==================== block 1
==> block_1/placement.png <==
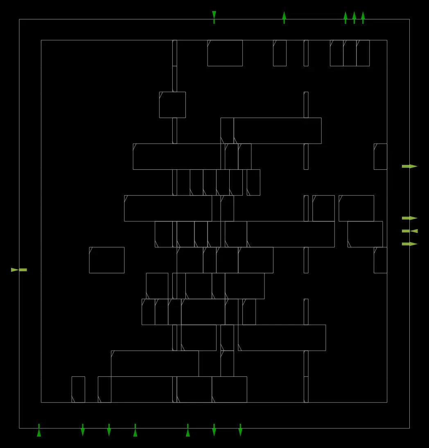

--- config.mk ---
export PLATFORM = sky130hd
export DESIGN_NAME = seq_pattern_fsm_flat
export DESIGN_NICKNAME = d
export VERILOG_FILES = /design/src/rtl/seq_pattern_fsm_if.sv /design/src/rtl/seq_pattern_fsm.sv /design/src/flat_wrapper.sv
export SDC_FILE = /design/constraint.sdc
export NUM_CORES = 1
export LEC_CHECK = 0
export ABC_AREA = 1
export CAP_MARGIN = 10
export CORE_AREA = 2 2 39 41
export CTS_CLUSTER_SIZE = 25
export DETAILED_ROUTE_END_ITERATION = 16
export DIE_AREA = 0 0 41 43
export PLACE_DENSITY = 0.67
export SETUP_SLACK_MARGIN = 0.3
export SLEW_MARGIN = 10
export SYNTH_ARGS = -nofsm -noshare
export SYNTH_HDL_FRONTEND = slang
export SYNTH_SLANG_ARGS = --single-unit
--- constraint.sdc ---
create_clock -name CLK -period 2.8 [get_ports CLK]
set_input_delay 0.56 -clock CLK [delete_from_list [all_inputs] [get_ports CLK]]
set_output_delay 0.56 -clock CLK [all_outputs]
set_load 0.02 [all_outputs]
--- src/rtl/seq_pattern_fsm_if.sv ---
// ---------------------------------------------------------------------------
// seq_pattern_fsm_if
// Bus between a serial bit source and the seq_pattern_fsm detector.
//
// Handshake: a bit on In1 is transferred on a rising CLK edge only when
// In_vld=1. There is no back-pressure: the detector accepts every valid bit.
// Overlap and Cnt_clr are sideband controls sampled on the same edge.
//
// Signals:
//   In1       master->slave  serial data bit
//   In_vld    master->slave  In1 qualifier
//   Overlap   master->slave  1 = overlapping matches, 0 = non-overlapping
//   Cnt_clr   master->slave  synchronous clear of Match_cnt
//   Out1      slave->master  registered one-cycle match pulse
//   Match_cnt slave->master  saturating match count
//   Fill_dbg  slave->master  FSM fill level (number of valid history bits)
// ---------------------------------------------------------------------------
interface seq_pattern_fsm_if #(
    parameter int PAT_W = 3,
    parameter int CNT_W = 8
);
    localparam int FILL_W = $clog2(PAT_W + 1);

    logic              In1;
    logic              In_vld;
    logic              Overlap;
    logic              Cnt_clr;
    logic              Out1;
    logic [CNT_W-1:0]  Match_cnt;
    logic [FILL_W-1:0] Fill_dbg;

    modport master (
        output In1, In_vld, Overlap, Cnt_clr,
        input  Out1, Match_cnt, Fill_dbg
    );

    modport slave (
        input  In1, In_vld, Overlap, Cnt_clr,
        output Out1, Match_cnt, Fill_dbg
    );
endinterface

--- src/rtl/seq_pattern_fsm.sv ---
// ---------------------------------------------------------------------------
// seq_pattern_fsm
// Serial pattern detector. Asserts a Moore match flag (Out1) for one cycle
// after the most recent PAT_W accepted bits equal PATTERN (MSB = oldest bit).
// Supports run-time overlap / non-overlap matching and an optional
// saturating match counter.
//
// Optional feature macro: SEQ_PATTERN_FSM_COUNT_EN
//   defined   : Match_cnt counter and Cnt_clr logic are implemented
//   undefined : Match_cnt tied to 0, Cnt_clr ignored
//
// Ports:
//   CLK     clock, rising edge
//   RST     asynchronous active-low reset
//   io_bus  seq_pattern_fsm_if.slave (In1, In_vld, Overlap, Cnt_clr in;
//           Out1, Match_cnt, Fill_dbg out)
// ---------------------------------------------------------------------------
module seq_pattern_fsm #(
    parameter int               PAT_W   = 3,
    parameter logic [PAT_W-1:0] PATTERN = 3'b101,
    parameter int               CNT_W   = 8
) (
    input  logic              CLK,
    input  logic              RST,
    seq_pattern_fsm_if.slave  io_bus
);
    localparam int FILL_W = $clog2(PAT_W + 1);
    localparam logic [FILL_W-1:0] FILL_LAST = FILL_W'(PAT_W - 1);
    localparam logic [FILL_W-1:0] FILL_FULL = FILL_W'(PAT_W);

    // ST_FILL covers FILL_0..FILL_{PAT_W-1}; r_fill carries k.
    typedef enum logic [0:0] {
        ST_FILL  = 1'b0,
        ST_ARMED = 1'b1
    } state_t;

    state_t            r_state;
    state_t            w_state_nxt;
    logic [FILL_W-1:0] r_fill;
    logic [FILL_W-1:0] w_fill_nxt;
    logic [PAT_W-1:0]  r_hist;
    logic [PAT_W-1:0]  w_hist_nxt;
    logic [PAT_W-1:0]  w_hist_shift;
    logic              w_match;
    logic              r_out;

    assign w_hist_shift = {r_hist[PAT_W-2:0], io_bus.In1};

    always_ff @(posedge CLK or negedge RST) begin
        if (!RST) begin
            r_state <= ST_FILL;
            r_fill  <= '0;
            r_hist  <= '0;
            r_out   <= 1'b0;
        end else begin
            r_state <= w_state_nxt;
            r_fill  <= w_fill_nxt;
            r_hist  <= w_hist_nxt;
            r_out   <= w_match;
        end
    end

    always_comb begin
        w_state_nxt = r_state;
        w_fill_nxt  = r_fill;
        w_hist_nxt  = r_hist;
        w_match     = 1'b0;
        if (io_bus.In_vld) begin
            w_hist_nxt = w_hist_shift;
            case (r_state)
                ST_FILL: begin
                    if (r_fill == FILL_LAST) begin
                        // This bit completes the history: first match chance.
                        w_fill_nxt  = FILL_FULL;
                        w_state_nxt = ST_ARMED;
                        w_match     = (w_hist_shift == PATTERN);
                    end else begin
                        w_fill_nxt = r_fill + 1'b1;
                    end
                end
                ST_ARMED: begin
                    w_match = (w_hist_shift == PATTERN);
                end
                default: begin
                    w_state_nxt = ST_FILL;
                    w_fill_nxt  = '0;
                end
            endcase
            // Non-overlap: the matched bits are consumed; hist keeps its
            // contents but fill restarts so PAT_W fresh bits are required.
            if (w_match && !io_bus.Overlap) begin
                w_state_nxt = ST_FILL;
                w_fill_nxt  = '0;
            end
        end
    end

    assign io_bus.Out1     = r_out;
    assign io_bus.Fill_dbg = r_fill;

`ifdef SEQ_PATTERN_FSM_COUNT_EN
    logic [CNT_W-1:0] r_cnt;

    always_ff @(posedge CLK or negedge RST) begin
        if (!RST) begin
            r_cnt <= '0;
        end else if (io_bus.Cnt_clr) begin
            // Clear wins over a simultaneous match.
            r_cnt <= '0;
        end else if (w_match && (r_cnt != {CNT_W{1'b1}})) begin
            r_cnt <= r_cnt + 1'b1;
        end
    end

    assign io_bus.Match_cnt = r_cnt;
`else
    assign io_bus.Match_cnt = '0;
`endif
endmodule

--- src/flat_wrapper.sv ---
// flat-port wrapper written by rule: the top's interface ports become plain ports
module seq_pattern_fsm_flat 
#(
    parameter int               PAT_W   = 3,
    parameter logic [PAT_W-1:0] PATTERN = 3'b101,
    parameter int               CNT_W   = 8
)
  (CLK, RST, io_bus_In1, io_bus_In_vld, io_bus_Overlap, io_bus_Cnt_clr, io_bus_Out1, io_bus_Match_cnt, io_bus_Fill_dbg);
  seq_pattern_fsm_if #(.PAT_W(PAT_W), .CNT_W(CNT_W)) io_bus_i ();
  input  logic CLK;
  input  logic RST;
  input wire logic [$bits(io_bus_i.In1)-1:0] io_bus_In1;
  input wire logic [$bits(io_bus_i.In_vld)-1:0] io_bus_In_vld;
  input wire logic [$bits(io_bus_i.Overlap)-1:0] io_bus_Overlap;
  input wire logic [$bits(io_bus_i.Cnt_clr)-1:0] io_bus_Cnt_clr;
  output wire logic [$bits(io_bus_i.Out1)-1:0] io_bus_Out1;
  output wire logic [$bits(io_bus_i.Match_cnt)-1:0] io_bus_Match_cnt;
  output wire logic [$bits(io_bus_i.Fill_dbg)-1:0] io_bus_Fill_dbg;
  assign io_bus_i.In1 = io_bus_In1;
  assign io_bus_i.In_vld = io_bus_In_vld;
  assign io_bus_i.Overlap = io_bus_Overlap;
  assign io_bus_i.Cnt_clr = io_bus_Cnt_clr;
  assign io_bus_Out1 = io_bus_i.Out1;
  assign io_bus_Match_cnt = io_bus_i.Match_cnt;
  assign io_bus_Fill_dbg = io_bus_i.Fill_dbg;
  seq_pattern_fsm #(.PAT_W(PAT_W), .PATTERN(PATTERN), .CNT_W(CNT_W)) u_core (.CLK(CLK), .RST(RST), .io_bus(io_bus_i));
endmodule
==================== block 2
[config.mk]
export PLATFORM = sky130hd
export DESIGN_NAME = ysyx_25030077_ifu
export DESIGN_NICKNAME = d
export VERILOG_FILES = /design/src/rtl/ysyx_25030077_ifu.sv
export SDC_FILE = /design/constraint.sdc
export NUM_CORES = 1
export LEC_CHECK = 0
export ABC_CLOCK_PERIOD_IN_PS = 3900
export CORE_MARGIN = 2
export CORE_UTILIZATION = 45
export DETAILED_ROUTE_END_ITERATION = 12
export GPL_TIMING_DRIVEN = 0
export PLACE_DENSITY = 0.87
export SYNTH_ARGS = -nofsm -noshare
export SYNTH_HDL_FRONTEND = slang
export SYNTH_SLANG_ARGS = --single-unit
[constraint.sdc]
create_clock -name clock -period 3.9 [get_ports clock]
set_clock_uncertainty 0.05 [all_clocks]
set_input_delay 0.39 -clock clock [delete_from_list [all_inputs] [get_ports clock]]
set_output_delay 0.39 -clock clock [all_outputs]
set_load 0.03 [all_outputs]
[src/rtl/ysyx_25030077_ifu.sv]
// Instruction fetch unit for the ysyx_25030077 multi-cycle RV32 core.
// Owns the PC, issues one instruction fetch at a time over a valid/ready
// request/response pair, hands the word and its PC to decode, and loads the
// next PC computed downstream. HALT and FAULT are terminal until reset.
module ysyx_25030077_ifu #(
  parameter logic [31:0] RESET_PC = 32'h8000_0000
) (
  input  logic        clock,
  input  logic        reset,
  output logic        io_imem_req_valid,
  input  logic        io_imem_req_ready,
  output logic [31:0] io_imem_req_addr,
  input  logic        io_imem_resp_valid,
  input  logic [31:0] io_imem_resp_data,
  input  logic        io_imem_resp_err,
  output logic        io_inst_valid,
  input  logic        io_inst_ready,
  output logic [31:0] io_instruction,
  output logic [31:0] io_pc_count,
  input  logic        io_pc_next_valid,
  input  logic [31:0] io_pc_next,
  input  logic        io_halt,
  output logic        io_fetch_fault,
  output logic        io_halted,
  output logic [31:0] io_fetch_count
);

  // Instruction register contents after reset: addi x0, x0, 0
  localparam logic [31:0] NOP_INST = 32'h0000_0013;

  typedef enum logic [2:0] {
    S_BOOT    = 3'd0,
    S_REQ     = 3'd1,
    S_WAIT    = 3'd2,
    S_DELIVER = 3'd3,
    S_EXEC    = 3'd4,
    S_HALT    = 3'd5,
    S_FAULT   = 3'd6
  } state_t;

  state_t      r_state;
  state_t      w_state_nxt;
  logic [31:0] r_pc;
  logic [31:0] r_inst;
  logic [31:0] r_fetch_cnt;

  logic        w_resp_ok;
  logic        w_deliver_fire;
  logic        w_pc_misaligned;
  logic        w_pc_load;

  // A target is fetchable only when it sits on a 4-byte boundary.
  function automatic logic f_misaligned(input logic [31:0] addr);
    return (addr[1:0] != 2'b00);
  endfunction

  // Qualified events; every one of them is gated by the state that owns it,
  // so stray pulses in other states have no effect.
  assign w_resp_ok       = (r_state == S_WAIT) && io_imem_resp_valid && !io_imem_resp_err;
  assign w_deliver_fire  = (r_state == S_DELIVER) && io_inst_ready;
  assign w_pc_misaligned = f_misaligned(io_pc_next);
  assign w_pc_load       = (r_state == S_EXEC) && io_pc_next_valid && !io_halt && !w_pc_misaligned;

  // State register.
  always_ff @(posedge clock or negedge reset) begin
    if (!reset) r_state <= S_BOOT;
    else        r_state <= w_state_nxt;
  end

  // Next-state logic; halt is checked before alignment so an ebreak with a
  // garbage next PC still ends in HALT.
  always_comb begin
    w_state_nxt = r_state;
    case (r_state)
      S_BOOT:    w_state_nxt = S_REQ;
      S_REQ:     if (io_imem_req_ready) w_state_nxt = S_WAIT;
      S_WAIT:    if (io_imem_resp_valid) w_state_nxt = io_imem_resp_err ? S_FAULT : S_DELIVER;
      S_DELIVER: if (io_inst_ready) w_state_nxt = S_EXEC;
      S_EXEC: begin
        if (io_pc_next_valid) begin
          if (io_halt)              w_state_nxt = S_HALT;
          else if (w_pc_misaligned) w_state_nxt = S_FAULT;
          else                      w_state_nxt = S_REQ;
        end
      end
      S_HALT:    w_state_nxt = S_HALT;
      S_FAULT:   w_state_nxt = S_FAULT;
      default:   w_state_nxt = S_BOOT;
    endcase
  end

  // Architectural PC; only an accepted, aligned, non-halting next PC loads it.
  always_ff @(posedge clock or negedge reset) begin
    if (!reset)         r_pc <= RESET_PC;
    else if (w_pc_load) r_pc <= io_pc_next;
  end

  // Instruction register; captured from a good response while waiting.
  always_ff @(posedge clock or negedge reset) begin
    if (!reset)         r_inst <= NOP_INST;
    else if (w_resp_ok) r_inst <= io_imem_resp_data;
  end

  // Delivered-instruction counter; wraps naturally at 2^32.
  always_ff @(posedge clock or negedge reset) begin
    if (!reset)              r_fetch_cnt <= 32'd0;
    else if (w_deliver_fire) r_fetch_cnt <= r_fetch_cnt + 32'd1;
  end

  // Outputs are state decodes or register copies only, so no input reaches
  // an output within the same cycle.
  assign io_imem_req_valid = (r_state == S_REQ);
  assign io_imem_req_addr  = r_pc;
  assign io_inst_valid     = (r_state == S_DELIVER);
  assign io_instruction    = r_inst;
  assign io_pc_count       = r_pc;
  assign io_fetch_fault    = (r_state == S_FAULT);
  assign io_halted         = (r_state == S_HALT);
  assign io_fetch_count    = r_fetch_cnt;

endmodule
==================== block 3
`src/rtl/fu_wb_tracker_pkg.sv`:
```
`default_nettype none
// ============================================================================
// Package  : fu_wb_tracker_pkg
// Brief    : Writeback unit encodings and destination-tag types.
// Revision : 1.0
// ============================================================================
package fu_wb_tracker_pkg;

    typedef enum logic [2:0] {
        DEFAULT_unit  = 3'd0,
        MUL_unit      = 3'd1,
        FMUL_unit     = 3'd2,
        FADD_SUB_unit = 3'd3,
        R4_unit       = 3'd4,
        FPU_unit      = 3'd5
    } priority_t;

    localparam int WB_TAG_W = 5;
    localparam int NUM_SRC  = 3;

    typedef struct packed {
        logic [WB_TAG_W-1:0] rd;
        logic                fp;
    } wb_tag_t;

    // Integer x0 is hardwired to zero, so it can never be a hazard.
    function automatic logic tag_hit(input wb_tag_t t, input logic [WB_TAG_W-1:0] rd,
                                     input logic fp, input logic used);
        return used && (t.rd == rd) && (t.fp == fp) && !((t.rd == '0) && !t.fp);
    endfunction

endpackage
`default_nettype wire

```
`src/rtl/fu_wb_tracker_if.sv`:
```
`default_nettype none
// ============================================================================
// Interface : fu_wb_tracker_if
// Brief     : Issue, arbiter and hazard signals between a unit and its tracker.
// Revision  : 1.0
// ============================================================================
interface fu_wb_tracker_if;
    import fu_wb_tracker_pkg::*;

    logic                          issue_valid;
    logic [WB_TAG_W-1:0]           issue_rd;
    logic                          issue_fp;
    logic                          issue_ready;
    logic                          stall;
    priority_t                     p_sel;
    logic                          flush;
    logic [NUM_SRC-1:0][WB_TAG_W-1:0] src_addr;
    logic [NUM_SRC-1:0]            src_fp;
    logic [NUM_SRC-1:0]            src_used;
    logic                          p_signal;
    logic                          p_signal_start;
    logic                          rd_busy;
    logic                          wb_fire;
    logic [WB_TAG_W-1:0]           wb_rd;
    logic                          wb_fp;
    logic [3:0]                    inflight_cnt;
    logic                          protocol_err;

    modport master (
        output issue_valid, issue_rd, issue_fp, stall, p_sel, flush,
               src_addr, src_fp, src_used,
        input  issue_ready, p_signal, p_signal_start, rd_busy, wb_fire,
               wb_rd, wb_fp, inflight_cnt, protocol_err
    );

    modport slave (
        input  issue_valid, issue_rd, issue_fp, stall, p_sel, flush,
               src_addr, src_fp, src_used,
        output issue_ready, p_signal, p_signal_start, rd_busy, wb_fire,
               wb_rd, wb_fp, inflight_cnt, protocol_err
    );

endinterface
`default_nettype wire

```
`src/rtl/fu_wb_tracker_stage.sv`:
```
`default_nettype none
// ============================================================================
// Module   : fu_tag_stage
// Brief    : One {valid, tag} shadow-pipeline register with hold/load/clear.
// Revision : 1.0
// ============================================================================
module fu_tag_stage
    import fu_wb_tracker_pkg::*;
(
    input  wire logic    clk,
    input  wire logic    reset_n,
    input  wire logic    i_load,
    input  wire logic    i_clear,
    input  wire logic    i_valid,
    input  wire wb_tag_t i_tag,
    output logic         o_valid,
    output wb_tag_t      o_tag
);

    logic    r_valid;
    wb_tag_t r_tag;

    always_ff @(posedge clk) begin
        if (!reset_n) begin
            r_valid <= 1'b0;
            r_tag   <= '0;
        end else if (i_clear) begin
            r_valid <= 1'b0;
        end else if (i_load) begin
            r_valid <= i_valid;
            r_tag   <= i_tag;
        end
    end

    assign o_valid = r_valid;
    assign o_tag   = r_tag;

endmodule
`default_nettype wire

```
`src/rtl/fu_wb_tracker.sv`:
```
`default_nettype none
// ============================================================================
// Module   : fu_wb_tracker
// Brief    : Shadows a functional unit's pipeline to drive writeback requests
//            and RAW-hazard detection for the writeback arbiter.
// Revision : 1.0
// ============================================================================
module fu_wb_tracker
    import fu_wb_tracker_pkg::*;
#(
    parameter int        LATENCY = 3,
    parameter priority_t UNIT_ID = MUL_unit
)
(
    input  wire logic     clk,
    input  wire logic     reset_n,
    fu_wb_tracker_if.slave bus
);

    localparam logic [3:0] c_lat = 4'(LATENCY);

    logic    w_in_valid [LATENCY];
    wb_tag_t w_in_tag   [LATENCY];
    logic    w_valid    [LATENCY];
    wb_tag_t w_tag      [LATENCY];

    logic       w_last_valid;
    logic       w_fire;
    logic       w_lost;
    logic       w_inc;
    logic       w_busy;
    logic [3:0] r_cnt;
    logic       r_err;

    generate
        for (genvar k = 0; k < LATENCY; k++) begin : g_stage
            if (k == 0) begin : g_head
                assign w_in_valid[k] = bus.issue_valid;
                assign w_in_tag[k]   = '{rd: bus.issue_rd, fp: bus.issue_fp};
            end else begin : g_body
                assign w_in_valid[k] = w_valid[k-1];
                assign w_in_tag[k]   = w_tag[k-1];
            end

            fu_tag_stage u_stage (
                .clk     (clk),
                .reset_n (reset_n),
                .i_load  (~bus.stall),
                .i_clear (bus.flush),
                .i_valid (w_in_valid[k]),
                .i_tag   (w_in_tag[k]),
                .o_valid (w_valid[k]),
                .o_tag   (w_tag[k])
            );
        end
    endgenerate

    assign w_last_valid = w_valid[LATENCY-1];
    assign w_fire       = w_last_valid & (bus.p_sel == UNIT_ID) & ~bus.stall;
    // An unclaimed result is overwritten by the shift; a flush kills it on purpose.
    assign w_lost       = w_last_valid & (bus.p_sel != UNIT_ID) & ~bus.stall & ~bus.flush;
    assign w_inc        = bus.issue_valid & ~bus.stall;

    always_comb begin
        w_busy = 1'b0;
        for (int k = 0; k < LATENCY; k++) begin
            for (int i = 0; i < NUM_SRC; i++) begin
                if (w_valid[k] && tag_hit(w_tag[k], bus.src_addr[i], bus.src_fp[i], bus.src_used[i])) begin
                    w_busy = 1'b1;
                end
            end
        end
    end

    always_ff @(posedge clk) begin
        if (!reset_n) begin
            r_cnt <= 4'd0;
            r_err <= 1'b0;
        end else if (bus.flush) begin
            r_cnt <= 4'd0;
        end else begin
            if (w_inc && !w_fire) begin
                if (r_cnt == c_lat) r_err <= 1'b1;
                else                r_cnt <= r_cnt + 4'd1;
            end else if (w_fire && !w_inc) begin
                if (r_cnt == 4'd0)  r_err <= 1'b1;
                else                r_cnt <= r_cnt - 4'd1;
            end
            if (w_lost) r_err <= 1'b1;
        end
    end

    assign bus.issue_ready    = ~bus.stall;
    assign bus.p_signal_start = w_inc;
    assign bus.p_signal       = w_last_valid;
    assign bus.wb_fire        = w_fire;
    assign bus.wb_rd          = w_tag[LATENCY-1].rd;
    assign bus.wb_fp          = w_tag[LATENCY-1].fp;
    assign bus.rd_busy        = w_busy;
    assign bus.inflight_cnt   = r_cnt;
    assign bus.protocol_err   = r_err;

endmodule
`default_nettype wire

```
`src/flat_wrapper.sv`:
```
// flat-port wrapper written by rule: the top's interface ports become plain ports
module fu_wb_tracker_flat import fu_wb_tracker_pkg::*;
#(
    parameter int        LATENCY = 3,
    parameter priority_t UNIT_ID = MUL_unit
)
  (clk, reset_n, bus_issue_valid, bus_issue_rd, bus_issue_fp, bus_stall, bus_p_sel, bus_flush, bus_src_addr, bus_src_fp, bus_src_used, bus_issue_ready, bus_p_signal, bus_p_signal_start, bus_rd_busy, bus_wb_fire, bus_wb_rd, bus_wb_fp, bus_inflight_cnt, bus_protocol_err);
  fu_wb_tracker_if bus_i ();
  input  wire logic clk;
  input  wire logic reset_n;
  input wire logic [$bits(bus_i.issue_valid)-1:0] bus_issue_valid;
  input wire logic [$bits(bus_i.issue_rd)-1:0] bus_issue_rd;
  input wire logic [$bits(bus_i.issue_fp)-1:0] bus_issue_fp;
  input wire logic [$bits(bus_i.stall)-1:0] bus_stall;
  input wire logic [$bits(bus_i.p_sel)-1:0] bus_p_sel;
  input wire logic [$bits(bus_i.flush)-1:0] bus_flush;
  input wire logic [$bits(bus_i.src_addr)-1:0] bus_src_addr;
  input wire logic [$bits(bus_i.src_fp)-1:0] bus_src_fp;
  input wire logic [$bits(bus_i.src_used)-1:0] bus_src_used;
  output wire logic [$bits(bus_i.issue_ready)-1:0] bus_issue_ready;
  output wire logic [$bits(bus_i.p_signal)-1:0] bus_p_signal;
  output wire logic [$bits(bus_i.p_signal_start)-1:0] bus_p_signal_start;
  output wire logic [$bits(bus_i.rd_busy)-1:0] bus_rd_busy;
  output wire logic [$bits(bus_i.wb_fire)-1:0] bus_wb_fire;
  output wire logic [$bits(bus_i.wb_rd)-1:0] bus_wb_rd;
  output wire logic [$bits(bus_i.wb_fp)-1:0] bus_wb_fp;
  output wire logic [$bits(bus_i.inflight_cnt)-1:0] bus_inflight_cnt;
  output wire logic [$bits(bus_i.protocol_err)-1:0] bus_protocol_err;
  assign bus_i.issue_valid = bus_issue_valid;
  assign bus_i.issue_rd = bus_issue_rd;
  assign bus_i.issue_fp = bus_issue_fp;
  assign bus_i.stall = bus_stall;
  assign bus_i.p_sel = bus_p_sel;
  assign bus_i.flush = bus_flush;
  assign bus_i.src_addr = bus_src_addr;
  assign bus_i.src_fp = bus_src_fp;
  assign bus_i.src_used = bus_src_used;
  assign bus_issue_ready = bus_i.issue_ready;
  assign bus_p_signal = bus_i.p_signal;
  assign bus_p_signal_start = bus_i.p_signal_start;
  assign bus_rd_busy = bus_i.rd_busy;
  assign bus_wb_fire = bus_i.wb_fire;
  assign bus_wb_rd = bus_i.wb_rd;
  assign bus_wb_fp = bus_i.wb_fp;
  assign bus_inflight_cnt = bus_i.inflight_cnt;
  assign bus_protocol_err = bus_i.protocol_err;
  fu_wb_tracker #(.LATENCY(LATENCY), .UNIT_ID(UNIT_ID)) u_core (.clk(clk), .reset_n(reset_n), .bus(bus_i));
endmodule
```
`config.mk`:
```
export PLATFORM = sky130hd
export DESIGN_NAME = fu_wb_tracker_flat
export DESIGN_NICKNAME = d
export VERILOG_FILES = /design/src/rtl/fu_wb_tracker_pkg.sv /design/src/rtl/fu_wb_tracker_if.sv /design/src/rtl/fu_wb_tracker_stage.sv /design/src/rtl/fu_wb_tracker.sv /design/src/flat_wrapper.sv
export SDC_FILE = /design/constraint.sdc
export NUM_CORES = 1
export LEC_CHECK = 0
export CAP_MARGIN = 20
export CELL_PAD_IN_SITES_DETAIL_PLACEMENT = 1
export CELL_PAD_IN_SITES_GLOBAL_PLACEMENT = 2
export CORE_MARGIN = 4
export CORE_UTILIZATION = 32
export CTS_BUF_LIST = sky130_fd_sc_hd__clkbuf_16
export DETAILED_ROUTE_END_ITERATION = 6
export DONT_BUFFER_PORTS = 1
export PLACE_DENSITY_LB_ADDON = 0.1
export SETUP_SLACK_MARGIN = 0.1
export SLEW_MARGIN = 15
export SYNTH_ARGS = -nofsm -noshare
export SYNTH_HDL_FRONTEND = slang
export SYNTH_SLANG_ARGS = --single-unit
```
`constraint.sdc`:
```
create_clock -name clk -period 2.56 [get_ports clk]
set_input_delay 0.768 -clock clk [delete_from_list [all_inputs] [get_ports clk]]
set_output_delay 0.768 -clock clk [all_outputs]
set_load 0.1 [all_outputs]
```
==================== block 4
### src/rtl/count_pkg.sv
// Shared types for the JK-flip-flop counter: counter width, count type and JK function encoding.
package count_pkg;

  localparam int unsigned CNT_W = 4;

  typedef logic [CNT_W-1:0] cnt_t;

  // Encoding matches {j, k} so a flop can cast its inputs directly.
  typedef enum logic [1:0] {
    JK_HOLD   = 2'b00,
    JK_RESET  = 2'b01,
    JK_SET    = 2'b10,
    JK_TOGGLE = 2'b11
  } jk_op_e;

endpackage

### src/rtl/jk_ff.sv
// JK flip-flop with asynchronous active-high reset and complementary outputs.
module jk_ff
  import count_pkg::*;
(
  input  logic clk,
  input  logic rs,
  input  logic j,
  input  logic k,
  output logic q,
  output logic qn
);

  jk_op_e op;

  assign op = jk_op_e'({j, k});
  assign qn = ~q;

  always_ff @(posedge clk or posedge rs) begin
    if (rs) begin
      q <= 1'b0;
    end else begin
      unique case (op)
        JK_HOLD:   q <= q;
        JK_RESET:  q <= 1'b0;
        JK_SET:    q <= 1'b1;
        JK_TOGGLE: q <= ~q;
      endcase
    end
  end

endmodule

### src/rtl/count4bit_jk.sv
// Synchronous binary up-counter built from toggle-mode JK flip-flops sharing one clock.
module count4bit_jk
  import count_pkg::*;
#(
  parameter int unsigned WIDTH = CNT_W
) (
  input  logic             jk_clk,
  input  logic             jk_rs,
  output logic [WIDTH-1:0] jk_q
);

  logic [WIDTH-1:0] tgl;
  logic [WIDTH-1:0] qn;

  // Stage i toggles only when every lower stage is 1; the chain reuses qn so each
  // stage needs just one extra AND term.
  assign tgl[0] = 1'b1;

  for (genvar i = 1; i < WIDTH; i++) begin : g_chain
    assign tgl[i] = tgl[i-1] & ~qn[i-1];
  end

  for (genvar i = 0; i < WIDTH; i++) begin : g_stage
    jk_ff u_jk_ff (
      .clk (jk_clk),
      .rs  (jk_rs),
      .j   (tgl[i]),
      .k   (tgl[i]),
      .q   (jk_q[i]),
      .qn  (qn[i])
    );
  end

endmodule

### config.mk
export PLATFORM = sky130hd
export DESIGN_NAME = count4bit_jk
export DESIGN_NICKNAME = d
export VERILOG_FILES = /design/src/rtl/count_pkg.sv /design/src/rtl/jk_ff.sv /design/src/rtl/count4bit_jk.sv
export SDC_FILE = /design/constraint.sdc
export NUM_CORES = 1
export LEC_CHECK = 0
export CAP_MARGIN = 10
export CORE_AREA = 2 2 39 41
export DETAILED_ROUTE_END_ITERATION = 12
export DIE_AREA = 0 0 41 43
export PLACE_DENSITY = 0.36
export SLEW_MARGIN = 20
export SYNTH_ARGS = -nofsm -noshare
export SYNTH_HDL_FRONTEND = slang
export SYNTH_SLANG_ARGS = --single-unit
### constraint.sdc
create_clock -name jk_clk -period 0.8 [get_ports jk_clk]
set_input_delay 0.16 -clock jk_clk [delete_from_list [all_inputs] [get_ports jk_clk]]
set_output_delay 0.16 -clock jk_clk [all_outputs]
set_load 0.1 [all_outputs]
==> block_4/metal_density.png <==
8 x 9 tiles, from dark blue (low) to red (high), scaled to the fullest tile. Values are wire area over tile area, all layers added.
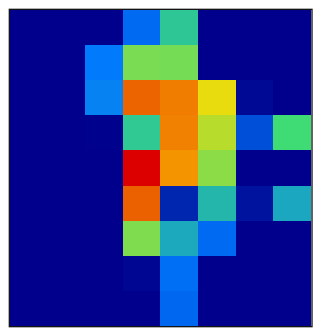
mean over tiles	0.022
densest ninth of the die	middle
nearly empty tiles	63%
wire length per cell after detailed routing: 6.658 um
total wirelength of the detailed-routed design: 253 um
via count: 107
GRT Util Overall: 5.040%

==> block_4/placement_by_type.png <==
Fill, decap, tap and diode cells in gray.
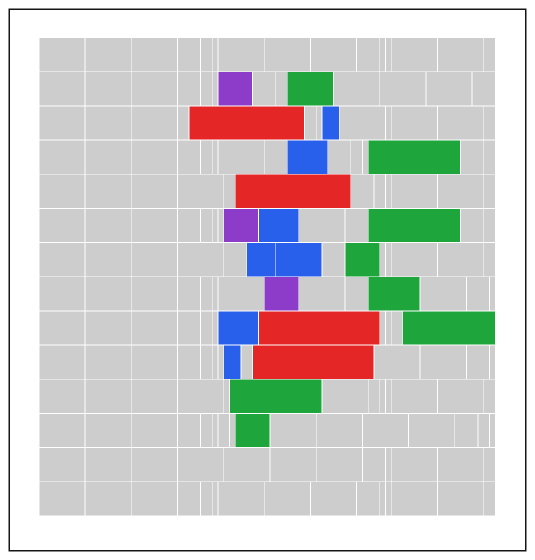
color	class	cells
green	other buffers and delay cells	8
red	flops	4
blue	combinational and other logic	7
purple	clock drivers	3

==> tab_implementation.tex, block 4 <==
% Generated from flow reports
\begin{tabular}{lr}
\hline
Metric & Value \\
\hline
\multicolumn{2}{l}{\textbf{Final layout}} \\
\quad Final instance area & roughly 310 sq um \\
\quad FFs \& Latches & 4 \\
\quad Sequential cell area & roughly 100 sq um \\
\quad Nonclk buf count & 8 \\
\quad Most instantiated logic cell after routing & sky130\_fd\_sc\_hd\_\_buf\_12 \\
\quad Most common logic cells in the final layout & 4 x sky130\_fd\_sc\_hd\_\_buf\_12, 3 x sky130\_fd\_sc\_hd\_\_clkbuf\_4 \\
\quad Proportion of cell area spent on the clock network & 7.229\% \\
\multicolumn{2}{l}{\textbf{Floorplanning}} \\
\quad \# Taps & 16 \\
\quad Total number of placement rows & 14 \\
\quad IO Count & 6 \\
\multicolumn{2}{l}{\textbf{STA}} \\
\quad Top achievable clock speed & 1024 MHz \\
\quad Period utilisation layout & 122.1\% \\
\quad Worst setup slack after layout & -0.1768 ns \\
\quad Setup TNS Final & -0.7479 ns \\
\quad Number of failing setup endpoints in the final timing report & 7 \\
\quad Max-slew violation count & 0 \\
\multicolumn{2}{l}{\textbf{Clocking}} \\
\quad Clock-pin transition on the worst setup and hold timing paths & approximately 0.040 ns \\
\quad Buffer depth of the longest clock path & 2 \\
\quad CTS tree & yes \\
\quad Late-Pin Clk Latency & between 0.2 and 0.25 ns \\
\multicolumn{2}{l}{\textbf{Synth}} \\
\quad Seq/Total Area, Yosys & between 50\% and 60\% \\
\quad Most area-hungry cell type in the Yosys netlist & sky130\_fd\_sc\_hd\_\_dfrtp\_1 \\
\quad Total cells reported by yosys after synthesis & 15 \\
\quad Cell Type Count & 7 \\
\multicolumn{2}{l}{\textbf{Status}} \\
\quad Status & finished, violations left \\
\quad Violations in the final reports & negative setup slack \\
\multicolumn{2}{l}{\textbf{Setup path}} \\
\quad Beginning of the critical path & g\_stage[3].u\_jk\_ff.q\$\_DFFE\_PP0P\_ \\
\quad Worst flop-to-flop path startpoint & g\_stage[0].u\_jk\_ff.q\$\_DFF\_PP0\_ \\
\quad Worst setup path class & flop to output port \\
\quad Critical path data required time & about 0.64 ns \\
\multicolumn{2}{l}{\textbf{Route}} \\
\quad Met3 layer wire length in the routed design & approximately 8 um \\
\multicolumn{2}{l}{\textbf{Placement}} \\
\quad Global placer's final weighted congestion & approximately 0.5 \\
\hline
\end{tabular}
==> block 4: power by group <==
part / total (uW) / switching [uW] / internal, uW
Clock: 236 / 69.0 / 167
Sequential: 204 / 0 / 204
Combinational: 8.64 / 4.08 / 4.55
==> block 4: cell families (layout without fill, tap and decap cells) <==
kind of cell / Yosys count / count (layout) / share of synthesized area, %
flops: 4 / 4 / 56.34
xor+xnor: 3 / 3 / 14.79
buf+inv: 6 / 13 / 21.13
simple gates: 2 / 2 / 7.745
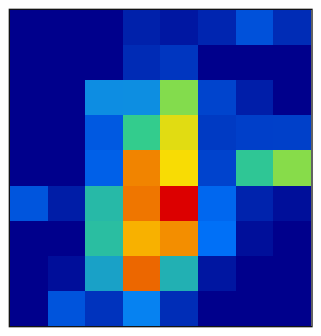
(block_1/metal_density.png)
8 x 9 tiles, from dark blue (low) to red (high), scaled to the fullest tile. Values are wire area over tile area, all layers added.
densest ninth of the die	middle
emptiest ninth of the die	top left
fullest tile	0.24
tiles over half the peak	14%

## Picture notes: block_1/placement.png
register fraction of the total cell area: 34.38%
FILL cells: 160

==> tab_implementation.tex, block 1 <==
% Generated from flow reports
\begin{tabular}{lr}
\hline
Metric & Value \\
\hline
\multicolumn{2}{l}{\textbf{Synth}} \\
\quad Synthesized area & roughly 370 sq um \\
\quad Total cells reported by yosys after synthesis & between 40 and 50 \\
\quad Dominant comb cell & simple AND/OR/NAND/NOR gates \\
\quad Warning count from the yosys run & 0 \\
\quad Basic-gate share of the synthesized area counting and, or, nand and nor cells & 28.14\% \\
\multicolumn{2}{l}{\textbf{Pwr}} \\
\quad Logic gate share of total power & 43.3\% \\
\multicolumn{2}{l}{\textbf{Setup path}} \\
\quad Cell-by-cell listing of the critical path & clkdlybuf4s50\_1 \\
\quad Type of origin of the critical path & flop \\
\quad Cell at the slowest stage of the critical path & sky130\_fd\_sc\_hd\_\_clkdlybuf4s50\_1 \\
\multicolumn{2}{l}{\textbf{Route}} \\
\quad Met2 layer wire length in the routed design & between 200 and 300 um \\
\quad Total routed wire length on the met1 layer & approximately 270 um \\
\quad Top layer reached by signal wires & met3 \\
\multicolumn{2}{l}{\textbf{Placement}} \\
\quad Quantity of I/O buffers inserted on ports & 7 \\
\multicolumn{2}{l}{\textbf{Floorplanning}} \\
\quad IO Count & 17 \\
\multicolumn{2}{l}{\textbf{Clocking}} \\
\quad Number of levels the H-tree was split into & 1 \\
\quad Root cell of the clock tree & sky130\_fd\_sc\_hd\_\_clkbuf\_4 \\
\multicolumn{2}{l}{\textbf{STA}} \\
\quad Number of endpoints with negative hold slack in the final report & 0 \\
\multicolumn{2}{l}{\textbf{Global route}} \\
\quad Most heavily used metal layer in global routing & met2 \\
\quad Sum of overflow across all layers after global routing & 0 \\
\multicolumn{2}{l}{\textbf{Final layout}} \\
\quad Antenna Cells & 0 \\
\multicolumn{2}{l}{\textbf{Status}} \\
\quad Status & finished clean \\
\hline
\end{tabular}
-- block 1: stage by stage --
| step | util (%) | setup slack (ns) | std cells |
|---|---|---|---|
| after global routing | 31.56 | 0.9470 | 69 |
| after CTS | 31.56 | 0.9810 | 69 |
| final | 31.56 | 0.9797 | 69 |
| after global placement | 29.93 | 1.157 | 66 |
| after detailed placement | 29.93 | 1.144 | 66 |
| after floorplan | - | 1.592 | 52 |
-- block 1: worst register-to-register path: cells and delay by family (launching register included) --
family                   cells  cell delay (ns)
AND/OR/NAND/NOR              6             0.41
buffers and inverters        2             0.13
adder cells (fa/ha/maj)      1             0.13
flip-flops                   1             0.41
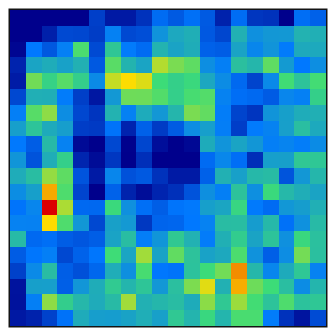
(block_2/metal_density.png)
20 x 20 tiles, from dark blue (low) to red (high), scaled to the fullest tile. Values are wire area over tile area, all layers added.
mean over tiles	0.16
fullest tile	0.51
nearly empty tiles	4.5%
emptiest ninth of the die	middle
tiles over half the peak	13%
total wirelength of the detailed-routed design: 10410 um
via count: 3262
GRT Util Overall: 20.02%

==> tab_implementation.tex, block 2 <==
% Generated from flow reports
\begin{tabular}{lr}
\hline
Metric & Value \\
\hline
\multicolumn{2}{l}{\textbf{STA}} \\
\quad Number of endpoints with negative hold slack in the final report & 7 \\
\quad Period utilisation layout & about three fifths \\
\quad Worst-case hold slack & -0.01197 ns \\
\multicolumn{2}{l}{\textbf{Setup path}} \\
\quad Highest cell delay on the worst timing path & a little under 0.7 ns \\
\quad Worst setup path class & flop to output port \\
\quad Critical path data required time & roughly 3.5 ns \\
\quad Critical path buffers and inverters & 2 \\
\quad Kind of end point of the critical path & output port \\
\quad Type of origin of the critical path & flop \\
\multicolumn{2}{l}{\textbf{Placement}} \\
\quad Post-placement cell count & roughly 670 \\
\multicolumn{2}{l}{\textbf{Synth}} \\
\quad Area reported by Yosys stat & $\sim$4400 sq um \\
\quad Fraction of synthesis flops using an asynchronous set or reset pin & 100.0\% \\
\quad Top cell type's share of synthesized area & approximately 55\% \\
\multicolumn{2}{l}{\textbf{Status}} \\
\quad Violations in the final reports & negative hold slack \\
\quad Status & finished, violations left \\
\multicolumn{2}{l}{\textbf{Route}} \\
\quad Initial DRC Count & roughly 74 \\
\multicolumn{2}{l}{\textbf{Clocking}} \\
\quad Number of levels the H-tree was split into & 3 \\
\quad Inserted Clock Buffers & 9 \\
\multicolumn{2}{l}{\textbf{Final layout}} \\
\quad Post-route insts no fill & approximately 690 \\
\quad Final instance area & approximately 6800 sq um \\
\quad Synth-to-Final Area Change & 54.98\% \\
\multicolumn{2}{l}{\textbf{Floorplanning}} \\
\quad X dimension of the die & between 100 and 150 um \\
\multicolumn{2}{l}{\textbf{Pwr}} \\
\quad Net Sw Power & around 2100 uW \\
\hline
\end{tabular}
-- block 2: layout make-up --
| type | count | area, sq um | share of cell area [%] |
|---|---|---|---|
| Clock inverter | 5 | 37.54 | 0.5555 |
| Tap cell | 129 | 161.4 | 2.388 |
| Timing Repair Buffer | 204 | 2057 | 30.44 |
| Inverter | 4 | 15.01 | 0.2222 |
| Sequential cell | 99 | 2482 | 36.73 |
| Clock buffer | 11 | 141.4 | 2.092 |
| Multi-Input combinational cell | 191 | 1543 | 22.83 |
| Buffer | 44 | 320.3 | 4.740 |
==> block_3/placement_by_type.png <==
Fill, decap, tap and diode cells in gray.
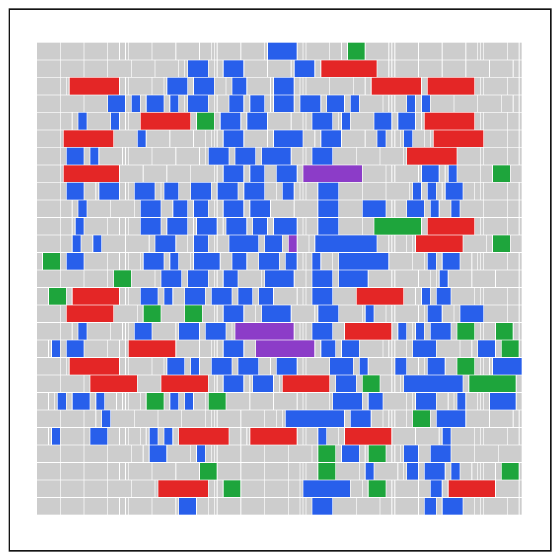
color	class	cells
red	flops	26
blue	combinational and other logic	181
green	other buffers and delay cells	26
purple	clock drivers and dummy loads	4
total number of placement rows: 27
Core Box Area: 5540 sq um
final instance area: 2298 sq um
register fraction of the total cell area: 23.52%
post-route core utilization: 41.49%

==> block_3/io_fan.png <==
Scale bar: 20 um.
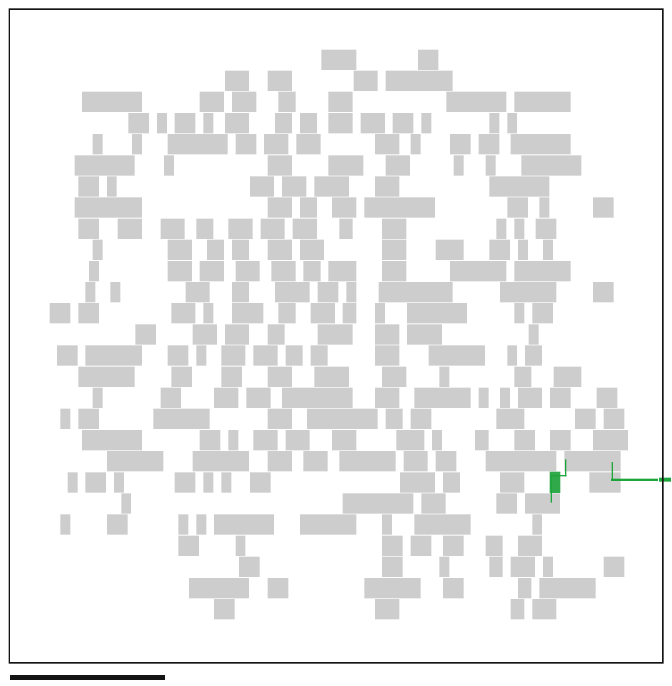
color	port	direction	edge	end cells	buffers	wire
green	bus_wb_fire	output	right	1	1	15.2 um

==> tab_implementation.tex, block 3 <==
% Generated from flow reports
\begin{tabular}{lr}
\hline
Metric & Value \\
\hline
\multicolumn{2}{l}{\textbf{Global route}} \\
\quad GRT Util Overall & approximately 16\% \\
\quad Maximum number of pins on one net before global-route repair & 21 \\
\multicolumn{2}{l}{\textbf{Floorplanning}} \\
\quad IO Count & 51 \\
\multicolumn{2}{l}{\textbf{Clocking}} \\
\quad Cts hold-fix bufs & 0 \\
\quad Clock Sinks & 26 \\
\multicolumn{2}{l}{\textbf{Status}} \\
\quad Status & finished, violations left \\
\quad Violations in the final reports & negative setup slack \\
\multicolumn{2}{l}{\textbf{Route}} \\
\quad Met2 layer wire length in the routed design & 3034 um \\
\multicolumn{2}{l}{\textbf{Setup path}} \\
\quad Top fanout value on the critical path & 6 \\
\quad Worst flop-to-flop path startpoint & u\_core.g\_stage[2].u\_stage.o\_valid\$\_SDFFE\_PP0N\_ \\
\quad Cell at the slowest stage of the critical path & sky130\_fd\_sc\_hd\_\_dfxtp\_1 \\
\quad Critical path buffers and inverters & 1 \\
\multicolumn{2}{l}{\textbf{STA}} \\
\quad Number of failing setup endpoints in the final timing report & 1 \\
\quad Worst setup slack after layout & -0.04878 ns \\
\multicolumn{2}{l}{\textbf{Synth}} \\
\quad Top area cells in the synthesized netlist & sky130\_fd\_sc\_hd\_\_dfxtp\_1 28\%, sky130\_fd\_sc\_hd\_\_xnor2\_1 14\%, sky130\_fd\_sc\_hd\_\_xor2\_1 13\%, sky130\_fd\_sc\_hd\_\_nand2\_1 7.7\%, sky130\_fd\_sc\_hd\_\_a21boi\_0 7.3\% \\
\quad Syn\_area\_per\_cell & 7.984 sq um \\
\quad Share of the synthesized netlist area taken by xor and xnor gates & around 27\% \\
\quad Synth Flop Type & sky130\_fd\_sc\_hd\_\_dfxtp\_1 \\
\multicolumn{2}{l}{\textbf{Final layout}} \\
\quad Synth-to-Final Area Change & 24.63\% \\
\multicolumn{2}{l}{\textbf{Placement}} \\
\quad Quantity of I/O buffers inserted on ports & 0 \\
\hline
\end{tabular}
## block 3: where the power goes
group	total, uW	switching, uW	internal (uW)
sequential	425	13.7	412
combinational	177	101	75.3
clock	358	148	209
## block 3: cell type report
type	count	area [sq um]
clock buffers	3	75.07
clock inverters	1	3.754
fillers	648	3242
inverters	5	28.78
multi-input cells	176	1340
flip-flops and latches	26	540.5
well taps	72	90.09
repair buffers	26	220.2
## block 3: timing repair
item / in CTS / in global routing
pin swaps: 1 / 0
gates resized: 11 / 8
endpoints found under the setup margin: 1 / 4
gates cloned: 0 / 0

==================== block 5
==> block_5/io_fan.png <==
Scale bar: 20 um.
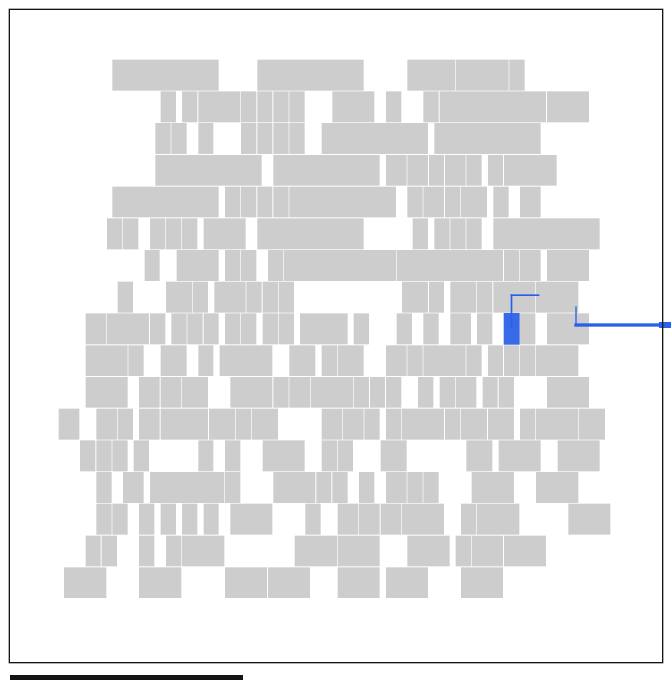

## src/rtl/mips_defs.sv

```systemverilog
`default_nettype none
// mips_defs: opcode values, state encodings, mux-select codes and fault codes
// shared by the multicycle MIPS controller and its sub-modules.
package mips_defs;

    localparam logic [5:0] OP_R    = 6'h00;
    localparam logic [5:0] OP_LW   = 6'h23;
    localparam logic [5:0] OP_SW   = 6'h2B;
    localparam logic [5:0] OP_BEQ  = 6'h04;
    localparam logic [5:0] OP_J    = 6'h02;
    localparam logic [5:0] OP_ADDI = 6'h08;

    typedef enum logic [3:0] {
        S_IDLE   = 4'd0,
        S_FETCH  = 4'd1,
        S_DECODE = 4'd2,
        S_MEMADR = 4'd3,
        S_MEMRD  = 4'd4,
        S_MEMWB  = 4'd5,
        S_MEMWR  = 4'd6,
        S_EXEC   = 4'd7,
        S_ALUWB  = 4'd8,
        S_BRANCH = 4'd9,
        S_JUMP   = 4'd10,
        S_ADDIEX = 4'd11,
        S_ADDIWB = 4'd12,
        S_TRAP   = 4'd13
    } state_e;

    localparam logic [1:0] SRCB_B      = 2'b00;
    localparam logic [1:0] SRCB_FOUR   = 2'b01;
    localparam logic [1:0] SRCB_IMM    = 2'b10;
    localparam logic [1:0] SRCB_IMM_SH = 2'b11;

    localparam logic [1:0] ALUOP_ADD   = 2'b00;
    localparam logic [1:0] ALUOP_SUB   = 2'b01;
    localparam logic [1:0] ALUOP_FUNCT = 2'b10;

    localparam logic [1:0] PCSRC_ALU    = 2'b00;
    localparam logic [1:0] PCSRC_ALUOUT = 2'b01;
    localparam logic [1:0] PCSRC_JUMP   = 2'b10;

    localparam logic [1:0] FAULT_NONE    = 2'b00;
    localparam logic [1:0] FAULT_ILLEGAL = 2'b01;
    localparam logic [1:0] FAULT_TIMEOUT = 2'b10;

endpackage : mips_defs
`default_nettype wire

```

## src/rtl/mem_wait_timer.sv

```systemverilog
`default_nettype none
// mem_wait_timer: 4-bit wait-cycle counter for memory handshakes; expired_o flags
// the wait cycle that would bring the count up to LIMIT.
module mem_wait_timer #(
    parameter int unsigned LIMIT = 15
) (
    input  logic clk_i,
    input  logic rst_ni,
    input  logic clr_i,
    input  logic cnt_en_i,
    output logic expired_o
);

    localparam logic [3:0] LIMIT_M1 = 4'(LIMIT - 1);

    logic [3:0] count_q;
    logic [3:0] count_d;

    always_comb begin
        count_d = count_q;
        if (clr_i) begin
            count_d = 4'd0;
        end else if (cnt_en_i) begin
            count_d = count_q + 4'd1;
        end
    end

    always_ff @(posedge clk_i or negedge rst_ni) begin
        if (!rst_ni) begin
            count_q <= 4'd0;
        end else begin
            count_q <= count_d;
        end
    end

    assign expired_o = cnt_en_i && (count_q == LIMIT_M1);

endmodule : mem_wait_timer
`default_nettype wire

```

## src/rtl/mips_dff.sv

```systemverilog
`default_nettype none
// mips_dff: parameterised D flip-flop with enable and asynchronous active-low reset.
module mips_dff #(
    parameter int unsigned            WIDTH   = 1,
    parameter logic [WIDTH-1:0]       RST_VAL = '0
) (
    input  logic             clk_i,
    input  logic             rst_ni,
    input  logic             en_i,
    input  logic [WIDTH-1:0] d_i,
    output logic [WIDTH-1:0] q_o
);

    logic [WIDTH-1:0] q_q;

    always_ff @(posedge clk_i or negedge rst_ni) begin
        if (!rst_ni) begin
            q_q <= RST_VAL;
        end else if (en_i) begin
            q_q <= d_i;
        end
    end

    assign q_o = q_q;

endmodule : mips_dff
`default_nettype wire

```

## src/rtl/multicycle_ctrl.sv

```systemverilog
`default_nettype none
// multicycle_ctrl: Moore controller for the multicycle MIPS datapath with a
// bounded memory handshake and illegal-opcode / timeout fault reporting.
module multicycle_ctrl
    import mips_defs::*;
#(
    parameter int unsigned MEM_TIMEOUT = 15
) (
    input  logic       CLK,
    input  logic       Reset,
    input  logic [5:0] Opcode,
    input  logic       Zero,
    input  logic       MemReady,
    output logic       PCWrite,
    output logic       PCWriteCond,
    output logic       IorD,
    output logic       MemRead,
    output logic       MemWrite,
    output logic       IRWrite,
    output logic       AEn,
    output logic       ALUOutEn,
    output logic       MDREn,
    output logic       RegWrite,
    output logic       RegDst,
    output logic       MemtoReg,
    output logic       ALUSrcA,
    output logic [1:0] ALUSrcB,
    output logic [1:0] ALUOp,
    output logic [1:0] PCSource,
    output logic       Fault,
    output logic [1:0] FaultCode,
    output logic [3:0] State
);

    logic [3:0] state_raw_q;
    state_e     state_q;
    state_e     state_d;
    logic [1:0] fault_code_q;
    logic [1:0] fault_code_d;
    logic       w_in_wait;
    logic       w_expired;
    // Branch qualification with Zero happens in the datapath, not here.
    logic       unused_zero;

    assign unused_zero = Zero;
    assign state_q     = state_e'(state_raw_q);
    assign w_in_wait   = (state_q == S_FETCH) || (state_q == S_MEMRD) || (state_q == S_MEMWR);

    mips_dff #(
        .WIDTH   (4),
        .RST_VAL (4'(S_IDLE))
    ) u_state_reg (
        .clk_i  (CLK),
        .rst_ni (Reset),
        .en_i   (1'b1),
        .d_i    (state_d),
        .q_o    (state_raw_q)
    );

    mips_dff #(
        .WIDTH   (2),
        .RST_VAL (FAULT_NONE)
    ) u_fault_code_reg (
        .clk_i  (CLK),
        .rst_ni (Reset),
        .en_i   (1'b1),
        .d_i    (fault_code_d),
        .q_o    (fault_code_q)
    );

    // Leaving the wait state (ready or timeout) clears the count for the next entry.
    mem_wait_timer #(
        .LIMIT (MEM_TIMEOUT)
    ) u_wait_timer (
        .clk_i     (CLK),
        .rst_ni    (Reset),
        .clr_i     (!w_in_wait || MemReady || w_expired),
        .cnt_en_i  (w_in_wait && !MemReady),
        .expired_o (w_expired)
    );

    always_comb begin
        state_d = S_IDLE;
        case (state_q)
            S_IDLE:   state_d = S_FETCH;
            S_FETCH:  state_d = MemReady ? S_DECODE : (w_expired ? S_TRAP : S_FETCH);
            S_DECODE: begin
                case (Opcode)
                    OP_LW, OP_SW: state_d = S_MEMADR;
                    OP_R:         state_d = S_EXEC;
                    OP_BEQ:       state_d = S_BRANCH;
                    OP_J:         state_d = S_JUMP;
                    OP_ADDI:      state_d = S_ADDIEX;
                    default:      state_d = S_TRAP;
                endcase
            end
            S_MEMADR: begin
                if (Opcode == OP_LW) begin
                    state_d = S_MEMRD;
                end else if (Opcode == OP_SW) begin
                    state_d = S_MEMWR;
                end else begin
                    state_d = S_TRAP;
                end
            end
            S_MEMRD:  state_d = MemReady ? S_MEMWB : (w_expired ? S_TRAP : S_MEMRD);
            S_MEMWR:  state_d = MemReady ? S_FETCH : (w_expired ? S_TRAP : S_MEMWR);
            S_EXEC:   state_d = S_ALUWB;
            S_ADDIEX: state_d = S_ADDIWB;
            S_MEMWB, S_ALUWB, S_BRANCH, S_JUMP, S_ADDIWB, S_TRAP: state_d = S_FETCH;
            default:  state_d = S_IDLE;
        endcase
    end

    // Decode-stage entries into TRAP are illegal opcodes; all others are memory timeouts.
    always_comb begin
        fault_code_d = fault_code_q;
        if ((state_d == S_TRAP) && (state_q != S_TRAP)) begin
            fault_code_d = ((state_q == S_DECODE) || (state_q == S_MEMADR)) ? FAULT_ILLEGAL
                                                                             : FAULT_TIMEOUT;
        end
    end

    always_comb begin
        PCWrite     = 1'b0;
        PCWriteCond = 1'b0;
        IorD        = 1'b0;
        MemRead     = 1'b0;
        MemWrite    = 1'b0;
        IRWrite     = 1'b0;
        AEn         = 1'b0;
        ALUOutEn    = 1'b0;
        MDREn       = 1'b0;
        RegWrite    = 1'b0;
        RegDst      = 1'b0;
        MemtoReg    = 1'b0;
        ALUSrcA     = 1'b0;
        ALUSrcB     = SRCB_B;
        ALUOp       = ALUOP_ADD;
        PCSource    = PCSRC_ALU;
        Fault       = 1'b0;
        case (state_q)
            S_FETCH: begin
                MemRead = 1'b1;
                ALUSrcB = SRCB_FOUR;
                IRWrite = MemReady;
                PCWrite = MemReady;
            end
            S_DECODE: begin
                ALUSrcB  = SRCB_IMM_SH;
                AEn      = 1'b1;
                ALUOutEn = 1'b1;
            end
            S_MEMADR, S_ADDIEX: begin
                ALUSrcA  = 1'b1;
                ALUSrcB  = SRCB_IMM;
                ALUOutEn = 1'b1;
            end
            S_MEMRD: begin
                MemRead = 1'b1;
                IorD    = 1'b1;
                MDREn   = MemReady;
            end
            S_MEMWR: begin
                MemWrite = 1'b1;
                IorD     = 1'b1;
            end
            S_MEMWB: begin
                RegWrite = 1'b1;
                MemtoReg = 1'b1;
            end
            S_EXEC: begin
                ALUSrcA  = 1'b1;
                ALUOp    = ALUOP_FUNCT;
                ALUOutEn = 1'b1;
            end
            S_ALUWB: begin
                RegWrite = 1'b1;
                RegDst   = 1'b1;
            end
            S_BRANCH: begin
                ALUSrcA     = 1'b1;
                ALUOp       = ALUOP_SUB;
                PCWriteCond = 1'b1;
                PCSource    = PCSRC_ALUOUT;
            end
            S_JUMP: begin
                PCWrite  = 1'b1;
                PCSource = PCSRC_JUMP;
            end
            S_ADDIWB: begin
                RegWrite = 1'b1;
            end
            S_TRAP: begin
                Fault = 1'b1;
            end
            default: begin
                Fault = 1'b0;
            end
        endcase
    end

    assign FaultCode = fault_code_q;
    assign State     = state_raw_q;

endmodule : multicycle_ctrl
`default_nettype wire

```

## config.mk

```make
export PLATFORM = sky130hd
export DESIGN_NAME = multicycle_ctrl
export DESIGN_NICKNAME = d
export VERILOG_FILES = /design/src/rtl/mips_defs.sv /design/src/rtl/mem_wait_timer.sv /design/src/rtl/mips_dff.sv /design/src/rtl/multicycle_ctrl.sv
export SDC_FILE = /design/constraint.sdc
export NUM_CORES = 1
export LEC_CHECK = 0
export ABC_AREA = 1
export CAP_MARGIN = 20
export CORE_MARGIN = 4
export CORE_UTILIZATION = 44
export CTS_BUF_LIST = sky130_fd_sc_hd__clkbuf_16
export CTS_CLUSTER_DIAMETER = 30
export DETAILED_ROUTE_END_ITERATION = 6
export GPL_ROUTABILITY_DRIVEN = 0
export GPL_TIMING_DRIVEN = 0
export HOLD_SLACK_MARGIN = 0.1
export PLACE_DENSITY = 0.79
export SLEW_MARGIN = 5
export SYNTH_ARGS = -nofsm -noshare
export SYNTH_HDL_FRONTEND = slang
export SYNTH_HIERARCHICAL = 1
export SYNTH_SLANG_ARGS = --single-unit
```

## constraint.sdc

```tcl
create_clock -name CLK -period 2.6 [get_ports CLK]
set_input_delay 0.52 -clock CLK [delete_from_list [all_inputs] [get_ports CLK]]
set_output_delay 0.52 -clock CLK [all_outputs]
set_load 0.02 [all_outputs]
```

==================== block 6
===== config.mk =====
export PLATFORM = sky130hd
export DESIGN_NAME = fetch_unit_flat
export DESIGN_NICKNAME = d
export VERILOG_FILES = /design/src/rtl/fetch_unit_if.sv /design/src/rtl/fetch_unit.sv /design/src/flat_wrapper.sv
export SDC_FILE = /design/constraint.sdc
export NUM_CORES = 1
export LEC_CHECK = 0
export ABC_AREA = 0
export CORE_MARGIN = 2
export CORE_UTILIZATION = 26
export DETAILED_ROUTE_END_ITERATION = 8
export GPL_TIMING_DRIVEN = 0
export PLACE_DENSITY = 0.47
export SYNTH_ARGS = -nofsm -noshare
export SYNTH_HDL_FRONTEND = slang
export SYNTH_SLANG_ARGS = --single-unit
export TNS_END_PERCENT = 30

===== constraint.sdc =====
create_clock -name CLK -period 2.4 [get_ports CLK]
set_clock_uncertainty 0.2 [all_clocks]
set_input_delay 0.48 -clock CLK [delete_from_list [all_inputs] [get_ports CLK]]
set_output_delay 0.48 -clock CLK [all_outputs]
set_load 0.01 [all_outputs]

===== src/rtl/fetch_unit_if.sv =====
// Signal bundle between the fetch stage and its neighbours: instruction cache,
// hazard unit, redirect source and the decode stage fed by the IF/ID register.
interface fetch_unit_if;
    logic        imemREN;
    logic [31:0] imemaddr;
    logic        ihit;
    logic [31:0] imemload;
    logic        stall;
    logic        flush;
    logic        redirect;
    logic [31:0] redirect_pc;
    logic        ifid_valid;
    logic [31:0] ifid_ins;
    logic [31:0] ifid_pc;
    logic [31:0] ifid_npc;
    logic        fetch_halted;

    modport master (
        output imemREN, imemaddr, ifid_valid, ifid_ins, ifid_pc, ifid_npc, fetch_halted,
        input  ihit, imemload, stall, flush, redirect, redirect_pc
    );

    modport slave (
        input  imemREN, imemaddr, ifid_valid, ifid_ins, ifid_pc, ifid_npc, fetch_halted,
        output ihit, imemload, stall, flush, redirect, redirect_pc
    );
endinterface


===== src/rtl/fetch_unit.sv =====
// MIPS instruction-fetch stage: owns the PC, reads the instruction cache and
// fills the IF/ID register, honouring stall, flush, redirects and HALT.
module fetch_unit #(
    parameter logic [31:0] PC_INIT = 32'h0000_0000,
    parameter logic [5:0]  HALT_OP = 6'b111111
) (
    input  logic CLK,
    input  logic RST,
    fetch_unit_if.master bus
);

    typedef enum logic [1:0] {StFetch, StDrain, StHalted} state_e;

    state_e      state_q, state_d;
    logic [31:0] pc_q, pc_d;
    logic [31:0] pend_q, pend_d;
    logic        valid_q, valid_d;
    logic [31:0] ins_q, ins_d;
    logic [31:0] ifpc_q, ifpc_d;
    logic [31:0] npc_q, npc_d;
    logic        halted_q, halted_d;
    logic [31:0] pc_plus4;
    logic [31:0] target;

    assign pc_plus4 = pc_q + 32'd4;
    assign target   = {bus.redirect_pc[31:2], 2'b00};

    always_comb begin
        state_d = state_q;
        pc_d    = pc_q;
        pend_d  = pend_q;
        valid_d = valid_q;
        ins_d   = ins_q;
        ifpc_d  = ifpc_q;
        npc_d   = npc_q;
        case (state_q)
            StFetch: begin
                if (bus.redirect) begin
                    valid_d = 1'b0;
                    if (bus.ihit) begin
                        pc_d = target;
                    end else begin
                        pend_d  = target;
                        state_d = StDrain;
                    end
                end else if (bus.flush) begin
                    valid_d = 1'b0;
                    if (bus.ihit && !bus.stall) pc_d = pc_plus4;
                end else if (!bus.stall) begin
                    if (bus.ihit) begin
                        valid_d = 1'b1;
                        ins_d   = bus.imemload;
                        ifpc_d  = pc_q;
                        npc_d   = pc_plus4;
                        pc_d    = pc_plus4;
                        if (bus.imemload[31:26] == HALT_OP) state_d = StHalted;
                    end else begin
                        valid_d = 1'b0;
                    end
                end
            end
            StDrain: begin
                // The outstanding word belongs to the wrong path and is never captured.
                valid_d = 1'b0;
                if (bus.redirect) pend_d = target;
                if (bus.ihit) begin
                    pc_d    = bus.redirect ? target : pend_q;
                    state_d = StFetch;
                end
            end
            StHalted: begin
                if (bus.redirect) begin
                    pc_d    = target;
                    valid_d = 1'b0;
                    state_d = StFetch;
                end else if (bus.flush || !bus.stall) begin
                    valid_d = 1'b0;
                end
            end
            default: state_d = StFetch;
        endcase
        halted_d = (state_d == StHalted);
    end

    always_ff @(posedge CLK) begin
        if (RST) begin
            state_q  <= StFetch;
            pc_q     <= {PC_INIT[31:2], 2'b00};
            pend_q   <= 32'd0;
            valid_q  <= 1'b0;
            ins_q    <= 32'd0;
            ifpc_q   <= 32'd0;
            npc_q    <= 32'd0;
            halted_q <= 1'b0;
        end else begin
            state_q  <= state_d;
            pc_q     <= pc_d;
            pend_q   <= pend_d;
            valid_q  <= valid_d;
            ins_q    <= ins_d;
            ifpc_q   <= ifpc_d;
            npc_q    <= npc_d;
            halted_q <= halted_d;
        end
    end

    assign bus.imemREN      = (state_q != StHalted);
    assign bus.imemaddr     = pc_q;
    assign bus.ifid_valid   = valid_q;
    assign bus.ifid_ins     = ins_q;
    assign bus.ifid_pc      = ifpc_q;
    assign bus.ifid_npc     = npc_q;
    assign bus.fetch_halted = halted_q;

endmodule


===== src/flat_wrapper.sv =====
// flat-port wrapper written by rule: the top's interface ports become plain ports
module fetch_unit_flat 
#(
    parameter logic [31:0] PC_INIT = 32'h0000_0000,
    parameter logic [5:0]  HALT_OP = 6'b111111
)
  (CLK, RST, bus_imemREN, bus_imemaddr, bus_ifid_valid, bus_ifid_ins, bus_ifid_pc, bus_ifid_npc, bus_fetch_halted, bus_ihit, bus_imemload, bus_stall, bus_flush, bus_redirect, bus_redirect_pc);
  fetch_unit_if bus_i ();
  input  logic CLK;
  input  logic RST;
  output wire logic [$bits(bus_i.imemREN)-1:0] bus_imemREN;
  output wire logic [$bits(bus_i.imemaddr)-1:0] bus_imemaddr;
  output wire logic [$bits(bus_i.ifid_valid)-1:0] bus_ifid_valid;
  output wire logic [$bits(bus_i.ifid_ins)-1:0] bus_ifid_ins;
  output wire logic [$bits(bus_i.ifid_pc)-1:0] bus_ifid_pc;
  output wire logic [$bits(bus_i.ifid_npc)-1:0] bus_ifid_npc;
  output wire logic [$bits(bus_i.fetch_halted)-1:0] bus_fetch_halted;
  input wire logic [$bits(bus_i.ihit)-1:0] bus_ihit;
  input wire logic [$bits(bus_i.imemload)-1:0] bus_imemload;
  input wire logic [$bits(bus_i.stall)-1:0] bus_stall;
  input wire logic [$bits(bus_i.flush)-1:0] bus_flush;
  input wire logic [$bits(bus_i.redirect)-1:0] bus_redirect;
  input wire logic [$bits(bus_i.redirect_pc)-1:0] bus_redirect_pc;
  assign bus_imemREN = bus_i.imemREN;
  assign bus_imemaddr = bus_i.imemaddr;
  assign bus_ifid_valid = bus_i.ifid_valid;
  assign bus_ifid_ins = bus_i.ifid_ins;
  assign bus_ifid_pc = bus_i.ifid_pc;
  assign bus_ifid_npc = bus_i.ifid_npc;
  assign bus_fetch_halted = bus_i.fetch_halted;
  assign bus_i.ihit = bus_ihit;
  assign bus_i.imemload = bus_imemload;
  assign bus_i.stall = bus_stall;
  assign bus_i.flush = bus_flush;
  assign bus_i.redirect = bus_redirect;
  assign bus_i.redirect_pc = bus_redirect_pc;
  fetch_unit #(.PC_INIT(PC_INIT), .HALT_OP(HALT_OP)) u_core (.CLK(CLK), .RST(RST), .bus(bus_i));
endmodule

==================== block 7
$ cat src/rtl/spi_periph_master.sv
// rtl/spi_periph_master.sv - SPI mode-0 initiator for on-board peripherals
// Purpose: serialises one WIDTH-bit word per transaction, MSB first. The shared
//   active-low chip selects are masked by a latched select vector.
// Ports:
//   clk, rst        clock; asynchronous active-high reset
//   start           transaction request, sampled only while idle
//   tx_data, cs_sel word and CS mask, latched when start is accepted
//   busy, done      transaction in progress; 1-cycle end pulse
//   rx_data         captured miso word (constant 0 without readback)
//   sclk, mosi      SPI clock (idle low) and data out, registered
//   miso            SPI data in
//   cs_n            active-low chip selects, registered
// Optional feature macro: SPI_MASTER_READBACK_EN enables miso capture into rx_data.
module spi_periph_master #(
  parameter int WIDTH    = 24,
  parameter int CLKDIV   = 4,
  parameter int CS_GUARD = 2,
  parameter int NCS      = 8
) (
  input  logic             clk,
  input  logic             rst,
  input  logic             start,
  input  logic [WIDTH-1:0] tx_data,
  input  logic [NCS-1:0]   cs_sel,
  output logic             busy,
  output logic             done,
  output logic [WIDTH-1:0] rx_data,
  output logic             sclk,
  output logic             mosi,
  input  logic             miso,
  output logic [NCS-1:0]   cs_n
);

  localparam int CMAX = (2 * CLKDIV > CS_GUARD) ? 2 * CLKDIV : CS_GUARD;
  localparam int CW   = $clog2(CMAX + 1);
  localparam int BW   = $clog2(WIDTH + 1);

  localparam logic [CW-1:0] GUARD_LAST  = CW'(CS_GUARD - 1);
  localparam logic [CW-1:0] HALF_LAST   = CW'(CLKDIV - 1);
  localparam logic [CW-1:0] PERIOD_LAST = CW'(2 * CLKDIV - 1);
  localparam logic [BW-1:0] BIT_LAST    = BW'(WIDTH - 1);

  typedef enum logic [1:0] {IDLE, SETUP, SHIFT, HOLD} state_t;

  state_t           state, state_next;
  logic [CW-1:0]    cnt;
  logic [BW-1:0]    bit_idx;
  logic [WIDTH-1:0] tx_shift;
  logic             guard_end, half_end, period_end, last_bit;

  always_ff @(posedge clk or posedge rst) begin
    if (rst) state <= IDLE;
    else     state <= state_next;
  end

  // busy is high exactly when state != IDLE, so testing start in IDLE
  // is the same as sampling start with busy=0.
  always_comb begin
    state_next = state;
    guard_end  = (cnt == GUARD_LAST);
    half_end   = (cnt == HALF_LAST);
    period_end = (cnt == PERIOD_LAST);
    last_bit   = (bit_idx == BIT_LAST);
    case (state)
      IDLE:    if (start) state_next = SETUP;
      SETUP:   if (guard_end) state_next = SHIFT;
      SHIFT:   if (period_end && last_bit) state_next = HOLD;
      HOLD:    if (guard_end) state_next = IDLE;
      default: state_next = IDLE;
    endcase
  end

  always_ff @(posedge clk or posedge rst) begin
    if (rst) begin
      busy     <= 1'b0;
      done     <= 1'b0;
      sclk     <= 1'b0;
      mosi     <= 1'b0;
      cs_n     <= '1;
      cnt      <= '0;
      bit_idx  <= '0;
      tx_shift <= '0;
    end else begin
      done <= 1'b0;
      case (state)
        IDLE: begin
          if (start) begin
            busy     <= 1'b1;
            cs_n     <= ~cs_sel;
            tx_shift <= tx_data;
            mosi     <= tx_data[WIDTH-1];
            cnt      <= '0;
            bit_idx  <= '0;
          end
        end
        SETUP: cnt <= guard_end ? '0 : cnt + CW'(1);
        SHIFT: begin
          // Bit period: low for CLKDIV cycles, high for CLKDIV cycles.
          if (half_end) sclk <= 1'b1;
          if (period_end) begin
            cnt  <= '0;
            sclk <= 1'b0;
            if (!last_bit) begin
              bit_idx  <= bit_idx + BW'(1);
              mosi     <= tx_shift[WIDTH-2];
              tx_shift <= {tx_shift[WIDTH-2:0], 1'b0};
            end
          end else begin
            cnt <= cnt + CW'(1);
          end
        end
        HOLD: begin
          if (guard_end) begin
            cnt  <= '0;
            cs_n <= '1;
            busy <= 1'b0;
            done <= 1'b1;
            mosi <= 1'b0;
          end else begin
            cnt <= cnt + CW'(1);
          end
        end
        default: ;
      endcase
    end
  end

`ifdef SPI_MASTER_READBACK_EN
  logic [WIDTH-1:0] rx_shift;

  // miso is sampled on the edge that raises sclk; every transaction shifts
  // in all WIDTH bits, so the register never needs clearing between words.
  always_ff @(posedge clk or posedge rst) begin
    if (rst) begin
      rx_shift <= '0;
      rx_data  <= '0;
    end else begin
      if (state == SHIFT && half_end) rx_shift <= {rx_shift[WIDTH-2:0], miso};
      if (state == HOLD && guard_end) rx_data <= rx_shift;
    end
  end
`else
  logic unused_miso;
  assign unused_miso = miso;
  assign rx_data     = '0;
`endif

endmodule

$ cat config.mk
export PLATFORM = sky130hd
export DESIGN_NAME = spi_periph_master
export DESIGN_NICKNAME = d
export VERILOG_FILES = /design/src/rtl/spi_periph_master.sv
export SDC_FILE = /design/constraint.sdc
export NUM_CORES = 1
export LEC_CHECK = 0
export CAP_MARGIN = 20
export CORE_MARGIN = 2
export CORE_UTILIZATION = 52
export DETAILED_ROUTE_END_ITERATION = 8
export PLACE_DENSITY = 0.91
export SYNTH_ARGS = -nofsm -noshare
export SYNTH_HDL_FRONTEND = slang
export SYNTH_SLANG_ARGS = --single-unit
$ cat constraint.sdc
create_clock -name clk -period 5.1 [get_ports clk]
set_clock_uncertainty 0.15 [all_clocks]
set_input_delay 0.765 -clock clk [delete_from_list [all_inputs] [get_ports clk]]
set_output_delay 0.765 -clock clk [all_outputs]
set_load 0.05 [all_outputs]
==================== block 8
### src/rtl/ex_mdu_stage_pkg.sv
// Shared encodings for the EX-stage multiply/divide unit.
package ex_mdu_stage_pkg;

  // Multiply operand signedness (bit0: rs1 signed, bit1: rs2 signed)
  localparam logic [1:0] UNSIGNED_UNSIGNED = 2'b00;
  localparam logic [1:0] SIGNED_UNSIGNED   = 2'b01;
  localparam logic [1:0] SIGNED_SIGNED     = 2'b11;

  // Multiply product half select
  localparam logic LOW  = 1'b0;
  localparam logic HIGH = 1'b1;

  // Divide result select
  localparam logic QUOTIENT  = 1'b0;
  localparam logic REMAINDER = 1'b1;

  // Iterative divider states
  typedef enum logic [1:0] {
    DIV_IDLE = 2'd0,
    DIV_CALC = 2'd1,
    DIV_DONE = 2'd2
  } div_state_e;

endpackage

### src/rtl/mdu_div_iter.sv
// Radix-2 restoring divider: IDLE -> CALC (XLEN steps) -> DONE -> IDLE.
// Works on magnitudes; signs are recorded at start and applied on the way out.
// Divide-by-zero and signed overflow produce the architectural results
// naturally from the restoring loop. With MDU_DIV_FAST_EN defined those two
// cases skip CALC and go straight to DONE with identical results.
module mdu_div_iter
  import ex_mdu_stage_pkg::*;
#(
  parameter int XLEN      = 32,
  parameter int DIV_CNT_W = 5
) (
  input  logic            clk,
  input  logic            rst,
  input  logic            start,
  input  logic            abort,
  input  logic            ack,
  input  logic            div_sign,
  input  logic [XLEN-1:0] dividend,
  input  logic [XLEN-1:0] divisor,
  output logic            busy,
  output logic            done,
  output logic [XLEN-1:0] quotient,
  output logic [XLEN-1:0] remainder
);

  div_state_e           state_q, state_n;
  logic [DIV_CNT_W-1:0] cnt_q, cnt_n;
  logic [XLEN-1:0]      quo_q, quo_n, rem_q, rem_n, dvsr_q, dvsr_n;
  logic                 q_neg_q, q_neg_n, r_neg_q, r_neg_n;
  logic                 dvd_neg, dvs_neg;
  logic [XLEN-1:0]      dividend_abs, divisor_abs;
  logic [XLEN:0]        shifted, diff;

  assign dvd_neg      = div_sign && dividend[XLEN-1];
  assign dvs_neg      = div_sign && divisor[XLEN-1];
  assign dividend_abs = dvd_neg ? -dividend : dividend;
  assign divisor_abs  = dvs_neg ? -divisor  : divisor;

  // One restoring step: shift next dividend bit into the partial remainder
  // and try to subtract; the borrow bit says whether the subtract fits.
  assign shifted = {rem_q, quo_q[XLEN-1]};
  assign diff    = shifted - {1'b0, dvsr_q};

`ifdef MDU_DIV_FAST_EN
  logic div_zero, div_ovf;
  assign div_zero = (divisor == '0);
  assign div_ovf  = div_sign && (dividend == {1'b1, {(XLEN-1){1'b0}}}) && (divisor == '1);
`endif

  // Next-state and datapath update
  always_comb begin
    state_n = state_q;
    cnt_n   = cnt_q;
    quo_n   = quo_q;
    rem_n   = rem_q;
    dvsr_n  = dvsr_q;
    q_neg_n = q_neg_q;
    r_neg_n = r_neg_q;
    unique case (state_q)
      DIV_IDLE: begin
        if (start) begin
          quo_n   = dividend_abs;
          rem_n   = '0;
          dvsr_n  = divisor_abs;
          cnt_n   = '0;
          // A zero divisor must leave the all-ones quotient untouched.
          q_neg_n = (dvd_neg ^ dvs_neg) && (divisor != '0);
          r_neg_n = dvd_neg;
          state_n = DIV_CALC;
`ifdef MDU_DIV_FAST_EN
          if (div_zero) begin
            quo_n   = '1;
            rem_n   = dividend;
            q_neg_n = 1'b0;
            r_neg_n = 1'b0;
            state_n = DIV_DONE;
          end else if (div_ovf) begin
            quo_n   = dividend;
            rem_n   = '0;
            q_neg_n = 1'b0;
            r_neg_n = 1'b0;
            state_n = DIV_DONE;
          end
`endif
        end
      end
      DIV_CALC: begin
        if (!diff[XLEN]) begin
          rem_n = diff[XLEN-1:0];
          quo_n = {quo_q[XLEN-2:0], 1'b1};
        end else begin
          rem_n = shifted[XLEN-1:0];
          quo_n = {quo_q[XLEN-2:0], 1'b0};
        end
        cnt_n = cnt_q + DIV_CNT_W'(1);
        if (cnt_q == DIV_CNT_W'(XLEN-1)) state_n = DIV_DONE;
      end
      DIV_DONE: begin
        if (ack) state_n = DIV_IDLE;
      end
      default: state_n = DIV_IDLE;
    endcase
    if (abort) begin
      state_n = DIV_IDLE;
      cnt_n   = '0;
    end
  end

  // State and datapath registers
  always_ff @(posedge clk) begin
    if (rst) begin
      state_q <= DIV_IDLE;
      cnt_q   <= '0;
      quo_q   <= '0;
      rem_q   <= '0;
      dvsr_q  <= '0;
      q_neg_q <= 1'b0;
      r_neg_q <= 1'b0;
    end else begin
      state_q <= state_n;
      cnt_q   <= cnt_n;
      quo_q   <= quo_n;
      rem_q   <= rem_n;
      dvsr_q  <= dvsr_n;
      q_neg_q <= q_neg_n;
      r_neg_q <= r_neg_n;
    end
  end

  assign busy      = (state_q == DIV_CALC);
  assign done      = (state_q == DIV_DONE);
  assign quotient  = q_neg_q ? -quo_q : quo_q;
  assign remainder = r_neg_q ? -rem_q : rem_q;

endmodule

### src/rtl/ex_mdu_stage.sv
// EX stage for M-extension ops: owns the EX valid bit, does MUL* in one cycle
// and DIV*/REM* on the iterative divider, holding EX until the divide is done.
// Optional: define MDU_DIV_FAST_EN to short-circuit divide-by-zero and signed
// overflow in the divider.
module ex_mdu_stage
  import ex_mdu_stage_pkg::*;
#(
  parameter int XLEN      = 32,
  parameter int DIV_CNT_W = 5
) (
  input  logic            clk,
  input  logic            rst,
  input  logic            pipe_flush,
  input  logic            id_ex_valid,
  input  logic            mem_allowin,
  output logic            ex_allowin,
  output logic            ex_valid,
  output logic            ex_mem_valid,
  input  logic            ex_is_mul_inst,
  input  logic            ex_is_div_inst,
  input  logic [1:0]      ex_sign_extend,
  input  logic            ex_word_sel,
  input  logic            ex_div_sign,
  input  logic            ex_div_res_sel,
  input  logic [XLEN-1:0] ex_rs1,
  input  logic [XLEN-1:0] ex_rs2,
  output logic [XLEN-1:0] mdu_result,
  output logic            mdu_busy
);

  logic              ex_ready_go;
  logic              div_start, div_ack, div_done;
  logic [XLEN-1:0]   div_quo, div_rem;
  logic              rs1_signed, rs2_signed;
  logic [2*XLEN-1:0] mul_a, mul_b, product;

  // Handshake: a divide holds EX until the divider reports DONE.
  assign ex_ready_go  = !(ex_valid && ex_is_div_inst) || div_done;
  assign ex_allowin   = !ex_valid || (ex_ready_go && mem_allowin);
  assign ex_mem_valid = ex_valid && ex_ready_go;

  // EX valid bit: flush wins, then accept from ID when allowed
  always_ff @(posedge clk) begin
    if (rst)              ex_valid <= 1'b0;
    else if (pipe_flush)  ex_valid <= 1'b0;
    else if (ex_allowin)  ex_valid <= id_ex_valid;
  end

  // Operand signedness decode
  always_comb begin
    rs1_signed = 1'b0;
    rs2_signed = 1'b0;
    case (ex_sign_extend)
      SIGNED_SIGNED:     begin rs1_signed = 1'b1; rs2_signed = 1'b1; end
      SIGNED_UNSIGNED:   rs1_signed = 1'b1;
      UNSIGNED_UNSIGNED: ;
      default:           ;
    endcase
  end

  // Low 2*XLEN bits of a product of sign-extended operands equal the exact
  // signed/unsigned/mixed product, so one unsigned multiplier covers all cases.
  assign mul_a   = {{XLEN{rs1_signed && ex_rs1[XLEN-1]}}, ex_rs1};
  assign mul_b   = {{XLEN{rs2_signed && ex_rs2[XLEN-1]}}, ex_rs2};
  assign product = mul_a * mul_b;

  assign div_start = ex_valid && ex_is_div_inst;
  assign div_ack   = ex_mem_valid && mem_allowin;

  mdu_div_iter #(
    .XLEN      (XLEN),
    .DIV_CNT_W (DIV_CNT_W)
  ) u_div (
    .clk       (clk),
    .rst       (rst),
    .start     (div_start),
    .abort     (pipe_flush),
    .ack       (div_ack),
    .div_sign  (ex_div_sign),
    .dividend  (ex_rs1),
    .divisor   (ex_rs2),
    .busy      (mdu_busy),
    .done      (div_done),
    .quotient  (div_quo),
    .remainder (div_rem)
  );

  // Result mux, zero whenever nothing is being presented to MEM
  always_comb begin
    mdu_result = '0;
    if (ex_mem_valid) begin
      if (ex_is_mul_inst)
        mdu_result = (ex_word_sel == HIGH) ? product[2*XLEN-1:XLEN] : product[XLEN-1:0];
      else if (ex_is_div_inst)
        mdu_result = (ex_div_res_sel == QUOTIENT) ? div_quo : div_rem;
    end
  end

endmodule
### config.mk
export PLATFORM = sky130hd
export DESIGN_NAME = ex_mdu_stage
export DESIGN_NICKNAME = d
export VERILOG_FILES = /design/src/rtl/ex_mdu_stage_pkg.sv /design/src/rtl/mdu_div_iter.sv /design/src/rtl/ex_mdu_stage.sv
export SDC_FILE = /design/constraint.sdc
export NUM_CORES = 2
export LEC_CHECK = 0
export ABC_CLOCK_PERIOD_IN_PS = 10900
export CAP_MARGIN = 20
export CORE_AREA = 4 4 286 288
export DETAILED_ROUTE_END_ITERATION = 6
export DIE_AREA = 0 0 290 292
export GPL_ROUTABILITY_DRIVEN = 0
export PLACE_DENSITY = 0.74
export SYNTH_ARGS = -nofsm -noshare
export SYNTH_HDL_FRONTEND = slang
export SYNTH_SLANG_ARGS = --single-unit
### constraint.sdc
create_clock -name clk -period 10.9 [get_ports clk]
set_clock_uncertainty 0.15 [all_clocks]
set_input_delay 1.09 -clock clk [delete_from_list [all_inputs] [get_ports clk]]
set_output_delay 1.09 -clock clk [all_outputs]
set_load 0.02 [all_outputs]
==> block_5/power_grid.png <==
Scale bar: 20 um. Pins as bars on the die edge. Tap cells in gray.
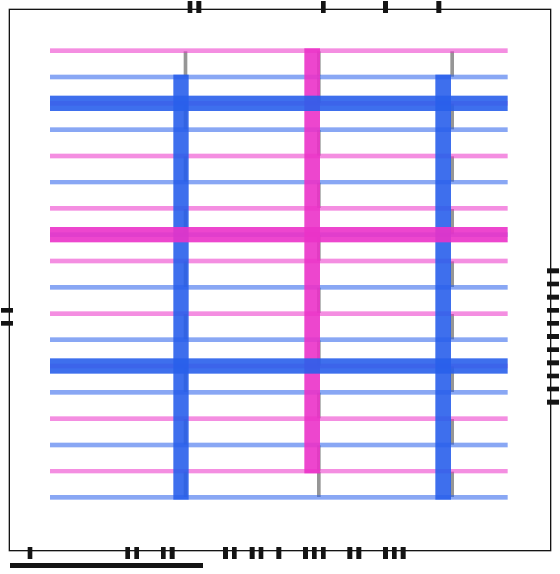
color	net
magenta	VDD
blue	VSS
rows	17
met1 rails	18
met5 straps	3
floorplan die height: 55.91 um
Core Box Area: 2191 sq um

==> block_5/metal_density.png <==
11 x 11 tiles, from dark blue (low) to red (high), scaled to the fullest tile. Values are wire area over tile area, all layers added.
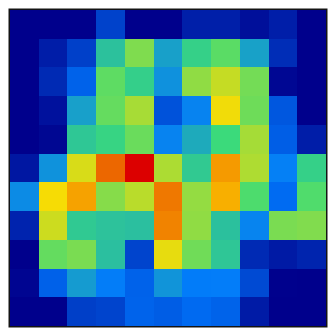
fullest tile	0.40
emptiest ninth of the die	top left
mean over tiles	0.13
tiles over half the peak	30%
densest ninth of the die	middle
nearly empty tiles	19%
GRT Util Overall: 17.12%
total wirelength of the detailed-routed design: 2570 um
via count: 1118

Notes on block_5/io_fan.png above:
color	port	direction	edge	end cells	buffers	wire
blue	MDREn	output	right	1	1	13.7 um
quantity of I/O buffers inserted on ports: 34
IO Count: 36

==> tab_implementation.tex, block 5 <==
% Generated from flow reports
\begin{tabular}{lr}
\hline
Metric & Value \\
\hline
\multicolumn{2}{l}{\textbf{STA}} \\
\quad Number of failing setup endpoints in the final timing report & 0 \\
\quad Setup TNS Final & 0 ns \\
\multicolumn{2}{l}{\textbf{Synth}} \\
\quad Synthesized area & 1010 sq um \\
\quad Yosys top cell by instances & sky130\_fd\_sc\_hd\_\_nand2\_1 \\
\quad Basic-gate share of the synthesized area counting and, or, nand and nor cells & $\sim$55\% \\
\quad Share of the synthesized netlist area taken by xor and xnor gates & 0\% \\
\quad Total cells reported by yosys after synthesis & 167 \\
\multicolumn{2}{l}{\textbf{Clocking}} \\
\quad Cts hold-fix bufs & 0 \\
\quad Post-CTS Resized & 0 \\
\multicolumn{2}{l}{\textbf{Run}} \\
\quad Log Warnings & 28 \\
\multicolumn{2}{l}{\textbf{Route}} \\
\quad Antenna Violating Nets Remaining & 0 \\
\multicolumn{2}{l}{\textbf{Status}} \\
\quad Status & finished clean \\
\multicolumn{2}{l}{\textbf{Global route}} \\
\quad Antenna violations before repair & 0 \\
\multicolumn{2}{l}{\textbf{Setup path}} \\
\quad Reg-to-reg critical path endpoint & u\_fault\_code\_reg/q\_o[0]\$\_DFFE\_PN0P\_ \\
\hline
\end{tabular}
## block 5: worst min-delay path, stage by stage, from the launching register on
cell                      delay [ns]
sky130_fd_sc_hd__dfrtp_1        0.38
sky130_fd_sc_hd__nand2_1        0.06
sky130_fd_sc_hd__o21ai_1        0.06
## block 5: final cells by class
cell class,count,share of cell area [%]
clock inverter,1,0.2500
clock buffer,3,5.000
timing repair buffer,34,22.67
inverter,27,6.833
tap,28,2.333
sequential,10,16.75
multi-input combinational,135,45.17
buffer,2,1.000
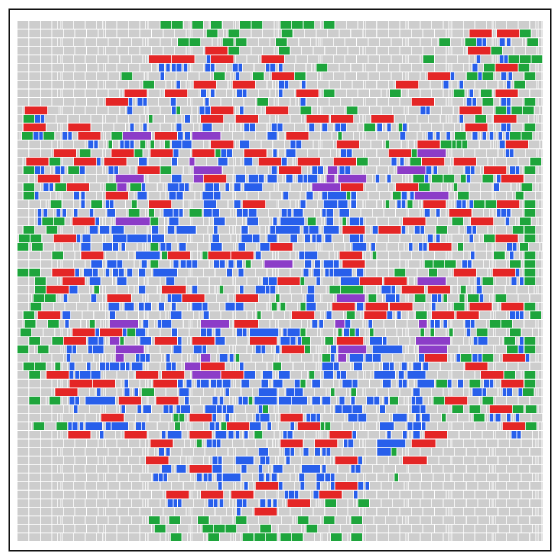
(block_6/placement_by_type.png)
Fill, decap, tap and diode cells in gray.
color	class	cells
red	flops	162
purple	clock drivers and dummy loads	32
green	other buffers and delay cells	284
blue	combinational and other logic	684
total number of placement rows: 61
post-route core utilization: 38.84%
final instance area: 10790 sq um
register fraction of the total cell area: 30.21%
Core Box Area: 27780 sq um

==> block_6/placement.png <==
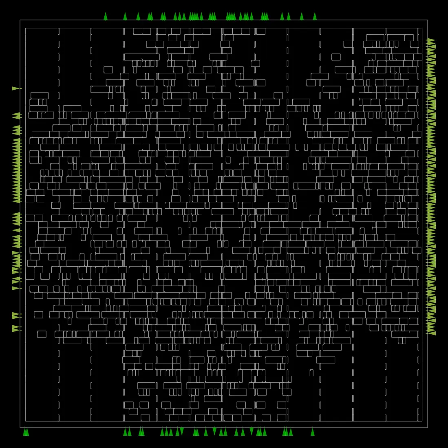
post-route insts no fill: 1540
# Taps: 378

==> tab_implementation.tex, block 6 <==
% Generated from flow reports
\begin{tabular}{lr}
\hline
Metric & Value \\
\hline
\multicolumn{2}{l}{\textbf{Status}} \\
\quad Status & finished, violations left \\
\quad Violations in the final reports & negative setup slack \\
\multicolumn{2}{l}{\textbf{Synth}} \\
\quad Post-synth top cells & 220 x sky130\_fd\_sc\_hd\_\_nand2\_1, 162 x sky130\_fd\_sc\_hd\_\_dfxtp\_1, 148 x sky130\_fd\_sc\_hd\_\_a21oi\_1 \\
\quad Cell Type Count & approximately 67 \\
\quad Syn\_area\_per\_cell & around 8 sq um \\
\quad Fraction of synthesis flops using an asynchronous set or reset pin & 0\% \\
\quad Yosys top cell by instances & sky130\_fd\_sc\_hd\_\_nand2\_1 \\
\quad Synthesized area & around 7300 sq um \\
\multicolumn{2}{l}{\textbf{STA}} \\
\quad Worst-case hold slack & 0.2457 ns \\
\quad Number of failing setup endpoints in the final timing report & 1 \\
\quad Worst setup slack after layout & -0.02182 ns \\
\multicolumn{2}{l}{\textbf{Final layout}} \\
\quad Sequential cell area & about 3300 sq um \\
\quad Fraction of area in multi-input gates & 36.56\% \\
\multicolumn{2}{l}{\textbf{Route}} \\
\quad Met2 layer wire length in the routed design & approximately 14000 um \\
\quad DR pass1 iterations & 6 \\
\multicolumn{2}{l}{\textbf{Placement}} \\
\quad Post-placement cell count & roughly 1500 \\
\quad Placed inst area & 9777 sq um \\
\quad Quantity of I/O buffers inserted on ports & around 200 \\
\multicolumn{2}{l}{\textbf{Run}} \\
\quad Maxcap violations & 0 \\
\multicolumn{2}{l}{\textbf{Clocking}} \\
\quad CTS tree & yes \\
\multicolumn{2}{l}{\textbf{Setup path}} \\
\quad Logic depth of the worst path, buffers included & 7 \\
\multicolumn{2}{l}{\textbf{Hold path}} \\
\quad Hold crit path type & input port to flop \\
\hline
\end{tabular}
block 6: logic make-up after synthesis:
logic type,share of synthesized area [%]
AOI/OAI and AO/OA,23.82
xor gates and xnor gates,3.221
adders and majority gates,0.8521
buffers and inverters,5.777
DFF,44.17
muxes,0.6987
and+or+nand+nor,21.46
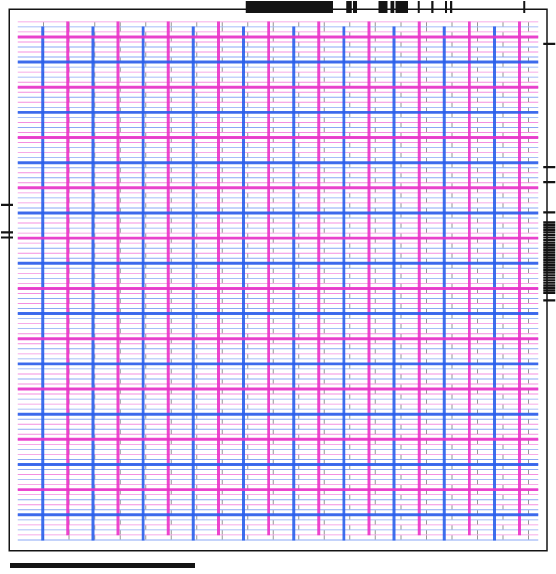
(block_8/power_grid.png)
Scale bar: 100 um. Pins as bars on the die edge. Tap cells in gray.
color	net
blue	VSS
magenta	VDD
met4 straps	20
tap cells	1050
signal pins	112
met1 rails	104
met5 straps	20
floorplan die height: 292 um
x dimension of the die: 290 um
Core Box Area: 78870 sq um

==> tab_implementation.tex, block 8 <==
% Generated from flow reports
\begin{tabular}{lr}
\hline
Metric & Value \\
\hline
\multicolumn{2}{l}{\textbf{Synth}} \\
\quad Post-synth mux share & less than 1\% \\
\quad Post-synth top cells & 1211 x sky130\_fd\_sc\_hd\_\_inv\_1, 1126 x sky130\_fd\_sc\_hd\_\_fa\_1, 954 x sky130\_fd\_sc\_hd\_\_nand2\_1 \\
\quad Most area-hungry cell type in the Yosys netlist & sky130\_fd\_sc\_hd\_\_fa\_1 \\
\quad Area reported by Yosys stat & approximately 47000 sq um \\
\multicolumn{2}{l}{\textbf{Run}} \\
\quad Maxcap violations & 0 \\
\multicolumn{2}{l}{\textbf{Setup path}} \\
\quad Critical path data required time & between 9 and 10 ns \\
\quad Logic depth of the worst path, buffers included & 33 \\
\quad Type of origin of the critical path & input port \\
\quad Reg-to-reg critical path endpoint & u\_div.rem\_q[13]\$\_SDFFE\_PP0P\_ \\
\quad Highest cell delay on the worst timing path & around 0.53 ns \\
\quad Worst Reg2Reg Path Length in Cells & 15 \\
\multicolumn{2}{l}{\textbf{Final layout}} \\
\quad Final instance area & 52220 sq um \\
\quad Fraction of area in multi-input gates & 75.38\% \\
\quad FILL cells & 6488 \\
\multicolumn{2}{l}{\textbf{Route}} \\
\quad Wire length per cell after detailed routing & about 21 um \\
\multicolumn{2}{l}{\textbf{Floorplanning}} \\
\quad Total number of placement rows & 103 \\
\multicolumn{2}{l}{\textbf{Placement}} \\
\quad Post-placement cell count & 6719 \\
\multicolumn{2}{l}{\textbf{Clocking}} \\
\quad Buffer depth of the longest clock path & 2 \\
\multicolumn{2}{l}{\textbf{STA}} \\
\quad Worst setup slack after layout & between 0.2 and 0.25 ns \\
\quad Setup TNS Final & 0 ns \\
\multicolumn{2}{l}{\textbf{Status}} \\
\quad Status & finished clean \\
\hline
\end{tabular}
-- block 8: per-layer routing --
metal  global-route usage [%]  share of wire, %  vias to the layer above
li1                         -                 -                    16854
met1                    45.48                38                    19581
met2                    54.90                46                     2098
met3                    7.545                11                      384
met4                    15.22               5.3                        2
met5                        0             0.011                        -
==> block_7/io_fan.png <==
Scale bar: 20 um.
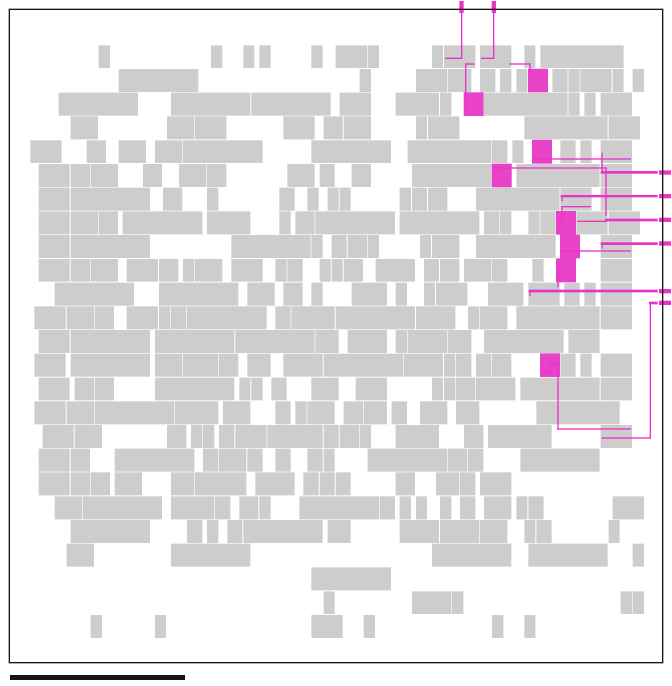
color	port	direction	edge	end cells	buffers	wire
magenta	cs_sel	input	6 right, 2 top	8	8	161 um
IO Count: 72
quantity of I/O buffers inserted on ports: 46

==> tab_implementation.tex, block 7 <==
% Generated from flow reports
\begin{tabular}{lr}
\hline
Metric & Value \\
\hline
\multicolumn{2}{l}{\textbf{Final layout}} \\
\quad Top cell category & multi-input combinational cells \\
\quad Largest registers & tx\_shift x23, cs\_n x8, bit\_idx x5 \\
\quad Fraction of area in multi-input gates & 40.19\% \\
\quad Share of cells above drive strength 1 & 9.091\% \\
\quad Clock Buffer Count & 7 \\
\quad Proportion of final cell area spent on non-clock buffers & 15.77\% \\
\quad Proportion of cell area spent on the clock network & 2.960\% \\
\quad Register fraction of the total cell area & $\sim$38\% \\
\quad Synth-to-Final Area Change & 18.67\% \\
\quad Mi-comb count & 199 \\
\quad Antenna Cells & 0 \\
\multicolumn{2}{l}{\textbf{STA}} \\
\quad Setup TNS Final & 0 ns \\
\quad Worst setup slack after layout & between 2 and 3 ns \\
\multicolumn{2}{l}{\textbf{Clocking}} \\
\quad Clock Sinks & roughly 46 \\
\quad Root cell of the clock tree & sky130\_fd\_sc\_hd\_\_clkbuf\_8 \\
\multicolumn{2}{l}{\textbf{Setup path}} \\
\quad Beginning of the critical path & cs\_n[2]\$\_DFFE\_PP1P\_ \\
\multicolumn{2}{l}{\textbf{Route}} \\
\quad Top layer reached by signal wires & met4 \\
\quad Total wirelength of the detailed-routed design & approximately 5000 um \\
\quad Met2 layer wire length in the routed design & around 2400 um \\
\quad Wire length per cell after detailed routing & $\sim$14 um \\
\quad Via density per instance & about 5.4 \\
\quad Via count & between 2000 and 2500 \\
\multicolumn{2}{l}{\textbf{Placement}} \\
\quad Global placer's final weighted congestion & between 0.7 and 0.8 \\
\multicolumn{2}{l}{\textbf{Hold path}} \\
\quad Hold Crit Depth & 2 \\
\multicolumn{2}{l}{\textbf{Floorplanning}} \\
\quad \# Taps & approximately 67 \\
\quad Total number of placement rows & 25 \\
\multicolumn{2}{l}{\textbf{Status}} \\
\quad Status & finished clean \\
\multicolumn{2}{l}{\textbf{Synth}} \\
\quad Area reported by Yosys stat & around 2600 sq um \\
\quad Synth flops & about 46 \\
\quad Number of instances in the synthesized netlist & about 270 \\
\multicolumn{2}{l}{\textbf{Global route}} \\
\quad Met2 layer usage reported by global route & $\sim$33\% \\
\hline
\end{tabular}
block 7: cell usage after synthesis (all sizes together) (2+ instances only):
cell	instances
nand2	20
nor2	21
nor3b	3
o21ai	18
nand2b	4
o22ai	23
nor2b	10
a21oi	6
dfrtp	38
inv	6
nand3	9
and3b	2
a2bb2oi	16
buf	34
dfstp	8
clkbuf	6
mux2	2
nor3	8
o22a	5
nand4	2
a211oi	2
ha	9


==> notes/layouts.md <==
Pictures saved along the way, in no particular order.

Wire density map.
Plate I
17 x 17 tiles, from dark blue (low) to red (high), scaled to the fullest tile. Values are wire area over tile area, all layers added.
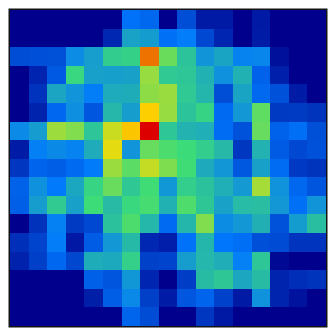
Plate II
29 x 29 tiles, from dark blue (low) to red (high), scaled to the fullest tile. Values are wire area over tile area, all layers added.
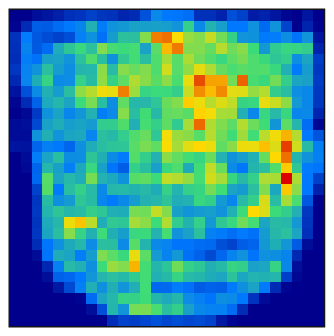
Plate III
34 x 34 tiles, from dark blue (low) to red (high), scaled to the fullest tile. Values are wire area over tile area, all layers added.
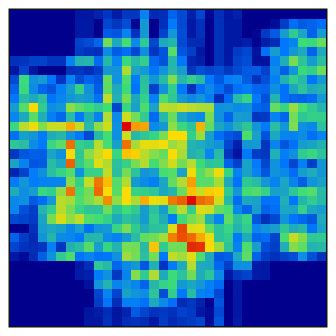
Plate IV
15 x 15 tiles, from dark blue (low) to red (high), scaled to the fullest tile. Values are wire area over tile area, all layers added.
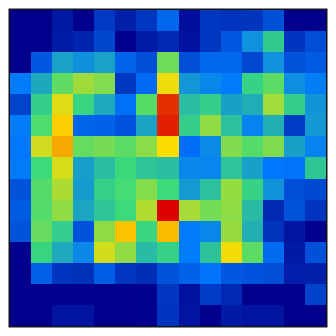
- Plate IV = block 7
- Plate III = block 6
- Plate II = block 8
- Plate I = block 3

Key to Plate II:
fullest tile	0.82
nearly empty tiles	12%
tiles over half the peak	25%
mean over tiles	0.29


==> screenshots <==
I/O nets highlighted.
image #1
Scale bar: 10 um.
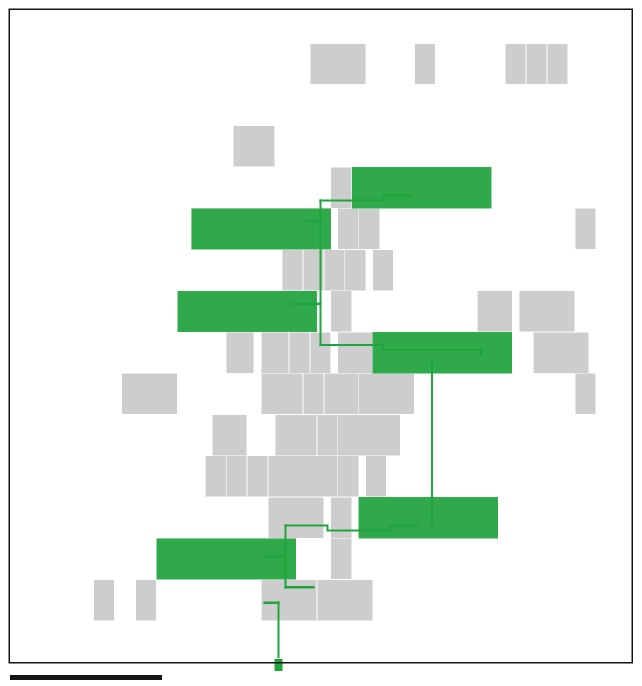
image #2
Scale bar: 100 um.
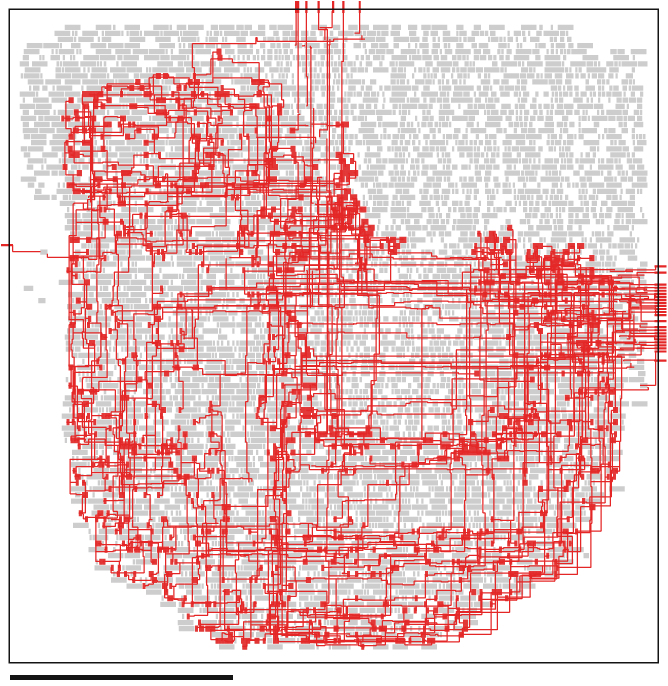
image #3
Scale bar: 10 um.
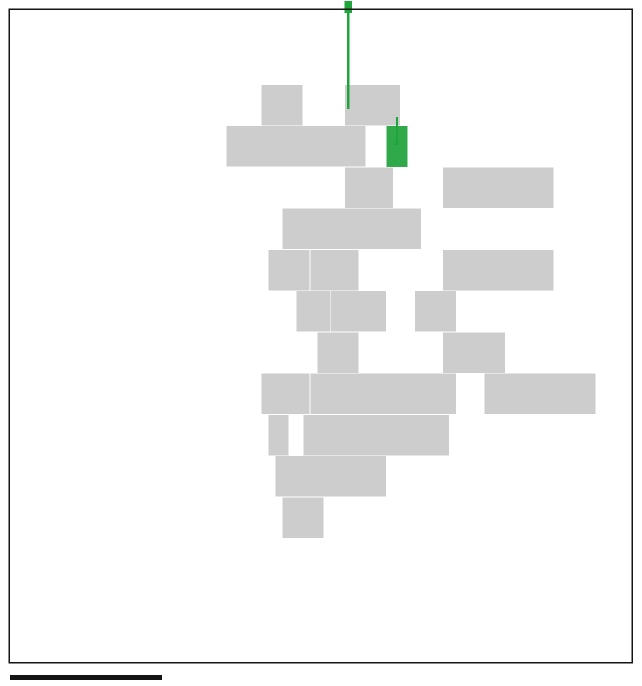
image #4
Scale bar: 50 um.
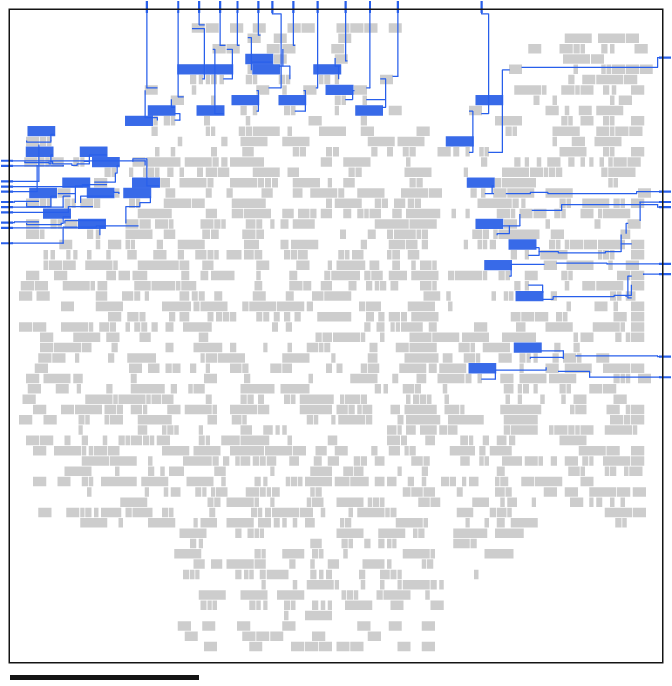
image #5
Scale bar: 20 um.
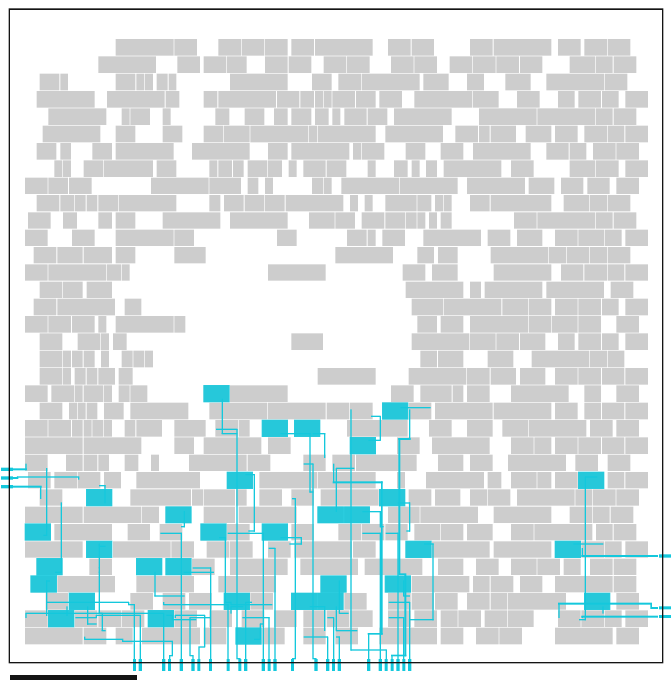
Of these, largest die: image #2
block 1 -> image #1
block 4 -> image #3
block 6 -> image #4
block 2 -> image #5
block 8 -> image #2

Power is estimated from default activity; no workload was simulated.
